######## block 1 ########
==> block_1/pdn.png <==
The bar under the picture is 20 microns long. Pins as bars on the die edge.
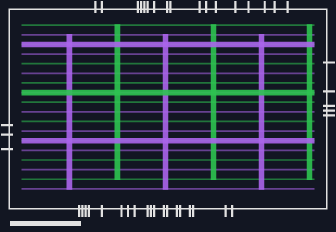

`src/rtl/select_reader.sv`:
```
// Purpose : burst read engine; walks start_len addresses from start_adr on a comb read port and streams the words out.
// Latency : read_adr loads on the start edge; the first word is valid after the next edge, then 1 word/cycle with out_ready high.
// Backpr. : 2-word buffer; fetching pauses while the buffer is full and not popping; head word is held stable while stalled.
// Option  : SELECT_READER_STRIDE_EN adds start_stride (address step, mod M); otherwise the step is 1.
module select_reader #(
    parameter int M = 128,
    parameter int W = 7,
    localparam int LOGM = (M > 1) ? $clog2(M) : 1
) (
    input  logic            clk,
    input  logic            rst,
    input  logic            start,
    input  logic [LOGM-1:0] start_adr,
    input  logic [LOGM:0]   start_len,
`ifdef SELECT_READER_STRIDE_EN
    input  logic [LOGM-1:0] start_stride,
`endif
    output logic [LOGM-1:0] read_adr,
    input  logic [W-1:0]    read_data,
    output logic [W-1:0]    out_data,
    output logic            out_valid,
    input  logic            out_ready,
    output logic            out_last,
    output logic            busy,
    output logic            done
);

    localparam logic [LOGM:0] M_W   = (LOGM+1)'(M);
    localparam logic [LOGM:0] ONE_W = (LOGM+1)'(1);

    typedef enum logic [1:0] {IDLE, RUN, DRAIN} state_t;

    state_t          state;
    state_t          state_nxt;
    logic [LOGM:0]   remaining;
    logic [1:0]      count;
    logic [W-1:0]    slot1_dat;
    logic            slot1_last;
    logic [LOGM-1:0] step;
    logic [LOGM:0]   adr_sum;
    logic [LOGM:0]   adr_nxt_full;
    logic            fetch;
    logic            pop;
    logic            accept;
    logic            done_nxt;
    logic            last_in;

    assign out_valid = (count != 2'd0);
    assign busy      = (state != IDLE);
    assign pop       = out_valid & out_ready;
    assign last_in   = (remaining == ONE_W);

`ifdef SELECT_READER_STRIDE_EN
    logic [LOGM:0] stride_full;

    // Reduce the requested stride into 0..M-1 (only one subtraction is ever needed).
    always_comb begin
        stride_full = {1'b0, start_stride};
        if (stride_full >= M_W) begin
            stride_full = stride_full - M_W;
        end
    end

    // Capture the stride together with the burst request.
    always_ff @(posedge clk or negedge rst) begin
        if (!rst) begin
            step <= '0;
        end else if (accept) begin
            step <= LOGM'(stride_full);
        end
    end
`else
    assign step = LOGM'(1);
`endif

    // Next read address: advance by the step and wrap modulo M.
    always_comb begin
        adr_sum      = {1'b0, read_adr} + {1'b0, step};
        adr_nxt_full = adr_sum;
        if (adr_sum >= M_W) begin
            adr_nxt_full = adr_sum - M_W;
        end
    end

    // Control: next state, fetch decision and done generation.
    always_comb begin
        state_nxt = state;
        fetch     = 1'b0;
        accept    = 1'b0;
        done_nxt  = 1'b0;
        case (state)
            IDLE: begin
                if (start) begin
                    if (start_len == '0) begin
                        done_nxt = 1'b1;
                    end else begin
                        accept    = 1'b1;
                        state_nxt = RUN;
                    end
                end
            end
            RUN: begin
                if ((remaining != '0) && ((count != 2'd2) || pop)) begin
                    fetch = 1'b1;
                    if (last_in) begin
                        state_nxt = DRAIN;
                    end
                end
            end
            DRAIN: begin
                if (pop && out_last) begin
                    done_nxt  = 1'b1;
                    state_nxt = IDLE;
                end
            end
            default: state_nxt = IDLE;
        endcase
    end

    // State register.
    always_ff @(posedge clk or negedge rst) begin
        if (!rst) begin
            state <= IDLE;
        end else begin
            state <= state_nxt;
        end
    end

    // Address walk, word counter and done pulse.
    always_ff @(posedge clk or negedge rst) begin
        if (!rst) begin
            read_adr  <= '0;
            remaining <= '0;
            done      <= 1'b0;
        end else begin
            done <= done_nxt;
            if (accept) begin
                read_adr  <= start_adr;
                remaining <= start_len;
            end else if (fetch) begin
                read_adr  <= LOGM'(adr_nxt_full);
                remaining <= remaining - ONE_W;
            end
        end
    end

    // Two-entry output buffer: head drives the outputs, slot1 holds the second word.
    always_ff @(posedge clk or negedge rst) begin
        if (!rst) begin
            count      <= 2'd0;
            out_data   <= '0;
            out_last   <= 1'b0;
            slot1_dat  <= '0;
            slot1_last <= 1'b0;
        end else begin
            case ({fetch, pop})
                2'b10: begin
                    if (count == 2'd0) begin
                        out_data <= read_data;
                        out_last <= last_in;
                    end else begin
                        slot1_dat  <= read_data;
                        slot1_last <= last_in;
                    end
                    count <= count + 2'd1;
                end
                2'b01: begin
                    if (count == 2'd2) begin
                        out_data <= slot1_dat;
                        out_last <= slot1_last;
                    end
                    count <= count - 2'd1;
                end
                2'b11: begin
                    if (count == 2'd1) begin
                        out_data <= read_data;
                        out_last <= last_in;
                    end else begin
                        out_data   <= slot1_dat;
                        out_last   <= slot1_last;
                        slot1_dat  <= read_data;
                        slot1_last <= last_in;
                    end
                end
                default: ;
            endcase
        end
    end

endmodule

```
`config.mk`:
```
export PLATFORM = sky130hd
export DESIGN_NAME = select_reader
export DESIGN_NICKNAME = d
export VERILOG_FILES = /design/src/rtl/select_reader.sv
export SDC_FILE = /design/constraint.sdc
export NUM_CORES = 1
export LEC_CHECK = 0
export ABC_AREA = 1
export CAP_MARGIN = 15
export CORE_ASPECT_RATIO = 0.6
export CORE_MARGIN = 3
export CORE_UTILIZATION = 55
export CTS_CLUSTER_SIZE = 16
export DETAILED_ROUTE_END_ITERATION = 7
export PLACE_DENSITY = 0.91
export REMOVE_ABC_BUFFERS = 1
export SYNTH_ARGS = -nofsm -noshare
export SYNTH_HDL_FRONTEND = slang
export SYNTH_SLANG_ARGS = --single-unit
```
`constraint.sdc`:
```
create_clock -name clk -period 4.3 [get_ports clk]
set_input_delay 1.29 -clock clk [delete_from_list [all_inputs] [get_ports clk]]
set_output_delay 1.29 -clock clk [all_outputs]
set_load 0.005 [all_outputs]
```
######## block 2 ########
`src/rtl/mips_cpu_pkg.sv`:
```
// Shared CPU definitions: data-memory SRAM controller state encoding and default address width.
package mips_cpu_pkg;

  localparam int DM_SRAM_ADDR_W = 20;

  typedef enum logic [2:0] {
    IDLE   = 3'd0,
    SETUP  = 3'd1,
    ACCESS = 3'd2,
    HOLD   = 3'd3,
    DONE   = 3'd4
  } dm_sram_state_enum;

endpackage

```
`src/rtl/dm_sram_rdbuf.sv`:
```
// One-entry load buffer for dm_sram_ctrl: lookup by word address, refill on SRAM loads,
// invalidate on any store to the buffered word.
module dm_sram_rdbuf #(
  parameter int ADDR_W = 20
) (
  input  logic              clk_i,
  input  logic              rst_i,
  input  logic [ADDR_W-1:0] lookup_addr_i,
  output logic              hit_o,
  output logic [31:0]       data_o,
  input  logic              refill_i,
  input  logic [ADDR_W-1:0] refill_addr_i,
  input  logic [31:0]       refill_data_i,
  input  logic              inv_i,
  input  logic [ADDR_W-1:0] inv_addr_i
);

  logic              valid_q;
  logic [ADDR_W-1:0] addr_q;
  logic [31:0]       data_q;

  // Refill happens in ACCESS and invalidation at request acceptance, so they never coincide.
  always_ff @(posedge clk_i) begin
    if (rst_i) begin
      valid_q <= 1'b0;
      addr_q  <= '0;
      data_q  <= '0;
    end else if (refill_i) begin
      valid_q <= 1'b1;
      addr_q  <= refill_addr_i;
      data_q  <= refill_data_i;
    end else if (inv_i && (inv_addr_i == addr_q)) begin
      valid_q <= 1'b0;
    end
  end

  assign hit_o  = valid_q && (lookup_addr_i == addr_q);
  assign data_o = data_q;

endmodule

```
`src/rtl/dm_sram_ctrl.sv`:
```
// Data-memory responder running multi-cycle accesses on an asynchronous 32-bit SRAM.
// Optional one-entry load buffer enabled by defining DM_SRAM_FASTREAD_EN.
module dm_sram_ctrl
  import mips_cpu_pkg::*;
#(
  parameter int ADDR_W      = DM_SRAM_ADDR_W,
  parameter int WAIT_CYCLES = 2
) (
  input  logic              cpu_clk_50M,
  input  logic              cpu_rst,
  input  logic              dmce,
  input  logic              dmwe,
  input  logic [3:0]        dmbe,
  input  logic [31:0]       dmaddr,
  input  logic [31:0]       dmdin,
  output logic [31:0]       dmdout,
  output logic              dm_ack,
  output logic              dm_stall,
  output logic [ADDR_W-1:0] sram_addr,
  output logic [31:0]       sram_din,
  output logic              sram_dq_oe,
  input  logic [31:0]       sram_dout,
  output logic              sram_ce_n,
  output logic              sram_oe_n,
  output logic              sram_we_n,
  output logic [3:0]        sram_be_n,
  output dm_sram_state_enum dbg_state_o
);

  if (WAIT_CYCLES < 1 || WAIT_CYCLES > 15) begin : g_bad_wait
    $error("dm_sram_ctrl: WAIT_CYCLES must be in 1..15");
  end

  localparam logic [3:0] LAST_CNT = 4'(WAIT_CYCLES - 1);

  // Handshake: the CPU holds dmce (and its fields) until dm_ack; dm_ack is a one-cycle
  // pulse in DONE, and the request fields are latched when IDLE sees dmce.
  dm_sram_state_enum state_q, state_d;
  logic [3:0]        cnt_q, cnt_d;
  logic [ADDR_W-1:0] addr_q;
  logic [31:0]       din_q, dout_q;
  logic [3:0]        be_q;
  logic              we_q;

  logic [ADDR_W-1:0] req_addr;
  logic              accept, last_access, buf_hit;
  logic [31:0]       buf_data;
  logic              unused_addr_bits;

  assign req_addr         = dmaddr[ADDR_W+1:2];
  assign unused_addr_bits = ^{dmaddr[31:ADDR_W+2], dmaddr[1:0]};
  assign accept           = (state_q == IDLE) && dmce;
  assign last_access      = (state_q == ACCESS) && (cnt_q == LAST_CNT);

`ifdef DM_SRAM_FASTREAD_EN
  dm_sram_rdbuf #(.ADDR_W(ADDR_W)) u_rdbuf (
    .clk_i         (cpu_clk_50M),
    .rst_i         (cpu_rst),
    .lookup_addr_i (req_addr),
    .hit_o         (buf_hit),
    .data_o        (buf_data),
    .refill_i      (last_access && !we_q),
    .refill_addr_i (addr_q),
    .refill_data_i (sram_dout),
    .inv_i         (accept && dmwe),
    .inv_addr_i    (req_addr)
  );
`else
  assign buf_hit  = 1'b0;
  assign buf_data = '0;
`endif

  always_ff @(posedge cpu_clk_50M) begin
    if (cpu_rst) begin
      state_q <= IDLE;
      cnt_q   <= '0;
      addr_q  <= '0;
      din_q   <= '0;
      be_q    <= '0;
      we_q    <= 1'b0;
      dout_q  <= '0;
    end else begin
      state_q <= state_d;
      cnt_q   <= cnt_d;
      if (accept) begin
        addr_q <= req_addr;
        din_q  <= dmdin;
        be_q   <= dmbe;
        we_q   <= dmwe;
      end
      if (last_access && !we_q) begin
        dout_q <= sram_dout;
      end else if (accept && !dmwe && buf_hit) begin
        dout_q <= buf_data;
      end
    end
  end

  always_comb begin
    state_d = state_q;
    cnt_d   = cnt_q;
    unique case (state_q)
      IDLE: begin
        if (dmce) begin
          // Zero-enable stores and buffered loads skip the SRAM cycle entirely.
          if ((dmwe && (dmbe == 4'b0000)) || (!dmwe && buf_hit)) state_d = DONE;
          else                                                   state_d = SETUP;
        end
      end
      SETUP: begin
        state_d = ACCESS;
        cnt_d   = '0;
      end
      ACCESS: begin
        if (cnt_q == LAST_CNT) begin
          cnt_d   = '0;
          state_d = we_q ? HOLD : DONE;
        end else begin
          cnt_d = cnt_q + 4'd1;
        end
      end
      HOLD:    state_d = DONE;
      DONE:    state_d = IDLE;
      default: state_d = IDLE;
    endcase
  end

  always_comb begin
    sram_ce_n  = 1'b1;
    sram_oe_n  = 1'b1;
    sram_we_n  = 1'b1;
    sram_be_n  = 4'b1111;
    sram_dq_oe = 1'b0;
    dm_ack     = 1'b0;
    unique case (state_q)
      SETUP, ACCESS, HOLD: begin
        sram_ce_n = 1'b0;
        if (we_q) begin
          sram_dq_oe = 1'b1;
          sram_be_n  = ~be_q;
          sram_we_n  = (state_q != ACCESS);
        end else begin
          sram_oe_n = 1'b0;
          sram_be_n = 4'b0000;
        end
      end
      DONE:    dm_ack = 1'b1;
      default: ;
    endcase
  end

  assign sram_addr   = addr_q;
  assign sram_din    = din_q;
  assign dmdout      = dout_q;
  assign dm_stall    = dmce & ~dm_ack & ~cpu_rst;
  assign dbg_state_o = state_q;

endmodule

```
`config.mk`:
```
export PLATFORM = sky130hd
export DESIGN_NAME = dm_sram_ctrl
export DESIGN_NICKNAME = d
export VERILOG_FILES = /design/src/rtl/mips_cpu_pkg.sv /design/src/rtl/dm_sram_rdbuf.sv /design/src/rtl/dm_sram_ctrl.sv
export SDC_FILE = /design/constraint.sdc
export NUM_CORES = 1
export LEC_CHECK = 0
export CAP_MARGIN = 10
export CORE_ASPECT_RATIO = 0.7
export CORE_MARGIN = 2
export CORE_UTILIZATION = 35
export DETAILED_ROUTE_END_ITERATION = 7
export GPL_ROUTABILITY_DRIVEN = 0
export PLACE_DENSITY = 0.72
export SETUP_SLACK_MARGIN = 0.05
export SYNTH_ARGS = -nofsm -noshare
export SYNTH_HDL_FRONTEND = slang
export SYNTH_SLANG_ARGS = --single-unit
```
`constraint.sdc`:
```
create_clock -name cpu_clk_50M -period 3.65 [get_ports cpu_clk_50M]
set_clock_uncertainty 0.2 [all_clocks]
set_input_delay 0.73 -clock cpu_clk_50M [delete_from_list [all_inputs] [get_ports cpu_clk_50M]]
set_output_delay 0.73 -clock cpu_clk_50M [all_outputs]
set_load 0.05 [all_outputs]
```
==> block_2/metal_stack.png <==
The bar under the picture is 50 microns long.
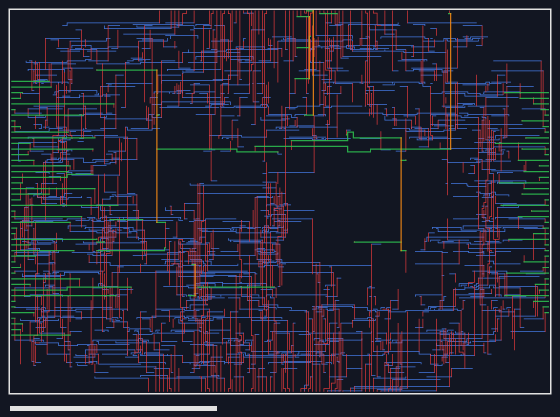
Key: met2 = red [wire length 4,670 microns]; met3 = green [wire length 812 microns]; met1 = blue [wire length 4,750 microns]; met4 = orange [wire length 144 microns]

==> changes_impl.md, block 2 <==
### Implementation results

* Capturing point of the worst reg2reg path: dmdout[14]
* H-tree lvl count at 3
* Worst-Skew Late Latency at roughly 0.33 ns
* Post-synthesis async set-or-reset flop share at 0
* CP max stage cell: clkdlybuf4s50_1
* Critical path's largest stage delay at 0.75 ns
* Worst VDD drop at 0.000329 V
* Internal Power at around 0.0020 W
* Non-Filler Instances at approximately 780
* Yosys chip area at 3900 sq um
* Outcome: complete, no violations
* Worst slew pin tran at approximately 1.1 ns
* Layout cell share with drive strength beyond 1 at 0.0465
* Synth top cell by count: nand2_1
* Reg clk slew, reported paths at ~0.070 ns
* Buffers on Ports at roughly 190
* Beginning of the worst hold path: be_q[2]
* Max-Cap Viols at 0
* First-pass GRT wire length at about 16,000 microns
* Post-synth top area cell: dfxtp_1
* Max Fclk at between 0.2 and 0.3 GHz
* Congestion Overflow GR at 0
* Post-synthesis cell type count at 35
* EDFF count, synth at 0
* Mapped Area at between 3000 and 4000 sq um
* Synth top area share at 0.492
* Synth Warn # at 0
* FP Rows at 32
* Static Leak at ~2.2 nW
* CP endpoint kind: output port
* Area growth syn-to-layout at 57.2%
* Total GRT Usage at 0.170
* Final Cell Area at 6140 sq um
* CP Data Arrival Time at around 2.4 ns
* Final Hold Viols at 0
## block 2: area by class of cell
class / instances / area (sq um) / share of cell area
timing repair buffer: 194 / 1940 / 0.316
sequential: 96 / 1920 / 0.313
clock inverter: 7 / 71.3 / 0.0116
inverter: 4 / 15.0 / 0.00245
clock buffer: 9 / 225 / 0.0367
tap: 153 / 191 / 0.0312
multi-input combinational: 313 / 1770 / 0.289
## block 2: cell usage in the layout (no fill, tap or decap), types with 3 or more instances in the layout
master	n
a21oi_1	61
clkbuf_16	9
inv_1	4
nor2_1	3
mux2i_1	32
nor3_1	3
clkdlybuf4s50_1	187
buf_4	6
nand2b_1	65
dfxtp_1	96
nand2_1	117
clkinvlp_4	3
o21ai_0	6
## block 2: critical path: cells and delay by family, from the launching register on
kind	cells	cell delay, ns
flip-flops	1	0.67
AND/OR/NAND/NOR	2	0.47
buffers and inverters	1	0.75
AND-OR/OR-AND	1	0.18
## block 2: routing by layer
layer,wire (microns),GRT usage
met1,4750,0.214
met2,4670,0.271
met3,811,0.0630
met4,144,0.0520
met5,0,0
## block 2: flip-flops by register name, summed over array words and instances, names as in the netlist
register	flops
be_q	4
we_q	1
dmdout	32
sram_din	32
sram_addr	20
dbg_state_o	3
cnt_q	4
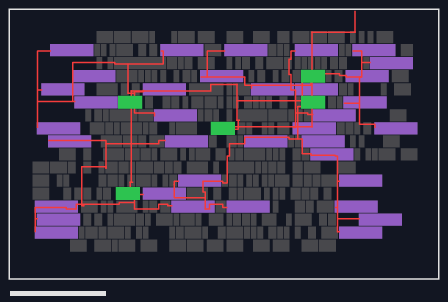
(block_1/clock_map.png)
The bar under the picture is 20 microns long.
Key: cells driving clock nets = green [count 5]; clock wires = red [length 495 microns]; flip-flops = purple [count 36]
There are 6 routed clock nets.

Notes on block_1/pdn.png above:
Key: VDD = green; VSS = purple
The core has 17 rows. 18 met1 rails follow the rows. 44 signal pins sit on the boundary. 6 straps on met4. 3 straps on met5.
Core Region: 3830 sq um
die height: 56.0 microns
Worst VDD drop: 0.000413 V
die width: 89.3 microns

==> changes_impl.md, block 1 <==
### Implementation results

* Comb pwr at approximately 0.0013 W
* Number of gates resized after cts at 0
* Max Fclk at 0.273 GHz
* Area contributors post-synth: dfrtp_1 39%, nand2_1 11%, nand3_1 10%, ha_1 6.6%, inv_1 4.4%
* Longest Clk Path Bufs at 2
* Hold Path Stages at 2
* Synth Warn # at 0
* Total CTS buffers at 5
* Top power group: combinational cells
* Largest net degree at the start of global routing at 37
* Synth top cell by count: nand2_1
* First-pass GRT wire length at 9840 microns
* Drt pass-1 iters at 5
* FF-to-FF setup slack at around 1.3 ns
* Critical path's top delay family: buffers and inverters
* Layout cell share with drive strength beyond 1 at 0.128
* Final Hold Viols at 0
* Die area at ~5000 sq um
* Most used cell, CP: nand2_1
* Critical path launch point: out_ready
* Sw Share at 0.475
* Outcome: complete, no violations
* Top cells by count: 68 x nand2_1, 47 x nand3_1, 36 x dfrtp_1
* Tool warnings at 33
* Hold_buf cts at 0
* Syn_area_per_cell at roughly 8.0 sq um
* Synth top area share at 0.393
* Reg clk slew, reported paths at 0.07 ns
* Hold slack final at ~0.48 ns
* CTS tree: yes
[block 1: flip-flops by register name, indices dropped and copies added (netlist names)]
register	count
remaining	8
done	1
read_adr	7
slot1_last	1
slot1_dat	7
state	2
count	2
out_data	7
out_last	1
[block 1: per-layer routing]
metal | wire, microns | global-route usage | vias up
li1 | - | - | 1025
met1 | 2650 | 0.371 | 1002
met2 | 2700 | 0.364 | 91
met3 | 410 | 0.0547 | 18
met4 | 129 | 0.0892 | 0
met5 | 0 | 0 | -
[block 1: cell type report]
| cell class | count | area (sq um) | share of cell area |
|---|---|---|---|
| Tap cell | 47 | 58.8 | 0.0206 |
| Sequential cell | 36 | 901 | 0.316 |
| Clock buffer | 5 | 68.8 | 0.0242 |
| Timing Repair Buffer | 45 | 445 | 0.156 |
| Inverter | 34 | 133 | 0.0466 |
| Clock inverter | 3 | 42.5 | 0.0149 |
| Multi-Input combinational cell | 212 | 1200 | 0.421 |
[block 1: cells by family after synthesis]
kind of cell               Yosys count  synth area share
and+or+nand+nor                    161             0.350
buffers and inverters               40            0.0825
DFF                                 36             0.393
AOI/OAI and AO/OA                   31            0.0776
adders and majority gates           12            0.0656
xor gates and xnor gates             8            0.0306

######## block 3 ########
**src/rtl/wb_copy_engine_pkg.sv**
```systemverilog
// ---------------------------------------------------------------------------
// wb_copy_engine_pkg
//   Shared definitions for the Wishbone copy engine: top-level sequencer
//   state encodings, single-transfer handshake state encodings, the
//   byte-select constant and the word-address increment helper.
// ---------------------------------------------------------------------------
package wb_copy_engine_pkg;

    // Copy sequencer states
    localparam logic [2:0] ST_IDLE  = 3'd0;
    localparam logic [2:0] ST_RD    = 3'd1;
    localparam logic [2:0] ST_WR    = 3'd2;
    localparam logic [2:0] ST_FIN   = 3'd3;
    localparam logic [2:0] ST_ABORT = 3'd4;

    // Single-transfer handshake states
    localparam logic [1:0] XS_IDLE = 2'd0;  // no request outstanding
    localparam logic [1:0] XS_BUSY = 2'd1;  // stb high, waiting for a termination
    localparam logic [1:0] XS_GAP  = 2'd2;  // stb low for one cycle after a retry

    localparam logic [3:0]  SEL_ALL    = 4'hF;
    localparam logic [31:0] WORD_BYTES = 32'd4;

    // Word-aligned address step; 32-bit modulo so 0xFFFF_FFFC wraps to 0.
    function automatic logic [31:0] next_word_addr(input logic [31:0] addr);
        return addr + WORD_BYTES;
    endfunction

endpackage

```
**src/rtl/wb_single_xfer.sv**
```systemverilog
// ---------------------------------------------------------------------------
// wb_single_xfer
//   Owns one Wishbone single read or write handshake: raises stb, waits for
//   a termination, reissues on retry after a one-cycle stb gap, and aborts on
//   error, retry exhaustion or timeout.  cyc is owned by the caller.
//
// Ports
//   clk_i, rst_i       clock, synchronous active-low reset
//   i_start            one-cycle request; latches i_we/i_adr/i_dat (idle only)
//   i_we/i_adr/i_dat   transfer direction, byte address, write data
//   i_ack/i_err/i_rty  Wishbone terminations from the responder
//   o_stb/o_we         Wishbone strobe and write enable
//   o_adr/o_dat        Wishbone address and write data
//   o_ack              transfer completed this cycle (dat_i valid for reads)
//   o_fail             transfer aborted this cycle
// ---------------------------------------------------------------------------
module wb_single_xfer
    import wb_copy_engine_pkg::*;
#(
    parameter int TIMEOUT_CYCLES = 16,
    parameter int MAX_RETRIES    = 3
) (
    input  logic        clk_i,
    input  logic        rst_i,
    input  logic        i_start,
    input  logic        i_we,
    input  logic [31:0] i_adr,
    input  logic [31:0] i_dat,
    input  logic        i_ack,
    input  logic        i_err,
    input  logic        i_rty,
    output logic        o_stb,
    output logic        o_we,
    output logic [31:0] o_adr,
    output logic [31:0] o_dat,
    output logic        o_ack,
    output logic        o_fail
);

    localparam int TMO_W = $clog2(TIMEOUT_CYCLES + 1);
    localparam int RTY_W = (MAX_RETRIES > 0) ? $clog2(MAX_RETRIES + 1) : 1;
    localparam logic [TMO_W-1:0] TMO_LAST = TMO_W'(TIMEOUT_CYCLES - 1);
    localparam logic [RTY_W-1:0] RTY_MAX  = RTY_W'(MAX_RETRIES);

    logic [1:0]       r_state;
    logic [TMO_W-1:0] r_tmo;
    logic [RTY_W-1:0] r_retry;
    logic             r_we;
    logic [31:0]      r_adr;
    logic [31:0]      r_dat;

    logic w_live;
    logic w_err;
    logic w_ack;
    logic w_rty;
    logic w_idle_cycle;
    logic w_abort;

    // Terminations only count while stb is high; err beats ack beats rty.
    assign w_live       = (r_state == XS_BUSY);
    assign w_err        = w_live & i_err;
    assign w_ack        = w_live & i_ack & ~i_err;
    assign w_rty        = w_live & i_rty & ~i_ack & ~i_err;
    assign w_idle_cycle = w_live & ~i_err & ~i_ack & ~i_rty;

    // The retry that would exceed the budget aborts instead of reissuing;
    // the last unanswered cycle of the timeout window aborts as well.
    assign w_abort = w_err
                   | (w_rty & (r_retry == RTY_MAX))
                   | (w_idle_cycle & (r_tmo == TMO_LAST));

    assign o_stb  = w_live;
    assign o_we   = r_we;
    assign o_adr  = r_adr;
    assign o_dat  = r_dat;
    assign o_ack  = w_ack;
    assign o_fail = w_abort;

    // NOTE: every register here uses <= so all of them update from the same
    // pre-edge values; blocking assignments would create ordering races.
    always_ff @(posedge clk_i) begin
        if (!rst_i) begin
            r_state <= XS_IDLE;
            r_tmo   <= '0;
            r_retry <= '0;
            r_we    <= 1'b0;
            r_adr   <= '0;
            r_dat   <= '0;
        end else begin
            case (r_state)
                XS_IDLE: begin
                    if (i_start) begin
                        r_state <= XS_BUSY;
                        r_tmo   <= '0;
                        r_retry <= '0;
                        r_we    <= i_we;
                        r_adr   <= i_adr;
                        r_dat   <= i_dat;
                    end
                end
                XS_BUSY: begin
                    if (w_abort || w_ack) begin
                        r_state <= XS_IDLE;
                    end else if (w_rty) begin
                        r_retry <= r_retry + RTY_W'(1);
                        r_state <= XS_GAP;
                    end else begin
                        r_tmo <= r_tmo + TMO_W'(1);
                    end
                end
                XS_GAP: begin
                    // stb rises again next cycle; the timeout window restarts.
                    r_state <= XS_BUSY;
                    r_tmo   <= '0;
                end
                default: r_state <= XS_IDLE;
            endcase
        end
    end

endmodule

```
**src/rtl/wb_copy_engine.sv**
```systemverilog
// ---------------------------------------------------------------------------
// wb_copy_engine
//   Wishbone classic initiator copying len_i 32-bit words from src_i to
//   dst_i, one single read followed by one single write per word, with cyc
//   held for the whole copy.  Reports completion (done_o) and abort
//   (done_o with fail_o) on bus error, retry exhaustion or timeout.
//
// Ports
//   clk_i, rst_i          clock, synchronous active-low reset
//   start_i               command strobe, accepted only while busy_o==0
//   src_i, dst_i, len_i   source/destination byte addresses, word count
//   busy_o                command in progress
//   done_o, fail_o        one-cycle completion pulse, abort flag alongside
//   cyc_o, stb_o, we_o    Wishbone cycle, strobe, write enable
//   adr_o, sel_o, dat_o   Wishbone address, byte selects (all), write data
//   dat_i                 Wishbone read data
//   ack_i, err_i, rty_i   Wishbone terminations
// ---------------------------------------------------------------------------
module wb_copy_engine
    import wb_copy_engine_pkg::*;
#(
    parameter int LEN_WIDTH      = 16,
    parameter int TIMEOUT_CYCLES = 16,
    parameter int MAX_RETRIES    = 3
) (
    input  logic                 clk_i,
    input  logic                 rst_i,
    input  logic                 start_i,
    input  logic [31:0]          src_i,
    input  logic [31:0]          dst_i,
    input  logic [LEN_WIDTH-1:0] len_i,
    output logic                 busy_o,
    output logic                 done_o,
    output logic                 fail_o,
    output logic                 cyc_o,
    output logic                 stb_o,
    output logic                 we_o,
    output logic [31:0]          adr_o,
    output logic [3:0]           sel_o,
    output logic [31:0]          dat_o,
    input  logic [31:0]          dat_i,
    input  logic                 ack_i,
    input  logic                 err_i,
    input  logic                 rty_i
);

    logic [2:0]           r_state;
    logic                 r_busy;
    logic                 r_done;
    logic                 r_fail;
    logic                 r_cyc;
    logic                 r_xfer_start;
    logic [31:0]          r_cur_src;
    logic [31:0]          r_cur_dst;
    logic [LEN_WIDTH-1:0] r_remaining;
    logic [31:0]          r_hold;

    logic        w_xfer_ack;
    logic        w_xfer_fail;
    logic        w_xfer_we;
    logic [31:0] w_xfer_adr;

    // Direction and address follow the state the sequencer has just entered;
    // the handshake latches them on r_xfer_start.
    assign w_xfer_we  = (r_state == ST_WR);
    assign w_xfer_adr = w_xfer_we ? r_cur_dst : r_cur_src;

    wb_single_xfer #(
        .TIMEOUT_CYCLES (TIMEOUT_CYCLES),
        .MAX_RETRIES    (MAX_RETRIES)
    ) u_xfer (
        .clk_i   (clk_i),
        .rst_i   (rst_i),
        .i_start (r_xfer_start),
        .i_we    (w_xfer_we),
        .i_adr   (w_xfer_adr),
        .i_dat   (r_hold),
        .i_ack   (ack_i),
        .i_err   (err_i),
        .i_rty   (rty_i),
        .o_stb   (stb_o),
        .o_we    (we_o),
        .o_adr   (adr_o),
        .o_dat   (dat_o),
        .o_ack   (w_xfer_ack),
        .o_fail  (w_xfer_fail)
    );

    assign busy_o = r_busy;
    assign done_o = r_done;
    assign fail_o = r_fail;
    assign cyc_o  = r_cyc;
    assign sel_o  = SEL_ALL;

    always_ff @(posedge clk_i) begin
        if (!rst_i) begin
            // NOTE: reset is sampled on the clock edge only, so it sits inside
            // the clocked block and rst_i stays out of the sensitivity list.
            r_state      <= ST_IDLE;
            r_busy       <= 1'b0;
            r_done       <= 1'b0;
            r_fail       <= 1'b0;
            r_cyc        <= 1'b0;
            r_xfer_start <= 1'b0;
            r_cur_src    <= '0;
            r_cur_dst    <= '0;
            r_remaining  <= '0;
            r_hold       <= '0;
        end else begin
            // Pulses default low and are re-asserted only where needed.
            r_done       <= 1'b0;
            r_fail       <= 1'b0;
            r_xfer_start <= 1'b0;

            case (r_state)
                ST_IDLE: begin
                    if (start_i) begin
                        r_busy      <= 1'b1;
                        r_cur_src   <= src_i;
                        r_cur_dst   <= dst_i;
                        r_remaining <= len_i;
                        if (len_i == '0) begin
                            r_state <= ST_FIN;
                        end else begin
                            r_state      <= ST_RD;
                            r_cyc        <= 1'b1;
                            r_xfer_start <= 1'b1;
                        end
                    end
                end
                ST_RD: begin
                    if (w_xfer_fail) begin
                        r_state <= ST_ABORT;
                        r_cyc   <= 1'b0;
                    end else if (w_xfer_ack) begin
                        r_hold       <= dat_i;
                        r_state      <= ST_WR;
                        r_xfer_start <= 1'b1;
                    end
                end
                ST_WR: begin
                    if (w_xfer_fail) begin
                        r_state <= ST_ABORT;
                        r_cyc   <= 1'b0;
                    end else if (w_xfer_ack) begin
                        r_cur_src   <= next_word_addr(r_cur_src);
                        r_cur_dst   <= next_word_addr(r_cur_dst);
                        r_remaining <= r_remaining - LEN_WIDTH'(1);
                        if (r_remaining == LEN_WIDTH'(1)) begin
                            r_state <= ST_FIN;
                            r_cyc   <= 1'b0;
                        end else begin
                            r_state      <= ST_RD;
                            r_xfer_start <= 1'b1;
                        end
                    end
                end
                ST_FIN: begin
                    r_done  <= 1'b1;
                    r_busy  <= 1'b0;
                    r_state <= ST_IDLE;
                end
                ST_ABORT: begin
                    r_done  <= 1'b1;
                    r_fail  <= 1'b1;
                    r_busy  <= 1'b0;
                    r_state <= ST_IDLE;
                end
                default: begin
                    r_state <= ST_IDLE;
                    r_busy  <= 1'b0;
                    r_cyc   <= 1'b0;
                end
            endcase
        end
    end

endmodule

```
**config.mk**
```make
export PLATFORM = sky130hd
export DESIGN_NAME = wb_copy_engine
export DESIGN_NICKNAME = d
export VERILOG_FILES = /design/src/rtl/wb_copy_engine_pkg.sv /design/src/rtl/wb_single_xfer.sv /design/src/rtl/wb_copy_engine.sv
export SDC_FILE = /design/constraint.sdc
export NUM_CORES = 1
export LEC_CHECK = 0
export CAP_MARGIN = 40
export CORE_MARGIN = 2
export CORE_UTILIZATION = 42
export DETAILED_ROUTE_END_ITERATION = 6
export PLACE_DENSITY_LB_ADDON = 0.12
export RECOVER_POWER = 25
export SYNTH_ARGS = -nofsm -noshare
export SYNTH_HDL_FRONTEND = slang
export SYNTH_SLANG_ARGS = --single-unit
```
**constraint.sdc**
```tcl
create_clock -name clk_i -period 2.6 [get_ports clk_i]
set_clock_uncertainty 0.1 [all_clocks]
set_input_delay 0.39 -clock clk_i [delete_from_list [all_inputs] [get_ports clk_i]]
set_output_delay 0.39 -clock clk_i [all_outputs]
set_load 0.05 [all_outputs]
```
######## block 4 ########
$ cat src/rtl/tl_buf_pkg.sv
// Shared TileLink buffer definitions: channel opcodes and the count-width helper.
package tl_buf_pkg;

  typedef enum logic [2:0] {
    PutFullData    = 3'd0,
    PutPartialData = 3'd1,
    ArithmeticData = 3'd2,
    LogicalData    = 3'd3,
    Get            = 3'd4,
    Intent         = 3'd5
  } aOpcode_e;

  typedef enum logic [2:0] {
    AccessAck     = 3'd0,
    AccessAckData = 3'd1,
    HintAck       = 3'd2
  } dOpcode_e;

  localparam int MAX_DEPTH = 16;

  // A depth-0 channel still needs a one-bit count port that is tied to zero.
  function automatic int cntWidth(input int depth);
    return (depth < 1) ? 1 : $clog2(depth + 1);
  endfunction

endpackage

$ cat src/rtl/tl_ad_buffer_param_if.sv
// One TileLink-UL/UH link (A request and D response channels) with master/slave views.
interface tl_ad_buffer_param_if #(
    parameter int DATA_W = 32,
    parameter int ADDR_W = 32,
    parameter int SRC_W  = 1,
    parameter int SINK_W = 1,
    parameter int SIZE_W = 2
);
  logic                  aValid;
  logic                  aReady;
  logic [2:0]            aOpcode;
  logic [2:0]            aParam;
  logic [SIZE_W-1:0]     aSize;
  logic [SRC_W-1:0]      aSource;
  logic [ADDR_W-1:0]     aAddress;
  logic [DATA_W/8-1:0]   aMask;
  logic [DATA_W-1:0]     aData;
  logic                  aCorrupt;

  logic                  dValid;
  logic                  dReady;
  logic [2:0]            dOpcode;
  logic [1:0]            dParam;
  logic [SIZE_W-1:0]     dSize;
  logic [SRC_W-1:0]      dSource;
  logic [SINK_W-1:0]     dSink;
  logic                  dDenied;
  logic [DATA_W-1:0]     dData;
  logic                  dCorrupt;

  modport master (
    output aValid, aOpcode, aParam, aSize, aSource, aAddress, aMask, aData, aCorrupt,
    input  aReady,
    input  dValid, dOpcode, dParam, dSize, dSource, dSink, dDenied, dData, dCorrupt,
    output dReady
  );

  modport slave (
    input  aValid, aOpcode, aParam, aSize, aSource, aAddress, aMask, aData, aCorrupt,
    output aReady,
    output dValid, dOpcode, dParam, dSize, dSource, dSink, dDenied, dData, dCorrupt,
    input  dReady
  );

endinterface

$ cat src/rtl/tl_buf_queue.sv
// Circular-buffer queue on an opaque packed payload with optional flow-through and
// pipelined-full behaviour; depth 0 degenerates to a plain wire.
module tl_buf_queue
  import tl_buf_pkg::*;
#(
    parameter int DEPTH = 2,
    parameter bit FLOW  = 1'b0,
    parameter bit PIPE  = 1'b0,
    parameter int W     = 8
) (
    input  logic                       clock,
    input  logic                       reset_n,
    input  logic                       inValid,
    output logic                       inReady,
    input  logic [W-1:0]               inData,
    output logic                       outValid,
    input  logic                       outReady,
    output logic [W-1:0]               outData,
    output logic [cntWidth(DEPTH)-1:0] count
);

  localparam int CNT_W = cntWidth(DEPTH);

  if (DEPTH == 0) begin : gWire
    logic unusedClkRst;
    assign unusedClkRst = clock ^ reset_n;
    assign outValid     = inValid;
    assign outData      = inData;
    assign inReady      = outReady;
    assign count        = '0;
  end else begin : gQueue
    localparam int              PTR_W = (DEPTH > 1) ? $clog2(DEPTH) : 1;
    localparam logic [PTR_W-1:0] LAST = PTR_W'(DEPTH - 1);

    logic [W-1:0]     mem [DEPTH];
    logic [PTR_W-1:0] enqPtr, deqPtr;
    logic             maybeFull;
    logic [CNT_W-1:0] cnt;
    logic             ptrEq, empty, full, doEnq, doDeq;

    assign ptrEq    = (enqPtr == deqPtr);
    assign empty    = ptrEq && !maybeFull;
    assign full     = ptrEq && maybeFull;
    assign outValid = !empty || (FLOW && inValid);
    assign outData  = (FLOW && empty) ? inData : mem[deqPtr];
    assign inReady  = !full || (PIPE && outReady);
    assign count    = cnt;

    // A beat that flows straight through an empty queue is never written to storage.
    assign doEnq = inValid && inReady && !(FLOW && empty && outReady);
    assign doDeq = outValid && outReady && !empty;

    // NOTE: state registers use non-blocking assignments so every flop samples pre-edge values.
    always_ff @(posedge clock or negedge reset_n) begin
      if (!reset_n) begin
        enqPtr    <= '0;
        deqPtr    <= '0;
        maybeFull <= 1'b0;
        cnt       <= '0;
      end else begin
        if (doEnq) enqPtr <= (enqPtr == LAST) ? '0 : enqPtr + 1'b1;
        if (doDeq) deqPtr <= (deqPtr == LAST) ? '0 : deqPtr + 1'b1;
        if (doEnq != doDeq) begin
          maybeFull <= doEnq;
          cnt       <= doEnq ? cnt + 1'b1 : cnt - 1'b1;
        end
      end
    end

    // NOTE: payload storage is deliberately left unreset; the pointers alone define validity.
    always_ff @(posedge clock) begin
      if (doEnq) mem[enqPtr] <= inData;
    end
  end

endmodule

$ cat src/rtl/tl_ad_buffer_param.sv
// TileLink A/D buffer: one independently configured queue per channel, plus
// occupancy counts and a quiescence flag for clock gating and drain logic.
module tl_ad_buffer_param
  import tl_buf_pkg::*;
#(
    parameter int A_DEPTH = 2,
    parameter int D_DEPTH = 2,
    parameter int A_FLOW  = 0,
    parameter int A_PIPE  = 0,
    parameter int D_FLOW  = 0,
    parameter int D_PIPE  = 0,
    parameter int DATA_W  = 32,
    parameter int ADDR_W  = 32,
    parameter int SRC_W   = 1,
    parameter int SINK_W  = 1,
    parameter int SIZE_W  = 2
) (
    input  logic                         clock,
    input  logic                         reset_n,
    tl_ad_buffer_param_if.slave          up,
    tl_ad_buffer_param_if.master         down,
    output logic [cntWidth(A_DEPTH)-1:0] a_count,
    output logic [cntWidth(D_DEPTH)-1:0] d_count,
    output logic                         idle
);

  typedef struct packed {
    logic [2:0]          opcode;
    logic [2:0]          param;
    logic [SIZE_W-1:0]   size;
    logic [SRC_W-1:0]    source;
    logic [ADDR_W-1:0]   address;
    logic [DATA_W/8-1:0] mask;
    logic [DATA_W-1:0]   data;
    logic                corrupt;
  } aBeat_t;

  typedef struct packed {
    logic [2:0]        opcode;
    logic [1:0]        param;
    logic [SIZE_W-1:0] size;
    logic [SRC_W-1:0]  source;
    logic [SINK_W-1:0] sink;
    logic              denied;
    logic [DATA_W-1:0] data;
    logic              corrupt;
  } dBeat_t;

  aBeat_t aIn, aOut;
  dBeat_t dIn, dOut;

  assign aIn = '{opcode: up.aOpcode, param: up.aParam, size: up.aSize, source: up.aSource,
                 address: up.aAddress, mask: up.aMask, data: up.aData, corrupt: up.aCorrupt};

  tl_buf_queue #(
    .DEPTH (A_DEPTH),
    .FLOW  (A_FLOW != 0),
    .PIPE  (A_PIPE != 0),
    .W     ($bits(aBeat_t))
  ) aQueue (
    .clock    (clock),
    .reset_n  (reset_n),
    .inValid  (up.aValid),
    .inReady  (up.aReady),
    .inData   (aIn),
    .outValid (down.aValid),
    .outReady (down.aReady),
    .outData  (aOut),
    .count    (a_count)
  );

  assign down.aOpcode  = aOut.opcode;
  assign down.aParam   = aOut.param;
  assign down.aSize    = aOut.size;
  assign down.aSource  = aOut.source;
  assign down.aAddress = aOut.address;
  assign down.aMask    = aOut.mask;
  assign down.aData    = aOut.data;
  assign down.aCorrupt = aOut.corrupt;

  assign dIn = '{opcode: down.dOpcode, param: down.dParam, size: down.dSize, source: down.dSource,
                 sink: down.dSink, denied: down.dDenied, data: down.dData, corrupt: down.dCorrupt};

  tl_buf_queue #(
    .DEPTH (D_DEPTH),
    .FLOW  (D_FLOW != 0),
    .PIPE  (D_PIPE != 0),
    .W     ($bits(dBeat_t))
  ) dQueue (
    .clock    (clock),
    .reset_n  (reset_n),
    .inValid  (down.dValid),
    .inReady  (down.dReady),
    .inData   (dIn),
    .outValid (up.dValid),
    .outReady (up.dReady),
    .outData  (dOut),
    .count    (d_count)
  );

  assign up.dOpcode  = dOut.opcode;
  assign up.dParam   = dOut.param;
  assign up.dSize    = dOut.size;
  assign up.dSource  = dOut.source;
  assign up.dSink    = dOut.sink;
  assign up.dDenied  = dOut.denied;
  assign up.dData    = dOut.data;
  assign up.dCorrupt = dOut.corrupt;

  // Counts are registered, so an empty queue plus no pending input means nothing can move.
  assign idle = (a_count == '0) && (d_count == '0) && !up.aValid && !down.dValid;

endmodule
$ cat src/flat_wrapper.sv
// flat-port wrapper written by rule: the top's interface ports become plain ports
module tl_ad_buffer_param_flat import tl_buf_pkg::*;
#(
    parameter int A_DEPTH = 2,
    parameter int D_DEPTH = 2,
    parameter int A_FLOW  = 0,
    parameter int A_PIPE  = 0,
    parameter int D_FLOW  = 0,
    parameter int D_PIPE  = 0,
    parameter int DATA_W  = 32,
    parameter int ADDR_W  = 32,
    parameter int SRC_W   = 1,
    parameter int SINK_W  = 1,
    parameter int SIZE_W  = 2
)
  (clock, reset_n, a_count, d_count, idle, up_aValid, up_aOpcode, up_aParam, up_aSize, up_aSource, up_aAddress, up_aMask, up_aData, up_aCorrupt, up_aReady, up_dValid, up_dOpcode, up_dParam, up_dSize, up_dSource, up_dSink, up_dDenied, up_dData, up_dCorrupt, up_dReady, down_aValid, down_aOpcode, down_aParam, down_aSize, down_aSource, down_aAddress, down_aMask, down_aData, down_aCorrupt, down_aReady, down_dValid, down_dOpcode, down_dParam, down_dSize, down_dSource, down_dSink, down_dDenied, down_dData, down_dCorrupt, down_dReady);
  tl_ad_buffer_param_if #(.DATA_W(DATA_W), .ADDR_W(ADDR_W), .SRC_W(SRC_W), .SINK_W(SINK_W), .SIZE_W(SIZE_W)) up_i ();
  tl_ad_buffer_param_if #(.DATA_W(DATA_W), .ADDR_W(ADDR_W), .SRC_W(SRC_W), .SINK_W(SINK_W), .SIZE_W(SIZE_W)) down_i ();
  input  logic clock;
  input  logic reset_n;
  output logic [cntWidth(A_DEPTH)-1:0] a_count;
  output logic [cntWidth(D_DEPTH)-1:0] d_count;
  output logic idle;
  input wire logic [$bits(up_i.aValid)-1:0] up_aValid;
  input wire logic [$bits(up_i.aOpcode)-1:0] up_aOpcode;
  input wire logic [$bits(up_i.aParam)-1:0] up_aParam;
  input wire logic [$bits(up_i.aSize)-1:0] up_aSize;
  input wire logic [$bits(up_i.aSource)-1:0] up_aSource;
  input wire logic [$bits(up_i.aAddress)-1:0] up_aAddress;
  input wire logic [$bits(up_i.aMask)-1:0] up_aMask;
  input wire logic [$bits(up_i.aData)-1:0] up_aData;
  input wire logic [$bits(up_i.aCorrupt)-1:0] up_aCorrupt;
  output wire logic [$bits(up_i.aReady)-1:0] up_aReady;
  output wire logic [$bits(up_i.dValid)-1:0] up_dValid;
  output wire logic [$bits(up_i.dOpcode)-1:0] up_dOpcode;
  output wire logic [$bits(up_i.dParam)-1:0] up_dParam;
  output wire logic [$bits(up_i.dSize)-1:0] up_dSize;
  output wire logic [$bits(up_i.dSource)-1:0] up_dSource;
  output wire logic [$bits(up_i.dSink)-1:0] up_dSink;
  output wire logic [$bits(up_i.dDenied)-1:0] up_dDenied;
  output wire logic [$bits(up_i.dData)-1:0] up_dData;
  output wire logic [$bits(up_i.dCorrupt)-1:0] up_dCorrupt;
  input wire logic [$bits(up_i.dReady)-1:0] up_dReady;
  output wire logic [$bits(down_i.aValid)-1:0] down_aValid;
  output wire logic [$bits(down_i.aOpcode)-1:0] down_aOpcode;
  output wire logic [$bits(down_i.aParam)-1:0] down_aParam;
  output wire logic [$bits(down_i.aSize)-1:0] down_aSize;
  output wire logic [$bits(down_i.aSource)-1:0] down_aSource;
  output wire logic [$bits(down_i.aAddress)-1:0] down_aAddress;
  output wire logic [$bits(down_i.aMask)-1:0] down_aMask;
  output wire logic [$bits(down_i.aData)-1:0] down_aData;
  output wire logic [$bits(down_i.aCorrupt)-1:0] down_aCorrupt;
  input wire logic [$bits(down_i.aReady)-1:0] down_aReady;
  input wire logic [$bits(down_i.dValid)-1:0] down_dValid;
  input wire logic [$bits(down_i.dOpcode)-1:0] down_dOpcode;
  input wire logic [$bits(down_i.dParam)-1:0] down_dParam;
  input wire logic [$bits(down_i.dSize)-1:0] down_dSize;
  input wire logic [$bits(down_i.dSource)-1:0] down_dSource;
  input wire logic [$bits(down_i.dSink)-1:0] down_dSink;
  input wire logic [$bits(down_i.dDenied)-1:0] down_dDenied;
  input wire logic [$bits(down_i.dData)-1:0] down_dData;
  input wire logic [$bits(down_i.dCorrupt)-1:0] down_dCorrupt;
  output wire logic [$bits(down_i.dReady)-1:0] down_dReady;
  assign up_i.aValid = up_aValid;
  assign up_i.aOpcode = up_aOpcode;
  assign up_i.aParam = up_aParam;
  assign up_i.aSize = up_aSize;
  assign up_i.aSource = up_aSource;
  assign up_i.aAddress = up_aAddress;
  assign up_i.aMask = up_aMask;
  assign up_i.aData = up_aData;
  assign up_i.aCorrupt = up_aCorrupt;
  assign up_aReady = up_i.aReady;
  assign up_dValid = up_i.dValid;
  assign up_dOpcode = up_i.dOpcode;
  assign up_dParam = up_i.dParam;
  assign up_dSize = up_i.dSize;
  assign up_dSource = up_i.dSource;
  assign up_dSink = up_i.dSink;
  assign up_dDenied = up_i.dDenied;
  assign up_dData = up_i.dData;
  assign up_dCorrupt = up_i.dCorrupt;
  assign up_i.dReady = up_dReady;
  assign down_aValid = down_i.aValid;
  assign down_aOpcode = down_i.aOpcode;
  assign down_aParam = down_i.aParam;
  assign down_aSize = down_i.aSize;
  assign down_aSource = down_i.aSource;
  assign down_aAddress = down_i.aAddress;
  assign down_aMask = down_i.aMask;
  assign down_aData = down_i.aData;
  assign down_aCorrupt = down_i.aCorrupt;
  assign down_i.aReady = down_aReady;
  assign down_i.dValid = down_dValid;
  assign down_i.dOpcode = down_dOpcode;
  assign down_i.dParam = down_dParam;
  assign down_i.dSize = down_dSize;
  assign down_i.dSource = down_dSource;
  assign down_i.dSink = down_dSink;
  assign down_i.dDenied = down_dDenied;
  assign down_i.dData = down_dData;
  assign down_i.dCorrupt = down_dCorrupt;
  assign down_dReady = down_i.dReady;
  tl_ad_buffer_param #(.A_DEPTH(A_DEPTH), .D_DEPTH(D_DEPTH), .A_FLOW(A_FLOW), .A_PIPE(A_PIPE), .D_FLOW(D_FLOW), .D_PIPE(D_PIPE), .DATA_W(DATA_W), .ADDR_W(ADDR_W), .SRC_W(SRC_W), .SINK_W(SINK_W), .SIZE_W(SIZE_W)) u_core (.clock(clock), .reset_n(reset_n), .up(up_i), .down(down_i), .a_count(a_count), .d_count(d_count), .idle(idle));
endmodule
$ cat config.mk
export PLATFORM = sky130hd
export DESIGN_NAME = tl_ad_buffer_param_flat
export DESIGN_NICKNAME = d
export VERILOG_FILES = /design/src/rtl/tl_buf_pkg.sv /design/src/rtl/tl_ad_buffer_param_if.sv /design/src/rtl/tl_buf_queue.sv /design/src/rtl/tl_ad_buffer_param.sv /design/src/flat_wrapper.sv
export SDC_FILE = /design/constraint.sdc
export NUM_CORES = 1
export LEC_CHECK = 0
export ABC_CLOCK_PERIOD_IN_PS = 5600
export CAP_MARGIN = 25
export CORE_ASPECT_RATIO = 1.1
export CORE_MARGIN = 2
export CORE_UTILIZATION = 38
export CTS_BUF_LIST = sky130_fd_sc_hd__clkbuf_16
export DETAILED_ROUTE_END_ITERATION = 6
export PLACE_DENSITY = 0.68
export SLEW_MARGIN = 5
export SYNTH_ARGS = -nofsm -noshare
export SYNTH_HDL_FRONTEND = slang
export SYNTH_SLANG_ARGS = --single-unit
$ cat constraint.sdc
create_clock -name clock -period 5.6 [get_ports clock]
set_clock_uncertainty 0.15 [all_clocks]
set_input_delay 0.84 -clock clock [delete_from_list [all_inputs] [get_ports clock]]
set_output_delay 0.84 -clock clock [all_outputs]
set_load 0.05 [all_outputs]
######## block 5 ########
### src/rtl/seg_scan_mux.sv
`timescale 1ns / 1ps
// -----------------------------------------------------------------------------
// seg_scan_mux
// Time-multiplexed scan driver for a 4-digit common-anode seven-segment
// display. A 16-bit hex value is captured into a pending register and copied
// into the displayed (shadow) copy only at frame boundaries, so a scan never
// shows a mix of old and new digits. Each digit slot lasts REFRESH_DIV cycles.
// The first DEAD cycles of every slot are blanked to prevent ghosting.
//
// Parameters
//   REFRESH_DIV  cycles per digit slot (4 .. 2^20)
//   DEAD         blanking cycles at the start of each slot (1 .. REFRESH_DIV-1)
//
// Ports
//   clk     in   1   system clock, rising edge
//   reset   in   1   asynchronous active-high reset
//   load    in   1   capture strobe for value
//   value   in  16   hex value to display, digit 0 = value[3:0]
//   lz_en   in   1   suppress leading zeros (live, not registered)
//   nibble  out  4   hex digit of the current slot, for the decoder
//   an      out  4   digit enables, active low, an[k] drives digit k
//   frame   out  1   one-cycle pulse on the first cycle of a new frame
// -----------------------------------------------------------------------------
module seg_scan_mux #(
  parameter int unsigned REFRESH_DIV = 50000,
  parameter int unsigned DEAD        = 2
) (
  input  logic        clk,
  input  logic        reset,
  input  logic        load,
  input  logic [15:0] value,
  input  logic        lz_en,
  output logic [3:0]  nibble,
  output logic [3:0]  an,
  output logic        frame
);

  localparam int unsigned CW = $clog2(REFRESH_DIV);

  logic [CW-1:0] r_cnt;
  logic [1:0]    r_dig;
  logic [15:0]   r_pending;
  logic [15:0]   r_shadow;
  logic          r_frame;

  logic          w_slot_end;
  logic          w_frame_edge;
  logic          w_dead;
  logic [3:0]    w_sup;

  assign w_slot_end   = (r_cnt == CW'(REFRESH_DIV - 1));
  assign w_frame_edge = w_slot_end && (r_dig == 2'd3);
  assign w_dead       = (r_cnt < CW'(DEAD));

  // NOTE: the value and shadow registers are reset too, because the
  // display must come out of reset showing a defined 0, not power-up garbage.
  always_ff @(posedge clk or posedge reset) begin
    if (reset) begin
      r_cnt     <= '0;
      r_dig     <= '0;
      r_pending <= '0;
      r_shadow  <= '0;
      r_frame   <= 1'b0;
    end else begin
      // NOTE: non-blocking assignments so every register samples the
      // pre-edge state; the shadow copy below relies on reading the old
      // pending value.
      if (w_slot_end) begin
        r_cnt <= '0;
        r_dig <= r_dig + 2'd1;
      end else begin
        r_cnt <= r_cnt + CW'(1);
      end

      if (load) r_pending <= value;

      // A load on the boundary edge itself bypasses pending so it is shown
      // in the very next frame.
      if (w_frame_edge) r_shadow <= load ? value : r_pending;

      r_frame <= w_frame_edge;
    end
  end

  // Digit k is blank under leading-zero suppression when it and every more
  // significant nibble are zero. Digit 0 always shows, so 0 renders as "0".
  // NOTE: every always_comb output gets a default first so no path can
  // leave it unassigned and infer a latch.
  always_comb begin
    w_sup    = 4'b0000;
    w_sup[1] = lz_en && (r_shadow[15:4]  == 12'h000);
    w_sup[2] = lz_en && (r_shadow[15:8]  == 8'h00);
    w_sup[3] = lz_en && (r_shadow[15:12] == 4'h0);
  end

  always_comb begin
    an = 4'b1111;
    if (!w_dead && !w_sup[r_dig]) an = ~(4'b0001 << r_dig);
  end

  assign nibble = r_shadow[{r_dig, 2'b00} +: 4];
  assign frame  = r_frame;

endmodule

### config.mk
export PLATFORM = sky130hd
export DESIGN_NAME = seg_scan_mux
export DESIGN_NICKNAME = d
export VERILOG_FILES = /design/src/rtl/seg_scan_mux.sv
export SDC_FILE = /design/constraint.sdc
export NUM_CORES = 1
export LEC_CHECK = 0
export ABC_CLOCK_PERIOD_IN_PS = 3900
export CAP_MARGIN = 25
export CORE_MARGIN = 5
export CORE_UTILIZATION = 55
export CTS_CLUSTER_SIZE = 28
export DETAILED_ROUTE_END_ITERATION = 16
export PLACE_DENSITY = 0.79
export SLEW_MARGIN = 10
export SYNTH_ARGS = -nofsm -noshare
export SYNTH_HDL_FRONTEND = slang
export SYNTH_SLANG_ARGS = --single-unit
### constraint.sdc
create_clock -name clk -period 3.9 [get_ports clk]
set_clock_uncertainty 0.1 [all_clocks]
set_input_delay 1.17 -clock clk [delete_from_list [all_inputs] [get_ports clk]]
set_output_delay 1.17 -clock clk [all_outputs]
set_load 0.03 [all_outputs]

## Gallery

Clock network drawn from the DEF.
Plate I
The bar under the picture is 50 microns long.
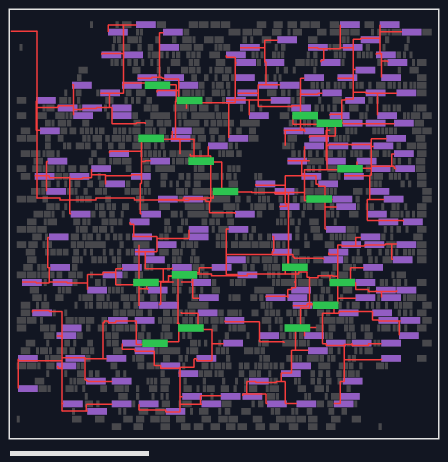
Plate II
The bar under the picture is 50 microns long.
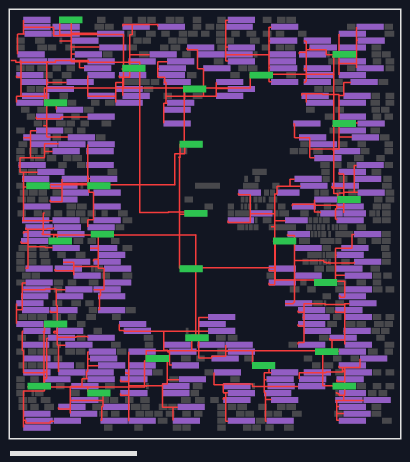
Plate III
The bar under the picture is 20 microns long.
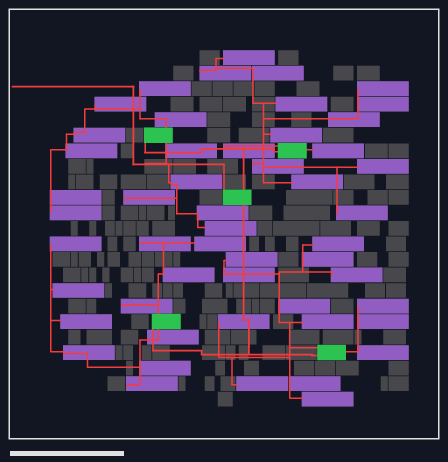
Plate II -> block 4
Plate III -> block 5
Plate I -> block 3

Key to Plate III:
Key: flip-flops = purple [count 51]; cells driving clock nets = green [count 5]; clock wires = red [length 541 microns]
There are 6 routed clock nets.

==> block_5/pdn.png <==
The bar under the picture is 20 microns long. Pins as bars on the die edge.
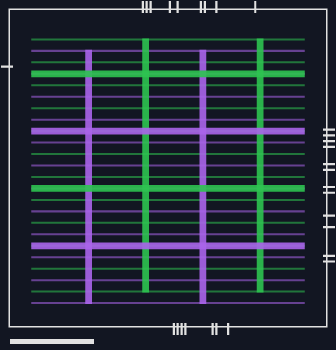
Key: VSS = purple; VDD = green
4 straps on met4. 29 signal pins sit on the boundary. 4 straps on met5.
die width: 75.0 microns
die height: 75.0 microns
Core Region: 4060 sq um

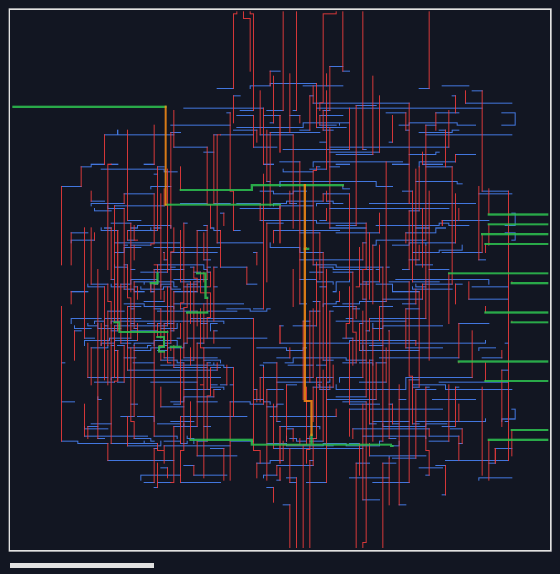
(block_5/metal_stack.png)
The bar under the picture is 20 microns long.
Key: met3 = green [wire length 215 microns]; met2 = red [wire length 2,180 microns]; met4 = orange [wire length 49.2 microns]; met1 = blue [wire length 1,750 microns]

==> changes_impl.md, block 5 <==
### Implementation results

* DR vias/cell at between 5 and 6
* WL final at 4190 microns
* Hold endpoint: r_cnt[5]
* Max-Cap Viols at 0
* Mux share at 0.213
* Drt pass-1 iters at 4
* FP Util at 0.572
* Reg2reg path depth at 5
* Reg2reg start: r_cnt[1]
* Longest Clk Path Bufs at 2
* Post-Syn Nets at 198
* ClkCell Share at 0.0321
* RSZ-0062 raised after global routing: no
* Worst slack, placed at between 0.4 and 0.5 ns
* Cells after DPL at around 250
* Power, Total at ~0.00094 W
* Outcome: complete, no violations
* Synth Register Bits at about 50
* Worst slew margin at 0.517
* Logic inverters at 6
* Xor/xnor share at 0.0490
* Static Leak at 1.20 nW
* PwrDens at 347 nW/um^2
* CTS tree: yes
* Synth top cell by count: dfrtp_1
* H-tree lvl count at 2
* Area contributors post-synth: dfrtp_1 55%, mux2_2 12%, mux2_4 5.8%, mux4_2 3.9%, xnor2_1 3.0%
* # Post-CTS Setup Buffers at 0
* Synth top area share at 0.550
* Tool warnings at 29
* WL/cell at approximately 17 microns
* DR vias at about 1,400
* Final TNS setup at 0 ns
* Crit path capture: an[2]
* Worst Setup Start Kind: register
* Core Util, Final at 0.672
* Hold Path Stages at 1
* Critical path launch point: r_dig[0]
* Worst slew pin tran at between 0.7 and 0.8 ns
* Io pins at 29
==> block 5: layer usage <==
layer  up-vias  GRT usage  routed length, microns
li1        678          -                       -
met1       716      0.191                    1750
met2        30      0.292                    2180
met3         5     0.0494                     214
met4         0     0.0415                      49
met5         -          0                       0
==> block 5: sequential cells by signal, indices dropped and copies added (netlist names) <==
| name | count |
|---|---|
| r_cnt | 16 |
| r_dig | 2 |
| r_pending | 16 |
| frame | 1 |
| r_shadow | 16 |
==> block 5: where the power goes <==
| group | total [W] | switching, W | internal (W) |
|---|---|---|---|
| Sequential | 0.000564 | 0.0000109 | 0.000553 |
| Combinational | 0.0000832 | 0.0000337 | 0.0000495 |
| Clock | 0.000298 | 0.000159 | 0.000139 |
==> block 5: cell usage in the layout (no fill, tap or decap), drive strengths merged <==
cell	instances
nand2	7
buf	5
o22a	1
clkinv	1
ha	5
a21oi	1
or4	1
clkdlybuf4s50	24
inv	6
o21ai	1
nand3	8
and3	1
mux2	33
nor2	11
o211ai	1
or4b	1
nand4	6
nor4	7
clkbuf	6
nor3	4
and4	3
mux4	4
xor2	5
a31oi	1
nor2b	1
xnor2	8
dfrtp	51
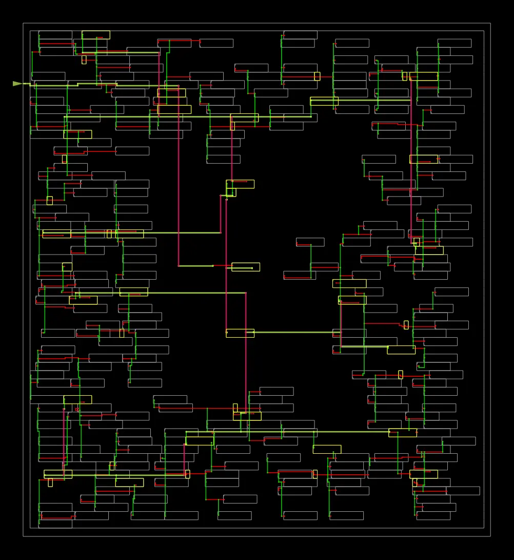
(block_4/final_clocks.png)
flop count: 252
Clock net power: 0.00155 W
total CTS buffers: 25
Clock Buffer Count: 25
Worst-Skew Late Latency: 0.51 ns

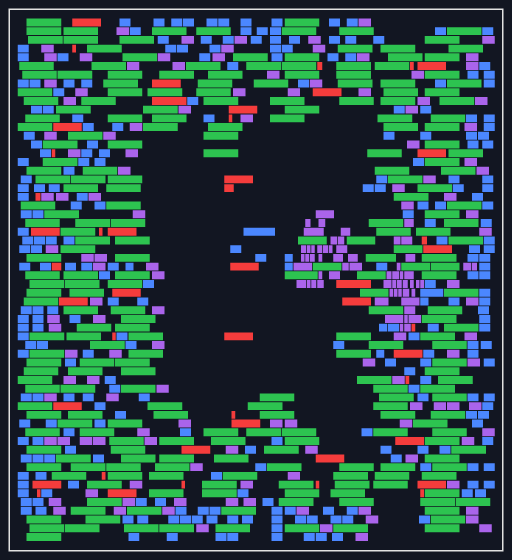
(block_4/cell_classes.png)
Key: other buffers and delay cells = blue [cells 264, share of their area 21%]; clock drivers and dummy loads = red [cells 46, share of their area 6.1%]; flip-flops = green [cells 252, share of their area 59%]; all other logic = purple [cells 181, share of their area 14%]

==> changes_impl.md, block 4 <==
### Implementation results

* CTS tree: yes
* First-pass GRT wire length at a little under 30,000 microns
* Post-synth top area cell: edfxtp_1
* Post-synthesis cell type count at 25
* Number of gates resized after cts at 0
* Cells along the critical path: buf_4 > mux2_2 > clkdlybuf4s50_1
* Yosys chip area at 9340 sq um
* Hold Path Stages at 1
* Outcome: complete, no violations
* Register Area at between 7000 and 8000 sq um
* FP Rows at 60
* Drt pass-1 iters at 4
* Largest registers: u_core.aQueue.gQueue.mem: 156 flops, u_core.dQueue.gQueue.mem: 86 flops
* Synth top area share at 0.778
* Die width at between 150 and 200 microns
* Worst slack, placed at ~1.6 ns
* Nets at about 850
* Max FFs per register at around 160
* ClkCell Share at 0.0588
* Post-synthesis simple-gate area fraction at 0.00991
* Crit path capture: down_aData[14]
* Crit path kind: register to output port
* Nonclk buf count at roughly 260
* Gate Area at ~1800 sq um
* Top Layout Cells: 256 x clkdlybuf4s50_1, 242 x edfxtp_1, 123 x mux2_2, 25 x clkbuf_16, 13 x inv_1
* Dominant comb cell: multiplexers
* Setup violators final at 0
* Critical path buffers and inverters at 2
* Cells after DPL at a little over 1,000
* Root Buffer Master: clkbuf_16
block 4: where the power goes:
group	internal (W)	switching, W	total [W]
registers	0.00255	0.000203	0.00275
clock network	0.000900	0.000651	0.00155
logic	0.00126	0.00224	0.00350
block 4: layer usage:
layer | GRT usage | up-vias | wire length, microns
met4 | 0.0335 | 0 | 297
li1 | - | 2313 | -
met1 | 0.174 | 2395 | 7710
met2 | 0.242 | 229 | 9200
met5 | 0 | - | 0
met3 | 0.0605 | 26 | 2100
block 4: cells in the mapped netlist:
| cell | number |
|---|---|
| o21ai_0 | 5 |
| a31oi_1 | 5 |
| buf_1 | 1 |
| buf_2 | 11 |
| xnor2_1 | 3 |
| nor3_1 | 1 |
| and3_1 | 1 |
| mux2i_1 | 4 |
| or4_1 | 1 |
| o211a_1 | 1 |
| a32oi_1 | 2 |
| a21oi_1 | 6 |
| o22ai_1 | 2 |
| nand2_1 | 11 |
| mux2_2 | 123 |
| edfxtp_1 | 242 |
| nand3b_1 | 1 |
| xor2_2 | 2 |
| xor2_1 | 2 |
| nor2_1 | 3 |
| nor3b_1 | 1 |
| clkbuf_1 | 6 |
| nor2b_1 | 1 |
| dfrtp_1 | 10 |
| inv_1 | 6 |
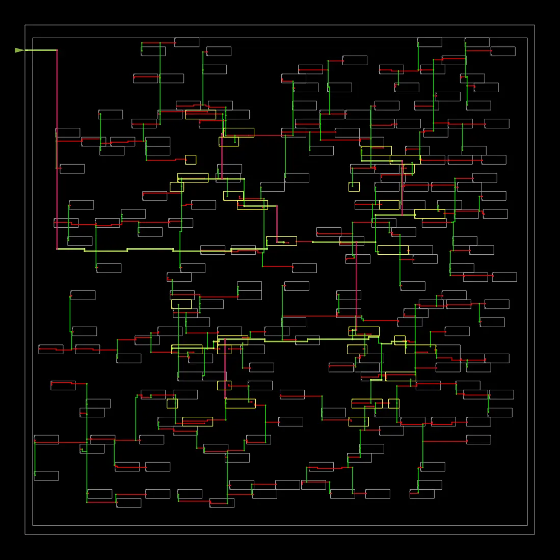
(block_3/final_clocks.png)
CTS Sinks: 194
flop count: 194
Worst-Skew Late Latency: 0.44 ns
total CTS buffers: 17

==> changes_impl.md, block 3 <==
### Implementation results

* Outcome: complete, no violations
* Number of global-route vias before repair at roughly 9,000
* Yosys stat cell total at between 1,000 and 1,500
* Worst VDD drop at around 0.00072 V
* Reg clk slew, reported paths at roughly 0.08 ns
* FP Util at 0.429
* Hold slack final at approximately 0.23 ns
* Post-synthesis cell type count at between 70 and 80
* Internal Power at just over 0.006 W
* Synth top area share at 0.414
* Buffers on Ports at 187
* Top power group: sequential cells
* FF-to-FF setup slack at 0.22 ns
* Drt pass-1 iters at 5
* Power Sequential at between 0.003 and 0.004 W
* Congestion Overflow GR at 0
* Syn_area_per_cell at about 7.5 sq um
* CP endpoint kind: register
* PwrDens at a little over 800 nW/um^2
* CTS tree: yes
* WL met1 at ~13,000 microns
* Area growth syn-to-layout at 31.7%
* Sw power at 0.00399 W
-- block 3: metrics by stage --
step | cell area [sq um] | power [W] | cells | utilization
floorplan | 9390 | 0.00613 | 1248 | -
global placement | 11800 | 0.00740 | 1671 | 0.538
detailed placement | 11800 | 0.00744 | 1671 | 0.538
CTS | 12400 | 0.0101 | 1703 | 0.566
global route | 12400 | 0.0106 | 1703 | 0.564
finish | 12400 | 0.0100 | 1703 | 0.564
-- block 3: registers in the layout (all words and copies together) (netlist names) --
register        flops
r_cur_dst          32
r_cur_src          32
r_hold             32
u_xfer.o_adr       32
u_xfer.o_dat       32
r_remaining        16
u_xfer.r_tmo        5
r_state             3
u_xfer.r_retry      2
u_xfer.r_state      2
busy_o              1
cyc_o               1
done_o              1
fail_o              1
r_xfer_start        1
u_xfer.o_we         1
-- block 3: final cells by class --
| type | instances | area [sq um] | share of cell area |
|---|---|---|---|
| flip-flops and latches | 194 | 3880 | 0.314 |
| clock buffers | 17 | 425 | 0.0344 |
| well taps | 280 | 350 | 0.0284 |
| multi-input cells | 942 | 5090 | 0.412 |
| clock inverters | 15 | 184 | 0.0149 |
| repair buffers | 242 | 2370 | 0.192 |
| inverters | 13 | 51.3 | 0.00415 |

######## block 6 ########
==> block_6/metal_stack.png <==
The bar under the picture is 20 microns long.
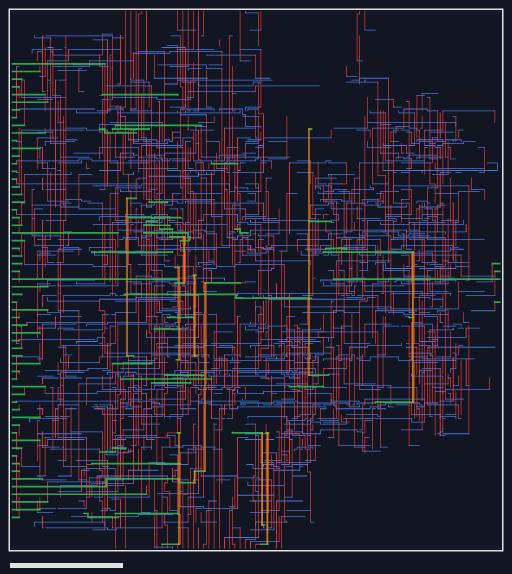

--- config.mk ---
export PLATFORM = sky130hd
export DESIGN_NAME = uart_cfg_shadow_tx
export DESIGN_NICKNAME = d
export VERILOG_FILES = /design/src/rtl/uart_cfg_shadow_tx.sv
export SDC_FILE = /design/constraint.sdc
export NUM_CORES = 1
export LEC_CHECK = 0
export CAP_MARGIN = 10
export CORE_ASPECT_RATIO = 1.1
export CORE_UTILIZATION = 50
export CTS_BUF_LIST = sky130_fd_sc_hd__clkbuf_8
export DETAILED_ROUTE_END_ITERATION = 16
export MAX_ROUTING_LAYER = met4
export PLACE_DENSITY = 0.87
export SYNTH_ARGS = -nofsm -noshare
export SYNTH_HDL_FRONTEND = slang
export SYNTH_SLANG_ARGS = --single-unit
--- constraint.sdc ---
create_clock -name clk -period 2.2 [get_ports clk]
set_clock_uncertainty 0.2 [all_clocks]
set_input_delay 0.44 -clock clk [delete_from_list [all_inputs] [get_ports clk]]
set_output_delay 0.44 -clock clk [all_outputs]
set_load 0.02 [all_outputs]
--- src/rtl/uart_cfg_shadow_tx.sv ---
// rtl/uart_cfg_shadow_tx.sv - configuration shadow register with an 8N1 UART uppercase-hex dumper
// Optional CR/LF terminator after the hex digits: define CFG_SHOW_CRLF_EN.
module uart_cfg_shadow_tx #(
    parameter int BUS_WIDTH = 32,
    parameter int CLK_DIV   = 87
) (
    input  logic                 clk,
    input  logic                 rst,
    input  logic [BUS_WIDTH-1:0] busDefault,
    input  logic                 loadDefault,
    input  logic                 setEn,
    input  logic [BUS_WIDTH-1:0] setData,
    output logic [BUS_WIDTH-1:0] busNow,
    input  logic                 showReq,
    output logic                 busy,
    output logic                 showDone,
    output logic                 uTx
);

    localparam int N = BUS_WIDTH / 4;
`ifdef CFG_SHOW_CRLF_EN
    localparam int NCHAR = N + 2;
`else
    localparam int NCHAR = N;
`endif
    localparam int CHW = $clog2(NCHAR + 1);
    localparam int CNW = (CLK_DIV > 2) ? $clog2(CLK_DIV) : 1;

    localparam logic [CNW-1:0] CNT_LAST  = CNW'(CLK_DIV - 1);
    localparam logic [CHW-1:0] CHAR_LAST = CHW'(NCHAR - 1);

    typedef enum logic [2:0] {
        S_IDLE,
        S_START,
        S_DATA,
        S_STOP,
        S_DONE
    } state_t;

    state_t               state_q, state_d;
    logic [BUS_WIDTH-1:0] busNow_q, busNow_d;
    logic [BUS_WIDTH-1:0] snap_q, snap_d;
    logic [7:0]           byte_q, byte_d;
    logic [CNW-1:0]       cnt_q, cnt_d;
    logic [2:0]           bit_q, bit_d;
    logic [CHW-1:0]       char_q, char_d;

    function automatic logic [7:0] hex_char(input logic [3:0] nib);
        if (nib < 4'd10) begin
            return 8'h30 + {4'h0, nib};
        end
        return 8'h37 + {4'h0, nib};
    endfunction

    always_comb begin
        state_d  = state_q;
        busNow_d = busNow_q;
        snap_d   = snap_q;
        byte_d   = byte_q;
        cnt_d    = cnt_q;
        bit_d    = bit_q;
        char_d   = char_q;

        if (loadDefault) begin
            busNow_d = busDefault;
        end else if (setEn) begin
            busNow_d = setData;
        end

        case (state_q)
            S_IDLE: begin
                // LOAD takes no line time: the first character is set up on the accepting edge
                if (showReq) begin
                    state_d = S_START;
                    snap_d  = busNow_q << 4;
                    byte_d  = hex_char(busNow_q[BUS_WIDTH-1 -: 4]);
                    cnt_d   = '0;
                    bit_d   = '0;
                    char_d  = '0;
                end
            end
            S_START: begin
                cnt_d = cnt_q + CNW'(1);
                if (cnt_q == CNT_LAST) begin
                    cnt_d   = '0;
                    bit_d   = '0;
                    state_d = S_DATA;
                end
            end
            S_DATA: begin
                cnt_d = cnt_q + CNW'(1);
                if (cnt_q == CNT_LAST) begin
                    cnt_d = '0;
                    if (bit_q == 3'd7) begin
                        state_d = S_STOP;
                    end else begin
                        bit_d = bit_q + 3'd1;
                    end
                end
            end
            S_STOP: begin
                cnt_d = cnt_q + CNW'(1);
                if (cnt_q == CNT_LAST) begin
                    cnt_d = '0;
                    if (char_q == CHAR_LAST) begin
                        state_d = S_DONE;
                        char_d  = '0;
                    end else begin
                        state_d = S_START;
                        char_d  = char_q + CHW'(1);
                        snap_d  = snap_q << 4;
                        byte_d  = hex_char(snap_q[BUS_WIDTH-1 -: 4]);
`ifdef CFG_SHOW_CRLF_EN
                        if (char_q == CHW'(N - 1)) begin
                            byte_d = 8'h0D;
                        end else if (char_q == CHW'(N)) begin
                            byte_d = 8'h0A;
                        end
`endif
                    end
                end
            end
            S_DONE: begin
                state_d = S_IDLE;
                cnt_d   = '0;
                bit_d   = '0;
                char_d  = '0;
            end
            default: begin
                state_d = S_IDLE;
            end
        endcase
    end

    always_ff @(posedge clk) begin
        if (rst) begin
            state_q  <= S_IDLE;
            busNow_q <= busDefault;
            snap_q   <= '0;
            byte_q   <= '0;
            cnt_q    <= '0;
            bit_q    <= '0;
            char_q   <= '0;
        end else begin
            state_q  <= state_d;
            busNow_q <= busNow_d;
            snap_q   <= snap_d;
            byte_q   <= byte_d;
            cnt_q    <= cnt_d;
            bit_q    <= bit_d;
            char_q   <= char_d;
        end
    end

    assign busNow   = busNow_q;
    assign busy     = (state_q == S_START) || (state_q == S_DATA) || (state_q == S_STOP);
    assign showDone = (state_q == S_DONE);
    assign uTx      = (state_q == S_START) ? 1'b0 :
                      (state_q == S_DATA)  ? byte_q[bit_q] : 1'b1;

endmodule
######## block 7 ########
`config.mk`:
```
export PLATFORM = sky130hd
export DESIGN_NAME = lcd_ctrl
export DESIGN_NICKNAME = d
export VERILOG_FILES = /design/src/rtl/lcd_ctrl.sv
export SDC_FILE = /design/constraint.sdc
export NUM_CORES = 1
export LEC_CHECK = 0
export ABC_CLOCK_PERIOD_IN_PS = 4350
export CAP_MARGIN = 20
export CORE_UTILIZATION = 40
export DETAILED_ROUTE_END_ITERATION = 6
export HOLD_SLACK_MARGIN = 0.12
export PLACE_DENSITY_LB_ADDON = 0.15
export SETUP_SLACK_MARGIN = 0.15
export SKIP_CTS_REPAIR_TIMING = 1
export SLEW_MARGIN = 20
export SYNTH_ARGS = -nofsm -noshare
export SYNTH_HDL_FRONTEND = slang
export SYNTH_SLANG_ARGS = --single-unit
```
`constraint.sdc`:
```
create_clock -name clk -period 4.35 [get_ports clk]
set_input_delay 0.6525 -clock clk [delete_from_list [all_inputs] [get_ports clk]]
set_output_delay 0.6525 -clock clk [all_outputs]
set_load 0.05 [all_outputs]
```
`src/rtl/lcd_ctrl.sv`:
```
// lcd_ctrl: HD44780-compatible character-LCD controller for an 8- or 4-bit bus.
// Runs the power-on init sequence by itself, then accepts writes via valid/ready.
module lcd_ctrl #(
  parameter int CLK_HZ     = 50_000_000,
  parameter int BUS_WIDTH  = 8,
  parameter int LINES      = 2,
  parameter int POWERON_US = 40_000
) (
  input  logic       clk,
  input  logic       rst_n,
  input  logic       req_valid,
  output logic       req_ready,
  input  logic       req_rs,
  input  logic [7:0] req_data,
  output logic       init_done,
  output logic [7:0] data,
  output logic       EN,
  output logic       RW,
  output logic       RS
);

  localparam int T_US    = CLK_HZ / 1_000_000;
  localparam int EN_CYC  = (T_US / 2 > 1) ? T_US / 2 : 1;
  localparam int PWR_CYC = (POWERON_US * T_US > 0) ? POWERON_US * T_US : 1;
  localparam int MAX_CYC = (PWR_CYC > 4100 * T_US) ? PWR_CYC : 4100 * T_US;
  localparam int CW      = $clog2(MAX_CYC + 1);
  localparam int N_INIT  = (BUS_WIDTH == 4) ? 8 : 7;

  localparam logic [CW-1:0] PWR_LIM   = CW'(PWR_CYC - 1);
  localparam logic [CW-1:0] SETUP_LIM = CW'(1);
  localparam logic [CW-1:0] EN_LIM    = CW'(EN_CYC - 1);
  localparam logic [CW-1:0] GAP_LIM   = CW'(T_US - 1);
  localparam logic [3:0]    STEP_END  = 4'(N_INIT);
  localparam logic [7:0]    FSET      = ((BUS_WIDTH == 4) ? 8'h20 : 8'h30) |
                                        ((LINES == 2) ? 8'h08 : 8'h00);

  // state      | meaning
  // POWER_WAIT | waiting out the LCD power-on time after reset
  // IDLE       | initialised, req_ready high, waiting for a request
  // SETUP      | data/RS settled on the bus, EN low
  // PULSE      | EN high
  // GAP        | 4-bit only: pause between high-nibble and low-nibble strobes
  // EXEC_WAIT  | instruction execution time; then next init write or IDLE
  // Init writes are launched from the edge that ends POWER_WAIT/EXEC_WAIT,
  // so stepping through the init table costs no extra cycle.
  typedef enum logic [2:0] {
    ST_POWER_WAIT,
    ST_IDLE,
    ST_SETUP,
    ST_PULSE,
    ST_GAP,
    ST_EXEC_WAIT
  } state_t;

  typedef struct packed {
    logic        nib;
    logic [7:0]  byte_v;
    logic [12:0] us;
  } init_t;

  function automatic init_t init_rom(input logic [3:0] idx);
    init_t e;
    e = '{nib: 1'b0, byte_v: 8'h06, us: 13'd40};
    if (BUS_WIDTH == 4) begin
      case (idx)
        4'd0: e = '{1'b1, 8'h30, 13'd4100};
        4'd1: e = '{1'b1, 8'h30, 13'd100};
        4'd2: e = '{1'b1, 8'h30, 13'd40};
        4'd3: e = '{1'b1, 8'h20, 13'd40};
        4'd4: e = '{1'b0, FSET,  13'd40};
        4'd5: e = '{1'b0, 8'h0C, 13'd40};
        4'd6: e = '{1'b0, 8'h01, 13'd1640};
        default: ;
      endcase
    end else begin
      case (idx)
        4'd0: e = '{1'b0, 8'h30, 13'd4100};
        4'd1: e = '{1'b0, 8'h30, 13'd100};
        4'd2: e = '{1'b0, 8'h30, 13'd40};
        4'd3: e = '{1'b0, FSET,  13'd40};
        4'd4: e = '{1'b0, 8'h0C, 13'd40};
        4'd5: e = '{1'b0, 8'h01, 13'd1640};
        default: ;
      endcase
    end
    return e;
  endfunction

  state_t        r_state;
  logic [CW-1:0] r_cnt;
  logic [CW-1:0] r_lim;
  logic [3:0]    r_lo_nib;
  logic          r_two;
  logic [3:0]    r_step;

  init_t         w_rom;
  logic          w_ld_rs;
  logic [7:0]    w_ld_byte;
  logic [12:0]   w_ld_us;
  logic          w_ld_nib;
  logic [CW-1:0] w_ld_lim;
  logic [7:0]    w_ld_bus;
  logic          w_ld_two;
  logic          w_load;

  assign w_rom = init_rom(r_step);
  assign RW    = 1'b0;

  // Next write comes from the init table until init completes, then from the user.
  always_comb begin
    w_ld_rs   = 1'b0;
    w_ld_byte = w_rom.byte_v;
    w_ld_us   = w_rom.us;
    w_ld_nib  = w_rom.nib;
    if (init_done) begin
      w_ld_rs   = req_rs;
      w_ld_byte = req_data;
      w_ld_nib  = 1'b0;
      w_ld_us   = (!req_rs && (req_data inside {8'h01, 8'h02, 8'h03})) ? 13'd1640 : 13'd40;
    end
    w_ld_lim = CW'(32'(w_ld_us) * 32'(T_US) - 32'd1);
    w_ld_bus = (BUS_WIDTH == 4) ? {w_ld_byte[7:4], 4'h0} : w_ld_byte;
    w_ld_two = (BUS_WIDTH == 4) && !w_ld_nib;
  end

  always_comb begin
    w_load = 1'b0;
    case (r_state)
      ST_POWER_WAIT: w_load = (r_cnt == PWR_LIM);
      ST_IDLE:       w_load = req_valid && req_ready;
      ST_EXEC_WAIT:  w_load = (r_cnt == r_lim) && !init_done && (r_step != STEP_END);
      default:       w_load = 1'b0;
    endcase
  end

  always_ff @(posedge clk or negedge rst_n) begin
    if (!rst_n) begin
      r_state   <= ST_POWER_WAIT;
      r_cnt     <= '0;
      r_lim     <= '0;
      r_lo_nib  <= 4'h0;
      r_two     <= 1'b0;
      r_step    <= 4'h0;
      data      <= 8'h00;
      EN        <= 1'b0;
      RS        <= 1'b0;
      req_ready <= 1'b0;
      init_done <= 1'b0;
    end else if (w_load) begin
      r_state   <= ST_SETUP;
      r_cnt     <= '0;
      r_lim     <= w_ld_lim;
      data      <= w_ld_bus;
      RS        <= w_ld_rs;
      r_lo_nib  <= w_ld_byte[3:0];
      r_two     <= w_ld_two;
      req_ready <= 1'b0;
      if (!init_done) r_step <= r_step + 4'd1;
    end else begin
      case (r_state)
        ST_POWER_WAIT: r_cnt <= r_cnt + 1'b1;
        ST_SETUP: begin
          if (r_cnt == SETUP_LIM) begin
            EN      <= 1'b1;
            r_cnt   <= '0;
            r_state <= ST_PULSE;
          end else begin
            r_cnt <= r_cnt + 1'b1;
          end
        end
        ST_PULSE: begin
          if (r_cnt == EN_LIM) begin
            EN      <= 1'b0;
            r_cnt   <= '0;
            r_state <= r_two ? ST_GAP : ST_EXEC_WAIT;
          end else begin
            r_cnt <= r_cnt + 1'b1;
          end
        end
        ST_GAP: begin
          if (r_cnt == GAP_LIM) begin
            data    <= {r_lo_nib, 4'h0};
            r_two   <= 1'b0;
            r_cnt   <= '0;
            r_state <= ST_SETUP;
          end else begin
            r_cnt <= r_cnt + 1'b1;
          end
        end
        ST_EXEC_WAIT: begin
          if (r_cnt == r_lim) begin
            r_state   <= ST_IDLE;
            r_cnt     <= '0;
            req_ready <= 1'b1;
            init_done <= 1'b1;
          end else begin
            r_cnt <= r_cnt + 1'b1;
          end
        end
        default: ;
      endcase
    end
  end

endmodule

```
######## block 8 ########
===== src/rtl/countdown_timer.sv =====
// countdown_timer: four-digit BCD MM:SS down-counter with start/pause/resume
// and an expiry pulse. Digits feed the shared seven-segment display mux.
// Optional feature macro: COUNTDOWN_ALARM_EN (timed alarm after expiry).
`timescale 1ns/1ps

module countdown_timer #(
    parameter int unsigned CLK_DIV   = 50_000_000,
    parameter int unsigned ALARM_SEC = 5
) (
    input  logic        clk,
    input  logic        rst,
    input  logic        load,
    input  logic        start,
    input  logic        pause,
    input  logic [15:0] preset,
    output logic [15:0] digits,
    output logic        running,
    output logic        done,
    output logic        alarm
);

    localparam int unsigned PW = (CLK_DIV > 2) ? $clog2(CLK_DIV) : 1;

    typedef enum logic [1:0] {
        IDLE    = 2'd0,
        RUN     = 2'd1,
        PAUSE   = 2'd2,
        EXPIRED = 2'd3
    } state_t;

    // Elaboration-time guard on illegal parameter values.
    if (CLK_DIV < 2 || ALARM_SEC < 1) begin : g_param_check
        $error("countdown_timer: CLK_DIV must be >= 2 and ALARM_SEC >= 1");
    end

    // Clamp ones digits to 9 and tens digits to 5.
    function automatic logic [15:0] sanitise(input logic [15:0] p);
        logic [15:0] r;
        r[15:12] = (p[15:12] > 4'd5) ? 4'd5 : p[15:12];
        r[11:8]  = (p[11:8]  > 4'd9) ? 4'd9 : p[11:8];
        r[7:4]   = (p[7:4]   > 4'd5) ? 4'd5 : p[7:4];
        r[3:0]   = (p[3:0]   > 4'd9) ? 4'd9 : p[3:0];
        return r;
    endfunction

    // Single-edge BCD decrement with borrow through all four digits.
    function automatic logic [15:0] decrement(input logic [15:0] v);
        logic [3:0] mt, mo, st, so;
        logic       b;
        {mt, mo, st, so} = v;
        b  = (so == 4'd0);
        so = b ? 4'd9 : so - 4'd1;
        if (b) begin
            b  = (st == 4'd0);
            st = b ? 4'd5 : st - 4'd1;
        end
        if (b) begin
            b  = (mo == 4'd0);
            mo = b ? 4'd9 : mo - 4'd1;
        end
        if (b) begin
            mt = mt - 4'd1;
        end
        return {mt, mo, st, so};
    endfunction

    state_t        state_q, state_d;
    logic [15:0]   digits_q, digits_d;
    logic [PW-1:0] presc_q, presc_d;
    logic          running_q, running_d;
    logic          done_q, done_d;
    logic          tick_c;
    logic [15:0]   dec_c;

`ifdef COUNTDOWN_ALARM_EN
    localparam int unsigned ACW = (ALARM_SEC > 1) ? $clog2(ALARM_SEC + 1) : 1;
    logic           alarm_q, alarm_d;
    logic [ACW-1:0] acnt_q, acnt_d;
`endif

    assign tick_c = (presc_q == PW'(CLK_DIV - 1));
    assign dec_c  = decrement(digits_q);

    // Next-state, prescaler and output computation.
    always_comb begin
        state_d  = state_q;
        digits_d = digits_q;
        presc_d  = presc_q;
        done_d   = 1'b0;
`ifdef COUNTDOWN_ALARM_EN
        alarm_d  = alarm_q;
        acnt_d   = acnt_q;
`endif
        if (load) begin
            state_d  = IDLE;
            digits_d = sanitise(preset);
            presc_d  = '0;
`ifdef COUNTDOWN_ALARM_EN
            alarm_d  = 1'b0;
            acnt_d   = '0;
`endif
        end else begin
            case (state_q)
                IDLE: begin
                    if (start && !pause && digits_q != 16'h0000) begin
                        state_d = RUN;
                        presc_d = '0;
                    end
                end
                RUN: begin
                    if (pause) begin
                        state_d = PAUSE;
                    end else if (tick_c) begin
                        presc_d  = '0;
                        digits_d = dec_c;
                        if (dec_c == 16'h0000) begin
                            state_d = EXPIRED;
                            done_d  = 1'b1;
`ifdef COUNTDOWN_ALARM_EN
                            alarm_d = 1'b1;
                            acnt_d  = '0;
`endif
                        end
                    end else begin
                        presc_d = PW'(presc_q + 1'b1);
                    end
                end
                PAUSE: begin
                    if (start && !pause) begin
                        state_d = RUN;
                    end
                end
                EXPIRED: begin
`ifdef COUNTDOWN_ALARM_EN
                    if (alarm_q) begin
                        if (tick_c) begin
                            presc_d = '0;
                            if (acnt_q == ACW'(ALARM_SEC - 1)) begin
                                alarm_d = 1'b0;
                            end else begin
                                acnt_d = ACW'(acnt_q + 1'b1);
                            end
                        end else begin
                            presc_d = PW'(presc_q + 1'b1);
                        end
                    end else begin
                        presc_d = '0;
                    end
`else
                    presc_d = '0;
`endif
                end
                default: state_d = IDLE;
            endcase
        end
        running_d = (state_d == RUN);
    end

    // State and registered outputs.
    always_ff @(posedge clk or negedge rst) begin
        if (!rst) begin
            state_q   <= IDLE;
            digits_q  <= 16'h0000;
            presc_q   <= '0;
            running_q <= 1'b0;
            done_q    <= 1'b0;
`ifdef COUNTDOWN_ALARM_EN
            alarm_q   <= 1'b0;
            acnt_q    <= '0;
`endif
        end else begin
            state_q   <= state_d;
            digits_q  <= digits_d;
            presc_q   <= presc_d;
            running_q <= running_d;
            done_q    <= done_d;
`ifdef COUNTDOWN_ALARM_EN
            alarm_q   <= alarm_d;
            acnt_q    <= acnt_d;
`endif
        end
    end

    assign digits  = digits_q;
    assign running = running_q;
    assign done    = done_q;
`ifdef COUNTDOWN_ALARM_EN
    assign alarm   = alarm_q;
`else
    assign alarm   = 1'b0;
`endif

endmodule


===== config.mk =====
export PLATFORM = sky130hd
export DESIGN_NAME = countdown_timer
export DESIGN_NICKNAME = d
export VERILOG_FILES = /design/src/rtl/countdown_timer.sv
export SDC_FILE = /design/constraint.sdc
export NUM_CORES = 1
export LEC_CHECK = 0
export CORE_AREA = 3 3 123 66
export CTS_CLUSTER_DIAMETER = 50
export CTS_CLUSTER_SIZE = 10
export DETAILED_ROUTE_END_ITERATION = 12
export DIE_AREA = 0 0 126 69
export SKIP_LAST_GASP = 1
export SLEW_MARGIN = 20
export SYNTH_ARGS = -nofsm -noshare
export SYNTH_HDL_FRONTEND = slang
export SYNTH_SLANG_ARGS = --single-unit

===== constraint.sdc =====
create_clock -name clk -period 2.9 [get_ports clk]
set_input_delay 0.58 -clock clk [delete_from_list [all_inputs] [get_ports clk]]
set_output_delay 0.58 -clock clk [all_outputs]
set_load 0.02 [all_outputs]

######## block 9 ########
$ cat config.mk
export PLATFORM = sky130hd
export DESIGN_NAME = pipe_stage_skid
export DESIGN_NICKNAME = d
export VERILOG_FILES = /design/src/rtl/pipe_stage_skid.sv
export SDC_FILE = /design/constraint.sdc
export NUM_CORES = 1
export LEC_CHECK = 0
export CELL_PAD_IN_SITES_DETAIL_PLACEMENT = 2
export CELL_PAD_IN_SITES_GLOBAL_PLACEMENT = 2
export CORE_ASPECT_RATIO = 0.75
export CORE_UTILIZATION = 28
export DETAILED_ROUTE_END_ITERATION = 8
export GPL_ROUTABILITY_DRIVEN = 1
export GPL_TIMING_DRIVEN = 0
export PLACE_DENSITY_LB_ADDON = 0.12
export SLEW_MARGIN = 20
export SYNTH_ARGS = -nofsm -noshare
export SYNTH_HDL_FRONTEND = slang
export SYNTH_SLANG_ARGS = --single-unit
$ cat constraint.sdc
create_clock -name clk -period 1.86 [get_ports clk]
set_clock_uncertainty 0.1 [all_clocks]
set_input_delay 0.558 -clock clk [delete_from_list [all_inputs] [get_ports clk]]
set_output_delay 0.558 -clock clk [all_outputs]
set_load 0.02 [all_outputs]
$ cat src/rtl/pipe_stage_skid.sv
// pipe_stage_skid: generic valid/ready pipeline stage register with a
// 2-entry skid buffer (main + skid). in_ready is driven from a flop so the
// ready path does not chain combinationally through the pipeline.
// Optional feature macro: PIPE_BUBBLE_CNT_EN (downstream-idle cycle counter).
module pipe_stage_skid #(
    parameter int unsigned DATA_W = 32,
    parameter int unsigned CTRL_W = 8,
    parameter int unsigned CNT_W  = 16
) (
    input  logic              clk,
    input  logic              rst,
    input  logic              flush,
    input  logic              in_valid,
    output logic              in_ready,
    input  logic [DATA_W-1:0] in_data,
    input  logic [CTRL_W-1:0] in_ctrl,
    output logic              out_valid,
    input  logic              out_ready,
    output logic [DATA_W-1:0] out_data,
    output logic [CTRL_W-1:0] out_ctrl,
    output logic [CNT_W-1:0]  bubble_cnt
);

    typedef enum logic [1:0] {
        ST_EMPTY = 2'd0,
        ST_ONE   = 2'd1,
        ST_TWO   = 2'd2
    } state_t;

    state_t state, state_nxt;

    logic [DATA_W-1:0] main_data, main_data_nxt;
    logic [CTRL_W-1:0] main_ctrl, main_ctrl_nxt;
    logic [DATA_W-1:0] skid_data, skid_data_nxt;
    logic [CTRL_W-1:0] skid_ctrl, skid_ctrl_nxt;
    logic              in_ready_nxt;
    logic              out_valid_nxt;
    logic              accept_c;
    logic              deliver_c;

    assign accept_c  = in_valid & in_ready;
    assign deliver_c = out_valid & out_ready;

    // main_ctrl is kept at zero whenever the stage is empty, so out_ctrl
    // needs no gating logic behind the register.
    assign out_data = main_data;
    assign out_ctrl = main_ctrl;

    // Next-state and register-update decode.
    always_comb begin
        state_nxt     = state;
        main_data_nxt = main_data;
        main_ctrl_nxt = main_ctrl;
        skid_data_nxt = skid_data;
        skid_ctrl_nxt = skid_ctrl;
        in_ready_nxt  = in_ready;
        out_valid_nxt = out_valid;

        if (flush) begin
            // Kill everything; data registers hold, only ctrl is cleared.
            state_nxt     = ST_EMPTY;
            main_ctrl_nxt = '0;
            skid_ctrl_nxt = '0;
        end else begin
            unique case (state)
                ST_EMPTY: begin
                    if (accept_c) begin
                        state_nxt     = ST_ONE;
                        main_data_nxt = in_data;
                        main_ctrl_nxt = in_ctrl;
                    end
                end
                ST_ONE: begin
                    if (accept_c && deliver_c) begin
                        main_data_nxt = in_data;
                        main_ctrl_nxt = in_ctrl;
                    end else if (accept_c) begin
                        state_nxt     = ST_TWO;
                        skid_data_nxt = in_data;
                        skid_ctrl_nxt = in_ctrl;
                    end else if (deliver_c) begin
                        state_nxt     = ST_EMPTY;
                        main_ctrl_nxt = '0;
                    end
                end
                ST_TWO: begin
                    // in_ready is low here, so only a deliver can occur.
                    if (deliver_c) begin
                        state_nxt     = ST_ONE;
                        main_data_nxt = skid_data;
                        main_ctrl_nxt = skid_ctrl;
                        skid_ctrl_nxt = '0;
                    end
                end
                default: begin
                    state_nxt     = ST_EMPTY;
                    main_ctrl_nxt = '0;
                    skid_ctrl_nxt = '0;
                end
            endcase
        end

        in_ready_nxt  = (state_nxt != ST_TWO);
        out_valid_nxt = (state_nxt != ST_EMPTY);
    end

    // State and storage registers; rst dominates flush.
    always_ff @(posedge clk) begin
        if (rst) begin
            state     <= ST_EMPTY;
            main_data <= '0;
            main_ctrl <= '0;
            skid_data <= '0;
            skid_ctrl <= '0;
            in_ready  <= 1'b1;
            out_valid <= 1'b0;
        end else begin
            state     <= state_nxt;
            main_data <= main_data_nxt;
            main_ctrl <= main_ctrl_nxt;
            skid_data <= skid_data_nxt;
            skid_ctrl <= skid_ctrl_nxt;
            in_ready  <= in_ready_nxt;
            out_valid <= out_valid_nxt;
        end
    end

`ifdef PIPE_BUBBLE_CNT_EN
    logic [CNT_W-1:0] bubble_q;

    // Count cycles where downstream is ready but we have nothing; saturating.
    always_ff @(posedge clk) begin
        if (rst) begin
            bubble_q <= '0;
        end else if (out_ready && !out_valid && (bubble_q != '1)) begin
            bubble_q <= bubble_q + CNT_W'(1);
        end
    end

    assign bubble_cnt = bubble_q;
`else
    assign bubble_cnt = '0;
`endif

endmodule
==> block_8/clock_map.png <==
The bar under the picture is 50 microns long.
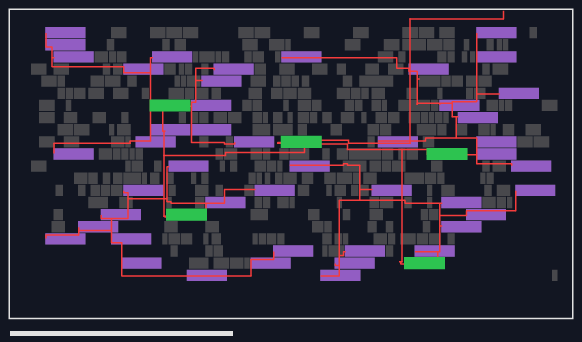
Key: cells driving clock nets = green [count 5]; flip-flops = purple [count 46]; clock wires = red [length 687 microns]
Position of the flops: widely spread.
Worst-Skew Late Latency: 0.29 ns
Clock power frac: 0.392
Max Clock Skew: 0.00348 ns

==> changes_impl.md, block 8 <==
### Implementation results

* Outcome: complete, no violations
* Yosys chip area at roughly 2800 sq um
* Buffers on Ports at 38
* Largest net degree at the start of global routing at 35
* Mux share at 0.0295
* Max-Cap Viols at 0
* PwrDens at around 420 nW/um^2
* Part of the cycle the worst path needs at 0.864
* Capturing point of the worst reg2reg path: presc_q[0]
* Critical path buffers and inverters at 2
* Core Region at 7160 sq um
* Worst path depth at 8
* Hold_buf cts at 0
* Number of global-route vias before repair at between 2,000 and 2,500
* Minimum clock period at around 2.5 ns
* # Post-CTS Setup Buffers at 0
* Max Fclk at between 0.3 and 0.4 GHz
* Post-synthesis simple-gate area fraction at 0.272
* Worst min path class: primary input to async pin
* Reg clk slew, reported paths at around 0.06 ns
* FF-to-FF setup slack at 0.39 ns
* Final Hold Viols at 0
* Final ANT Viol Nets at 0
* Die height at ~69 microns
* Filler cell count at 673
* GPL Wtd Cong at about 0.90
* Antenna fix cells at 0
* Adder Share, Synth at 0.0134
* Die width at ~130 microns
* GR met1 Demand/Resource at 0.344
* Worst Setup Start Kind: register
* Clock net power at around 0.00059 W
* Met2 GRT Util at 0.208
* Top Layout Cells: 46 x dfrtp_1, 37 x clkdlybuf4s50_1, 27 x o21ai_0, 22 x nor2_1, 21 x buf_4
* Top routing layer in use: met4
* CP Data Arrival Time at between 2 and 3 ns
* Met3 WL at approximately 700 microns
* Comb pwr at between 0.0002 and 0.00025 W
* First-pass GRT wire length at around 13,000 microns
* Total CTS buffers at 5
-- block 8: through the flow --
stage / area (sq um) / power, W / setup slack [ns] / std cells
floorplan: 2800 / 0.000800 / 0.612 / 305
global placement: 3390 / 0.000916 / 0.264 / 446
detailed placement: 3390 / 0.000920 / 0.196 / 446
CTS: 3540 / 0.00151 / 0.397 / 454
global route: 3540 / 0.00158 / 0.242 / 454
finish: 3540 / 0.00150 / 0.394 / 454
-- block 8: layout make-up --
cell class              instances  share of cell area
multi-input cells             235               0.438
clock inverters                 1             0.00141
inverters                      10              0.0106
clock buffers                   7              0.0403
repair buffers                 59               0.151
flip-flops and latches         46               0.325
well taps                      96              0.0339
-- block 8: worst reg2reg max path, delay by kind of cell, from the launching register on --
kind,cells,cell delay (ns)
AOI/OAI and AO/OA,2,0.62
adders and majority gates,1,0.16
buffers and inverters,2,0.31
DFF,1,0.45
muxes,1,0.26
and+or+nand+nor,2,0.60
-- block 8: state kept, by name, indices dropped and copies added (netlist names) --
| signal | cells |
|---|---|
| done | 1 |
| digits | 16 |
| presc_q | 26 |
| running | 1 |
| state_q | 2 |
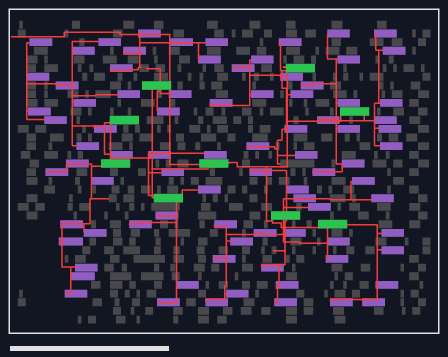
(block_9/clock_map.png)
The bar under the picture is 50 microns long.
Key: flip-flops = purple [count 84]; clock wires = red [length 1,230 microns]; cells driving clock nets = green [count 9]
Position of the flops: widely spread. There are 10 routed clock nets.

==> changes_impl.md, block 9 <==
### Implementation results

* Outcome: complete, no violations
* Synth Seq Share at 0.458
* Part of the power in registers at 0.428
* Placed Area at approximately 4800 sq um
* Antenna fix cells at 0
* Sw power at between 0.001 and 0.0015 W
* Setup WS post-layout at around 0.042 ns
* Reg2reg path depth at 7
* Area growth syn-to-layout at 42.7%
* Worst-Skew Late Latency at 0.34 ns
* Nets at about 560
* Sequential share of cell area at 0.321
* Hold Path Stages at 2
* Final number of max-transition violations at 0
* Setup violators final at 0
* Crit path kind: primary input to register
* Top power group: sequential cells
* ClkCell Share at 0.0597
* Filler cell count at 1,383
* Static Leak at between 2 and 2.5 nW
* Power, Total at ~0.0045 W
* Final TNS setup at 0 ns
* Hold_buf cts at 0
* Initial antenna violation count at 0
* Taps Inserted at around 170
* Total CTS buffers at 9
* WL/cell at 17.3 microns
* Reg2reg start: state[1]
* Worst Setup Start Kind: primary input
* DR vias at around 3,200
* Part of the cycle the worst path needs at 0.978
* CP Data Arrival Time at 1.97 ns
* Minimum clock period at approximately 1.8 ns
* Worst slack, placed at -0.938 ns
* Io pins at approximately 100
* H-tree lvl count at 3
* Die height at 101 microns
* Post-DP HPWL at 8290 microns
* Worst VDD drop at approximately 0.00050 V
* Combinational share of cell area at 0.347
* Drt pass-1 iters at 4
==> block 9: critical path, delay by kind of cell <==
family / cells / cell delay [ns]
AND/OR/NAND/NOR: 2 / 0.19
AND-OR/OR-AND: 2 / 0.59
buffers and inverters: 3 / 0.61
==> block 9: cell families (layout without fill, tap and decap cells) <==
| kind of cell | count (synthesis) | count (layout) | share of synthesized area |
|---|---|---|---|
| other cells | 1 | 16 | 0.00102 |
| mux | 40 | 40 | 0.109 |
| flops | 84 | 84 | 0.458 |
| simple gates | 131 | 131 | 0.149 |
| buf+inv | 45 | 154 | 0.0749 |
| compound gates | 90 | 90 | 0.208 |
==> block 9: worst paths after layout <==
check	end	slack, ns
max	out_data[24]	0.04
min	skid_ctrl[3]	0.36
max reg2reg	out_data[24]	0.07
min reg2reg	skid_ctrl[3]	0.36
==> block 9: registers in the layout (all words and copies together), names as in the netlist <==
| signal | count |
|---|---|
| skid_ctrl | 8 |
| in_ready | 1 |
| out_data | 32 |
| out_valid | 1 |
| out_ctrl | 8 |
| skid_data | 32 |
| state | 2 |
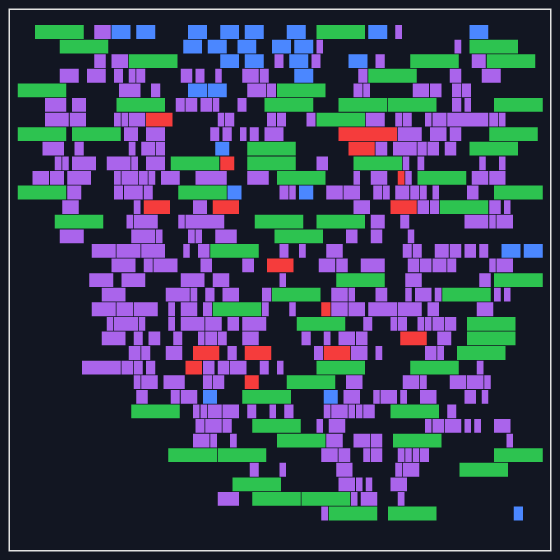
(block_7/cell_classes.png)
Key: clock drivers and dummy loads = red [cells 16, share of their area 4.7%]; other buffers and delay cells = blue [cells 28, share of their area 6.2%]; all other logic = purple [cells 331, share of their area 53%]; flip-flops = green [cells 62, share of their area 37%]

==> changes_impl.md, block 7 <==
### Implementation results

* Core Region at ~9300 sq um
* Post-Synth AOI/OAI Area at 0.108
* FF-to-FF setup slack at a little under 0.4 ns
* Met2 GRT Util at 0.295
* WL final at 8660 microns
* Clock power frac at 0.462
* Xor/xnor share at 0.110
* Routed wl met2 at between 4000 and 5000 microns
* Filler cell count at between 900 and 1,000
* Reg2reg start: r_step[0]
* Post-synth top area cell: dfrtp_1
* Setup WS post-layout at between 0.3 and 0.4 ns
* Cells after DPL at around 550
* Syn_area_per_cell at about 9.4 sq um
* Nonclk buf count at 28
* Worst VDD drop at 0.000164 V
* Commonest flop: dfrtp_1
* Yosys stat cell total at just over 400
* Static Leak at 1.87 nW
* Reg clk slew, reported paths at approximately 0.080 ns
* Part of the power in registers at 0.515
* Area growth syn-to-layout at 13.1%
* Combinational share of cell area at 0.486
* Setup violators final at 0
* Total GRT Usage at 0.183
* Largest net degree at the start of global routing at 35
* Met3 global-route usage at 0.0409
* Critical path's largest stage delay at 0.52 ns
* Synth Instances at roughly 420
* WL/cell at around 15 microns
* Tool warnings at 38
* Congestion Overflow GR at 0
* Max Clock Skew at ~0.012 ns
* PwrDens at about 250 nW/um^2
* Worst slack, placed at between 0.015 and 0.02 ns
* Max Fclk at 0.252 GHz
* Worst slew pin tran at 0.790 ns
* Outcome: complete, no violations
* Post-synthesis simple-gate area fraction at 0.197
* Comb pwr at between 0.00002 and 0.00003 W
-- block 7: cell usage in the layout (no fill, tap or decap), types with 3 or more instances in the layout --
| master | instances |
|---|---|
| nand3_1 | 16 |
| xor2_1 | 21 |
| nand3b_1 | 3 |
| or3_1 | 5 |
| nand2b_1 | 4 |
| mux2i_1 | 6 |
| a31oi_1 | 5 |
| nand2_1 | 23 |
| nor2_1 | 48 |
| clkdlybuf4s50_1 | 22 |
| inv_1 | 23 |
| xnor2_1 | 28 |
| ha_1 | 26 |
| o21ai_0 | 13 |
| or4_1 | 3 |
| buf_4 | 5 |
| nor3_1 | 7 |
| mux2_2 | 6 |
| nor4_1 | 8 |
| a21oi_1 | 29 |
| nand4_1 | 12 |
| dfrtp_1 | 62 |
| nor2b_1 | 4 |
| clkbuf_8 | 10 |
| and3_1 | 3 |
-- block 7: flip-flops by register name, indices dropped and copies added, names as in the netlist, 3 cells and up --
signal	cells
r_lim	18
r_cnt	21
data	8
r_lo_nib	4
r_state	3
r_step	4
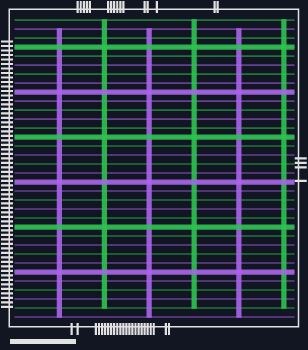
(block_6/pdn.png)
The bar under the picture is 20 microns long. Pins as bars on the die edge.
Key: VSS = purple; VDD = green
104 signal pins sit on the boundary. 6 straps on met5. 34 met1 rails follow the rows.
die width: 87.0 microns
Worst VDD drop: 0.000419 V

Notes on block_6/metal_stack.png above:
Key: met3 = green [wire length 566 microns]; met2 = red [wire length 4,870 microns]; met1 = blue [wire length 4,080 microns]; met4 = orange [wire length 228 microns]

==> changes_impl.md, block 6 <==
### Implementation results

* Critical path's largest stage delay at between 0.5 and 0.6 ns
* Max FFs per register at 32
* Post-synthesis cell type count at about 52
* Placed Area at about 5300 sq um
* Failing checks: setup timing
* Outcome: finished, violations left
* Met3 WL at approximately 570 microns
* Setup WS post-layout at -0.0132 ns
* Worst Setup Start Kind: register
* Worst-Skew Late Latency at between 0.3 and 0.4 ns
* First-pass GRT wire length at about 15,000 microns
* Hold Path Stages at 1
* Final TNS setup at -0.0132 ns
* Setup violators final at 1
* Comb power frac at 0.207
-- block 6: area by class of cell --
type | count | area, sq um
flip-flops and latches | 84 | 2010
clock buffers | 9 | 124
multi-input cells | 281 | 1840
inverters | 9 | 33.8
clock inverters | 7 | 37.5
repair buffers | 127 | 1270
well taps | 105 | 131
fillers | 537 | 2150
-- block 6: worst min-delay path by stage --
stage | from | endpoint
2_1_floorplan | char_q[3] | char_q[3]
3_3_place_gp | byte_q[5] | byte_q[5]
3_5_place_dp | char_q[3] | char_q[3]
4_1_cts | char_q[3] | char_q[3]
5_1_grt | byte_q[0] | byte_q[0]
6_report | char_q[3] | char_q[3]
-- block 6: timing repair --
| action | in CTS | in global routing |
|---|---|---|
| resized | 10 | 5 |
| buffers inserted | 0 | 0 |
| pin swaps | 0 | 1 |
| cloned | 0 | 1 |
| endpoints found under the setup margin | 3 | 4 |
-- block 6: logic make-up after synthesis --
| family | synth area share |
|---|---|
| AND-OR/OR-AND | 0.137 |
| XOR/XNOR | 0.0154 |
| adder cells (fa/ha/maj) | 0.0220 |
| buffers and inverters | 0.0393 |
| flip-flops | 0.503 |
| multiplexers | 0.106 |
| AND/OR/NAND/NOR | 0.176 |

==> notes/layouts.md <==
Pictures saved along the way, in no particular order.

Signal wires by layer.
(a)
The bar under the picture is 50 microns long.
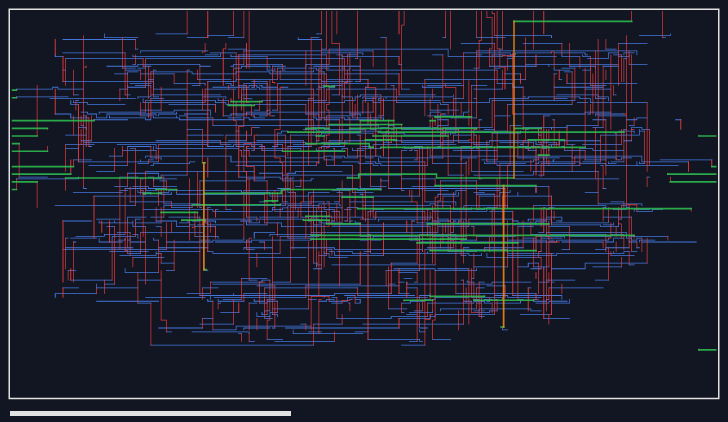
(b)
The bar under the picture is 20 microns long.
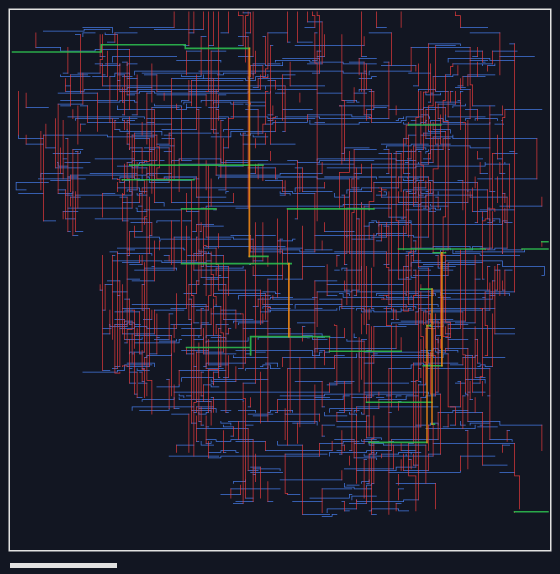
(c)
The bar under the picture is 50 microns long.
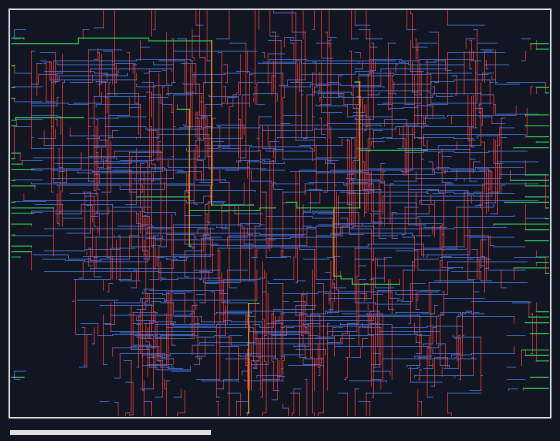
The one with the largest die is (c).
The one with the smallest die is (a).
block 8 -> (a)
block 7 -> (b)
block 9 -> (c)


######## block 10 ########
==> block_10/pdn.png <==
The bar under the picture is 100 microns long. Pins as bars on the die edge.
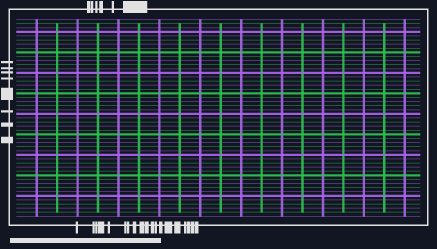
==> block_10/cell_classes.png <==
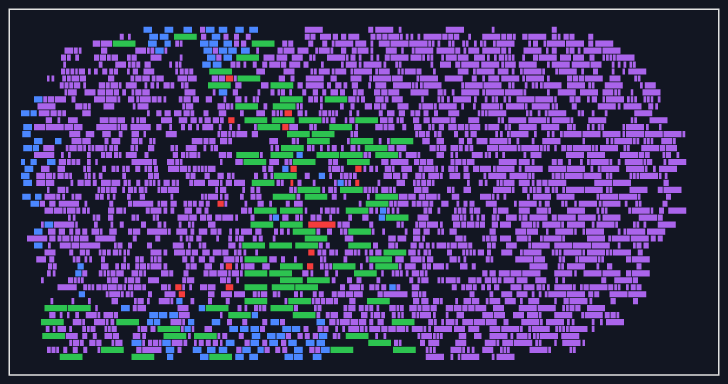
File: config.mk
export PLATFORM = sky130hd
export DESIGN_NAME = alu_pg_seq
export DESIGN_NICKNAME = d
export VERILOG_FILES = /design/src/rtl/alu_pg_seq.sv
export SDC_FILE = /design/constraint.sdc
export NUM_CORES = 1
export LEC_CHECK = 0
export ABC_CLOCK_PERIOD_IN_PS = 17300
export CORE_ASPECT_RATIO = 0.5
export CORE_MARGIN = 4
export CORE_UTILIZATION = 50
export CTS_BUF_LIST = sky130_fd_sc_hd__clkbuf_4
export DETAILED_ROUTE_END_ITERATION = 12
export MAX_ROUTING_LAYER = met4
export PLACE_DENSITY_LB_ADDON = 0.2
export SLEW_MARGIN = 20
export SYNTH_ARGS = -nofsm -noshare
export SYNTH_HDL_FRONTEND = slang
export SYNTH_SLANG_ARGS = --single-unit
File: constraint.sdc
create_clock -name clk -period 17.3 [get_ports clk]
set_clock_uncertainty 0.1 [all_clocks]
set_input_delay 3.46 -clock clk [delete_from_list [all_inputs] [get_ports clk]]
set_output_delay 3.46 -clock clk [all_outputs]
set_load 0.03 [all_outputs]
File: src/rtl/alu_pg_seq.sv
// Power-gated multi-cycle integer ALU: single-cycle logic/arith ops, pipelined-latency multiply,
// iterative restoring divide, with abort on power loss or isolation and an output isolation clamp.
module alu_pg_seq #(
  parameter int unsigned WIDTH   = 16,
  parameter int unsigned MUL_LAT = 5
) (
  input  logic             clk,
  input  logic             rst_n,
  input  logic             pwr_en,
  input  logic             iso_en,
  input  logic             in_valid,
  output logic             in_ready,
  input  logic [WIDTH-1:0] a,
  input  logic [WIDTH-1:0] b,
  input  logic [3:0]       opcode,
  output logic             out_valid,
  output logic [WIDTH-1:0] result,
  output logic [WIDTH-1:0] result_hi,
  output logic             err,
  output logic             abort,
  output logic             busy
);

  localparam int unsigned SH_W = $clog2(WIDTH);
  localparam int unsigned CntW = 7;
  localparam logic [CntW-1:0] MulLast = CntW'(MUL_LAT - 1);
  localparam logic [CntW-1:0] DivLast = CntW'(WIDTH - 1);

  typedef enum logic [1:0] {StIdle, StMul, StDiv} state_e;

  state_e            state_q, state_d;
  logic [CntW-1:0]   cnt_q, cnt_d;
  logic [WIDTH-1:0]  op_a_q, op_a_d;
  logic [WIDTH-1:0]  op_b_q, op_b_d;
  logic [WIDTH-1:0]  rem_q, rem_d;
  logic [WIDTH-1:0]  res_q, res_d;
  logic [WIDTH-1:0]  res_hi_q, res_hi_d;
  logic              out_valid_q, out_valid_d;
  logic              err_q, err_d;
  logic              abort_q, abort_d;

  logic              kill;
  logic              ready_int;
  logic [WIDTH:0]    add_full;
  logic [WIDTH:0]    sub_full;
  logic [SH_W-1:0]   shamt;
  logic [WIDTH-1:0]  alu_lo, alu_hi;
  logic              alu_err;
  logic [2*WIDTH-1:0] prod_in, prod_q;
  logic [WIDTH:0]    rem_shift, rem_trial;
  logic [WIDTH-1:0]  rem_next, quo_next;

  assign kill      = !pwr_en || iso_en;
  assign ready_int = (state_q == StIdle) && !kill;

  assign add_full = {1'b0, a} + {1'b0, b};
  assign sub_full = {1'b0, a} - {1'b0, b};
  assign shamt    = b[SH_W-1:0];
  assign prod_in  = {{WIDTH{1'b0}}, a} * {{WIDTH{1'b0}}, b};
  assign prod_q   = {{WIDTH{1'b0}}, op_a_q} * {{WIDTH{1'b0}}, op_b_q};

  // One restoring-division step: op_a_q shifts out dividend bits and shifts in quotient bits.
  assign rem_shift = {rem_q, op_a_q[WIDTH-1]};
  assign rem_trial = rem_shift - {1'b0, op_b_q};
  assign rem_next  = rem_trial[WIDTH] ? rem_shift[WIDTH-1:0] : rem_trial[WIDTH-1:0];
  assign quo_next  = {op_a_q[WIDTH-2:0], ~rem_trial[WIDTH]};

  always_comb begin
    alu_lo  = '0;
    alu_hi  = '0;
    alu_err = 1'b0;
    case (opcode)
      4'h0: begin
        alu_lo = add_full[WIDTH-1:0];
        alu_hi = {{(WIDTH-1){1'b0}}, add_full[WIDTH]};
      end
      4'h1: begin
        alu_lo = sub_full[WIDTH-1:0];
        alu_hi = {{(WIDTH-1){1'b0}}, sub_full[WIDTH]};
      end
      4'h2: alu_lo = a & b;
      4'h3: alu_lo = a | b;
      4'h4: alu_lo = a ^ b;
      4'h5: alu_lo = ~(a | b);
      4'h6: alu_lo = a >> shamt;
      4'h7: alu_lo = ~(a ^ b);
      4'hA: alu_lo = a << shamt;
      4'hB: alu_lo = $signed(a) >>> shamt;
      4'hC: alu_lo = {{(WIDTH-1){1'b0}}, ($signed(a) < $signed(b))};
      4'h8, 4'h9: alu_err = 1'b0;  // handled by the sequencer
      default: alu_err = 1'b1;
    endcase
  end

  always_comb begin
    state_d     = state_q;
    cnt_d       = cnt_q;
    op_a_d      = op_a_q;
    op_b_d      = op_b_q;
    rem_d       = rem_q;
    res_d       = res_q;
    res_hi_d    = res_hi_q;
    out_valid_d = 1'b0;
    err_d       = 1'b0;
    abort_d     = 1'b0;

    if (kill) begin
      // Power loss or isolation wins over everything; results are left untouched.
      if (state_q != StIdle) begin
        state_d = StIdle;
        cnt_d   = '0;
        abort_d = 1'b1;
      end
    end else begin
      case (state_q)
        StIdle: begin
          if (in_valid) begin
            op_a_d = a;
            op_b_d = b;
            if (opcode == 4'h8) begin
              if (MUL_LAT == 1) begin
                {res_hi_d, res_d} = prod_in;
                out_valid_d       = 1'b1;
              end else begin
                state_d = StMul;
                cnt_d   = CntW'(1);
              end
            end else if (opcode == 4'h9) begin
              if (b == '0) begin
                res_d       = '1;
                res_hi_d    = a;
                err_d       = 1'b1;
                out_valid_d = 1'b1;
              end else begin
                state_d = StDiv;
                cnt_d   = '0;
                rem_d   = '0;
              end
            end else begin
              res_d       = alu_lo;
              res_hi_d    = alu_hi;
              err_d       = alu_err;
              out_valid_d = 1'b1;
            end
          end
        end
        StMul: begin
          if (cnt_q == MulLast) begin
            {res_hi_d, res_d} = prod_q;
            out_valid_d       = 1'b1;
            state_d           = StIdle;
            cnt_d             = '0;
          end else begin
            cnt_d = cnt_q + CntW'(1);
          end
        end
        StDiv: begin
          op_a_d = quo_next;
          rem_d  = rem_next;
          if (cnt_q == DivLast) begin
            res_d       = quo_next;
            res_hi_d    = rem_next;
            out_valid_d = 1'b1;
            state_d     = StIdle;
            cnt_d       = '0;
          end else begin
            cnt_d = cnt_q + CntW'(1);
          end
        end
        default: begin
          state_d = StIdle;
          cnt_d   = '0;
        end
      endcase
    end
  end

  always_ff @(posedge clk or negedge rst_n) begin
    if (!rst_n) begin
      state_q     <= StIdle;
      cnt_q       <= '0;
      op_a_q      <= '0;
      op_b_q      <= '0;
      rem_q       <= '0;
      res_q       <= '0;
      res_hi_q    <= '0;
      out_valid_q <= 1'b0;
      err_q       <= 1'b0;
      abort_q     <= 1'b0;
    end else begin
      state_q     <= state_d;
      cnt_q       <= cnt_d;
      op_a_q      <= op_a_d;
      op_b_q      <= op_b_d;
      rem_q       <= rem_d;
      res_q       <= res_d;
      res_hi_q    <= res_hi_d;
      out_valid_q <= out_valid_d;
      err_q       <= err_d;
      abort_q     <= abort_d;
    end
  end

  // Isolation clamp is combinational so it takes effect in the same cycle iso_en rises.
  assign in_ready  = ready_int;
  assign result    = iso_en ? '0 : res_q;
  assign result_hi = iso_en ? '0 : res_hi_q;
  assign out_valid = out_valid_q && !iso_en;
  assign err       = err_q && !iso_en;
  assign busy      = (state_q != StIdle) && !iso_en;
  assign abort     = abort_q;

endmodule

==> changes_impl.md <==
### Implementation results

* Outcome: complete, no violations
* CP Data Arrival Time at roughly 5.3 ns
* Total CTS buffers at 9
* Antenna fix cells at 2
* Number of logic gates at between 1,500 and 2,000
* Crit path kind: primary input to output port
* Longest Clk Path Bufs at 2
* Filler cell count at 3,314
* Post-Syn Nets at approximately 2,700
* # Post-CTS Setup Buffers at 0
* Die height at approximately 140 microns
* Number of gates resized after cts at 0
* Req. time, crit path at ~14 ns
* Commonest flop: dfrtp_1
* Placed Area at between 15,000 and 20,000 sq um
* Synth Register Bits at 92
* Critical path's largest stage delay at slightly above 0.7 ns
* FP Util at 0.516
* First-pass GRT wire length at 89,200 microns
* Final Hold Viols at 0
* CTS Sinks at between 90 and 100
* FF-to-FF setup slack at between 10 and 15 ns
* Synth top area share at 0.218
* Post-synthesis simple-gate area fraction at 0.197
* Part of the cycle the worst path needs at 0.511
* Largest net degree at the start of global routing at 79
* Area contributors post-synth: fa_1 22%, dfrtp_1 13%, ha_1 12%, nand2_1 6.6%, inv_1 6.2%
* FP Rows at about 48
* Reg2reg path depth at 20
* Die width at 277 microns
* Mapped Area at 18,100 sq um
* Layer with the highest usage: met2
* Post-synthesis cell type count at just under 80
* Flop count at 92
* Most used cell, CP: clkdlybuf4s50_1
Notes on block_10/pdn.png above:
Key: VDD = green; VSS = purple
9 straps on met5. 78 signal pins sit on the boundary. The core has 48 rows. 19 straps on met4. 49 met1 rails follow the rows.

Notes on block_10/cell_classes.png above:
Key: flip-flops = green [cells 92, share of their area 12%]; clock drivers and dummy loads = red [cells 16, share of their area 0.75%]; all other logic = purple [cells 2,047, share of their area 82%]; other buffers and delay cells = blue [cells 103, share of their area 5.2%]

[stage by stage]
| stage | instances | util |
|---|---|---|
| final | 2735 | 0.550 |
| after global routing | 2735 | 0.550 |
| after CTS | 2733 | 0.549 |
| after detailed placement | 2717 | 0.545 |
| after global placement | 2717 | 0.545 |
| after floorplan | 2275 | - |
[Yosys cell counts, types with 35 or more instances]
master,number
nand2_1,318
inv_1,300
fa_1,197
ha_1,176
a21oi_1,146
nor2_1,145
clkbuf_1,117
o21ai_0,115
and2_1,108
dfrtp_1,92
nor2b_1,52
a31oi_1,35
[how the worst max path moves through the flow]
stage,start,to,slack [ns],cells past startpoint
global route,iso_en,in_ready,8.39,5
finish,iso_en,in_ready,8.46,5
CTS,iso_en,in_ready,8.47,5
detailed placement,iso_en,in_ready,8.47,5
floorplan,iso_en,result[10],9.44,3
global placement,iso_en,in_ready,8.55,5


==> gallery <==
Clock network drawn from the DEF.
shot_01.png
The bar under the picture is 20 microns long.
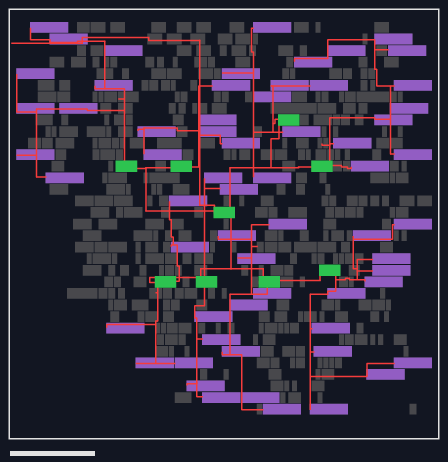
shot_02.png
The bar under the picture is 20 microns long.
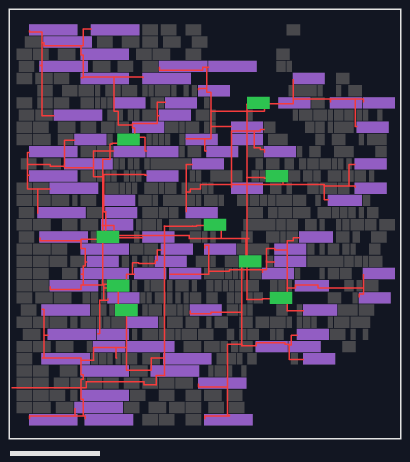
shot_03.png
The bar under the picture is 50 microns long.
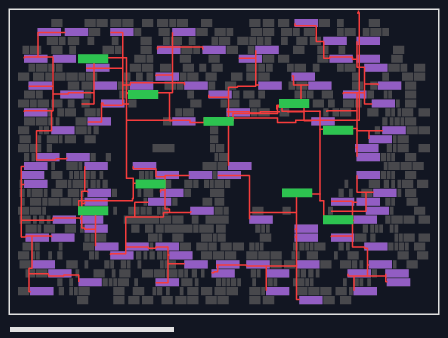
shot_04.png
The bar under the picture is 100 microns long.
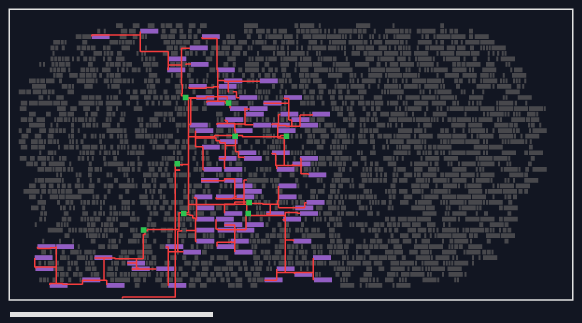
block 6: shot_02.png
block 7: shot_01.png
block 2: shot_03.png
block 10: shot_04.png


==> gallery <==
Power grid.
picture 1
The bar under the picture is 50 microns long. Pins as bars on the die edge.
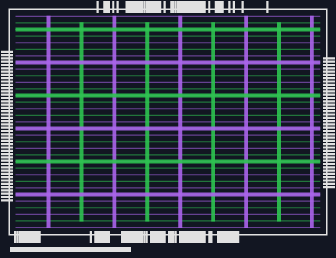
picture 2
The bar under the picture is 50 microns long. Pins as bars on the die edge.
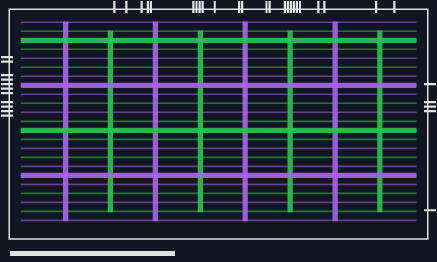
picture 3
The bar under the picture is 50 microns long. Pins as bars on the die edge.
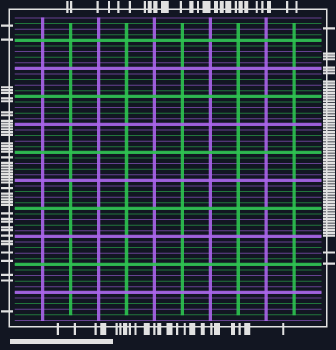
picture 4
The bar under the picture is 20 microns long. Pins as bars on the die edge.
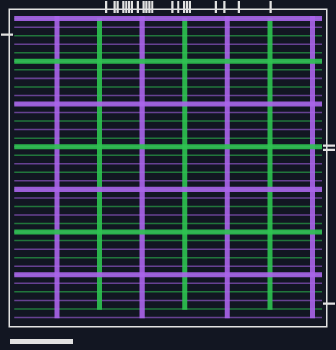
picture 5
The bar under the picture is 50 microns long. Pins as bars on the die edge.
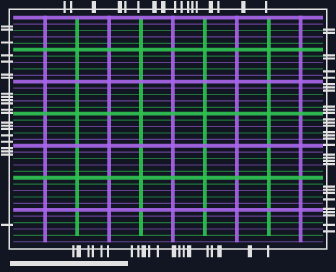
picture 6
The bar under the picture is 50 microns long. Pins as bars on the die edge.
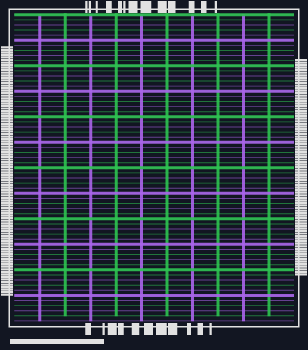
The one with the fewest pins is picture 4.
The one with the most pins is picture 6.
| from | picture |
|---|---|
| block 7 | picture 4 |
| block 3 | picture 3 |
| block 4 | picture 6 |
| block 2 | picture 1 |
| block 9 | picture 5 |
| block 8 | picture 2 |

Power is estimated from default activity; no workload was simulated.
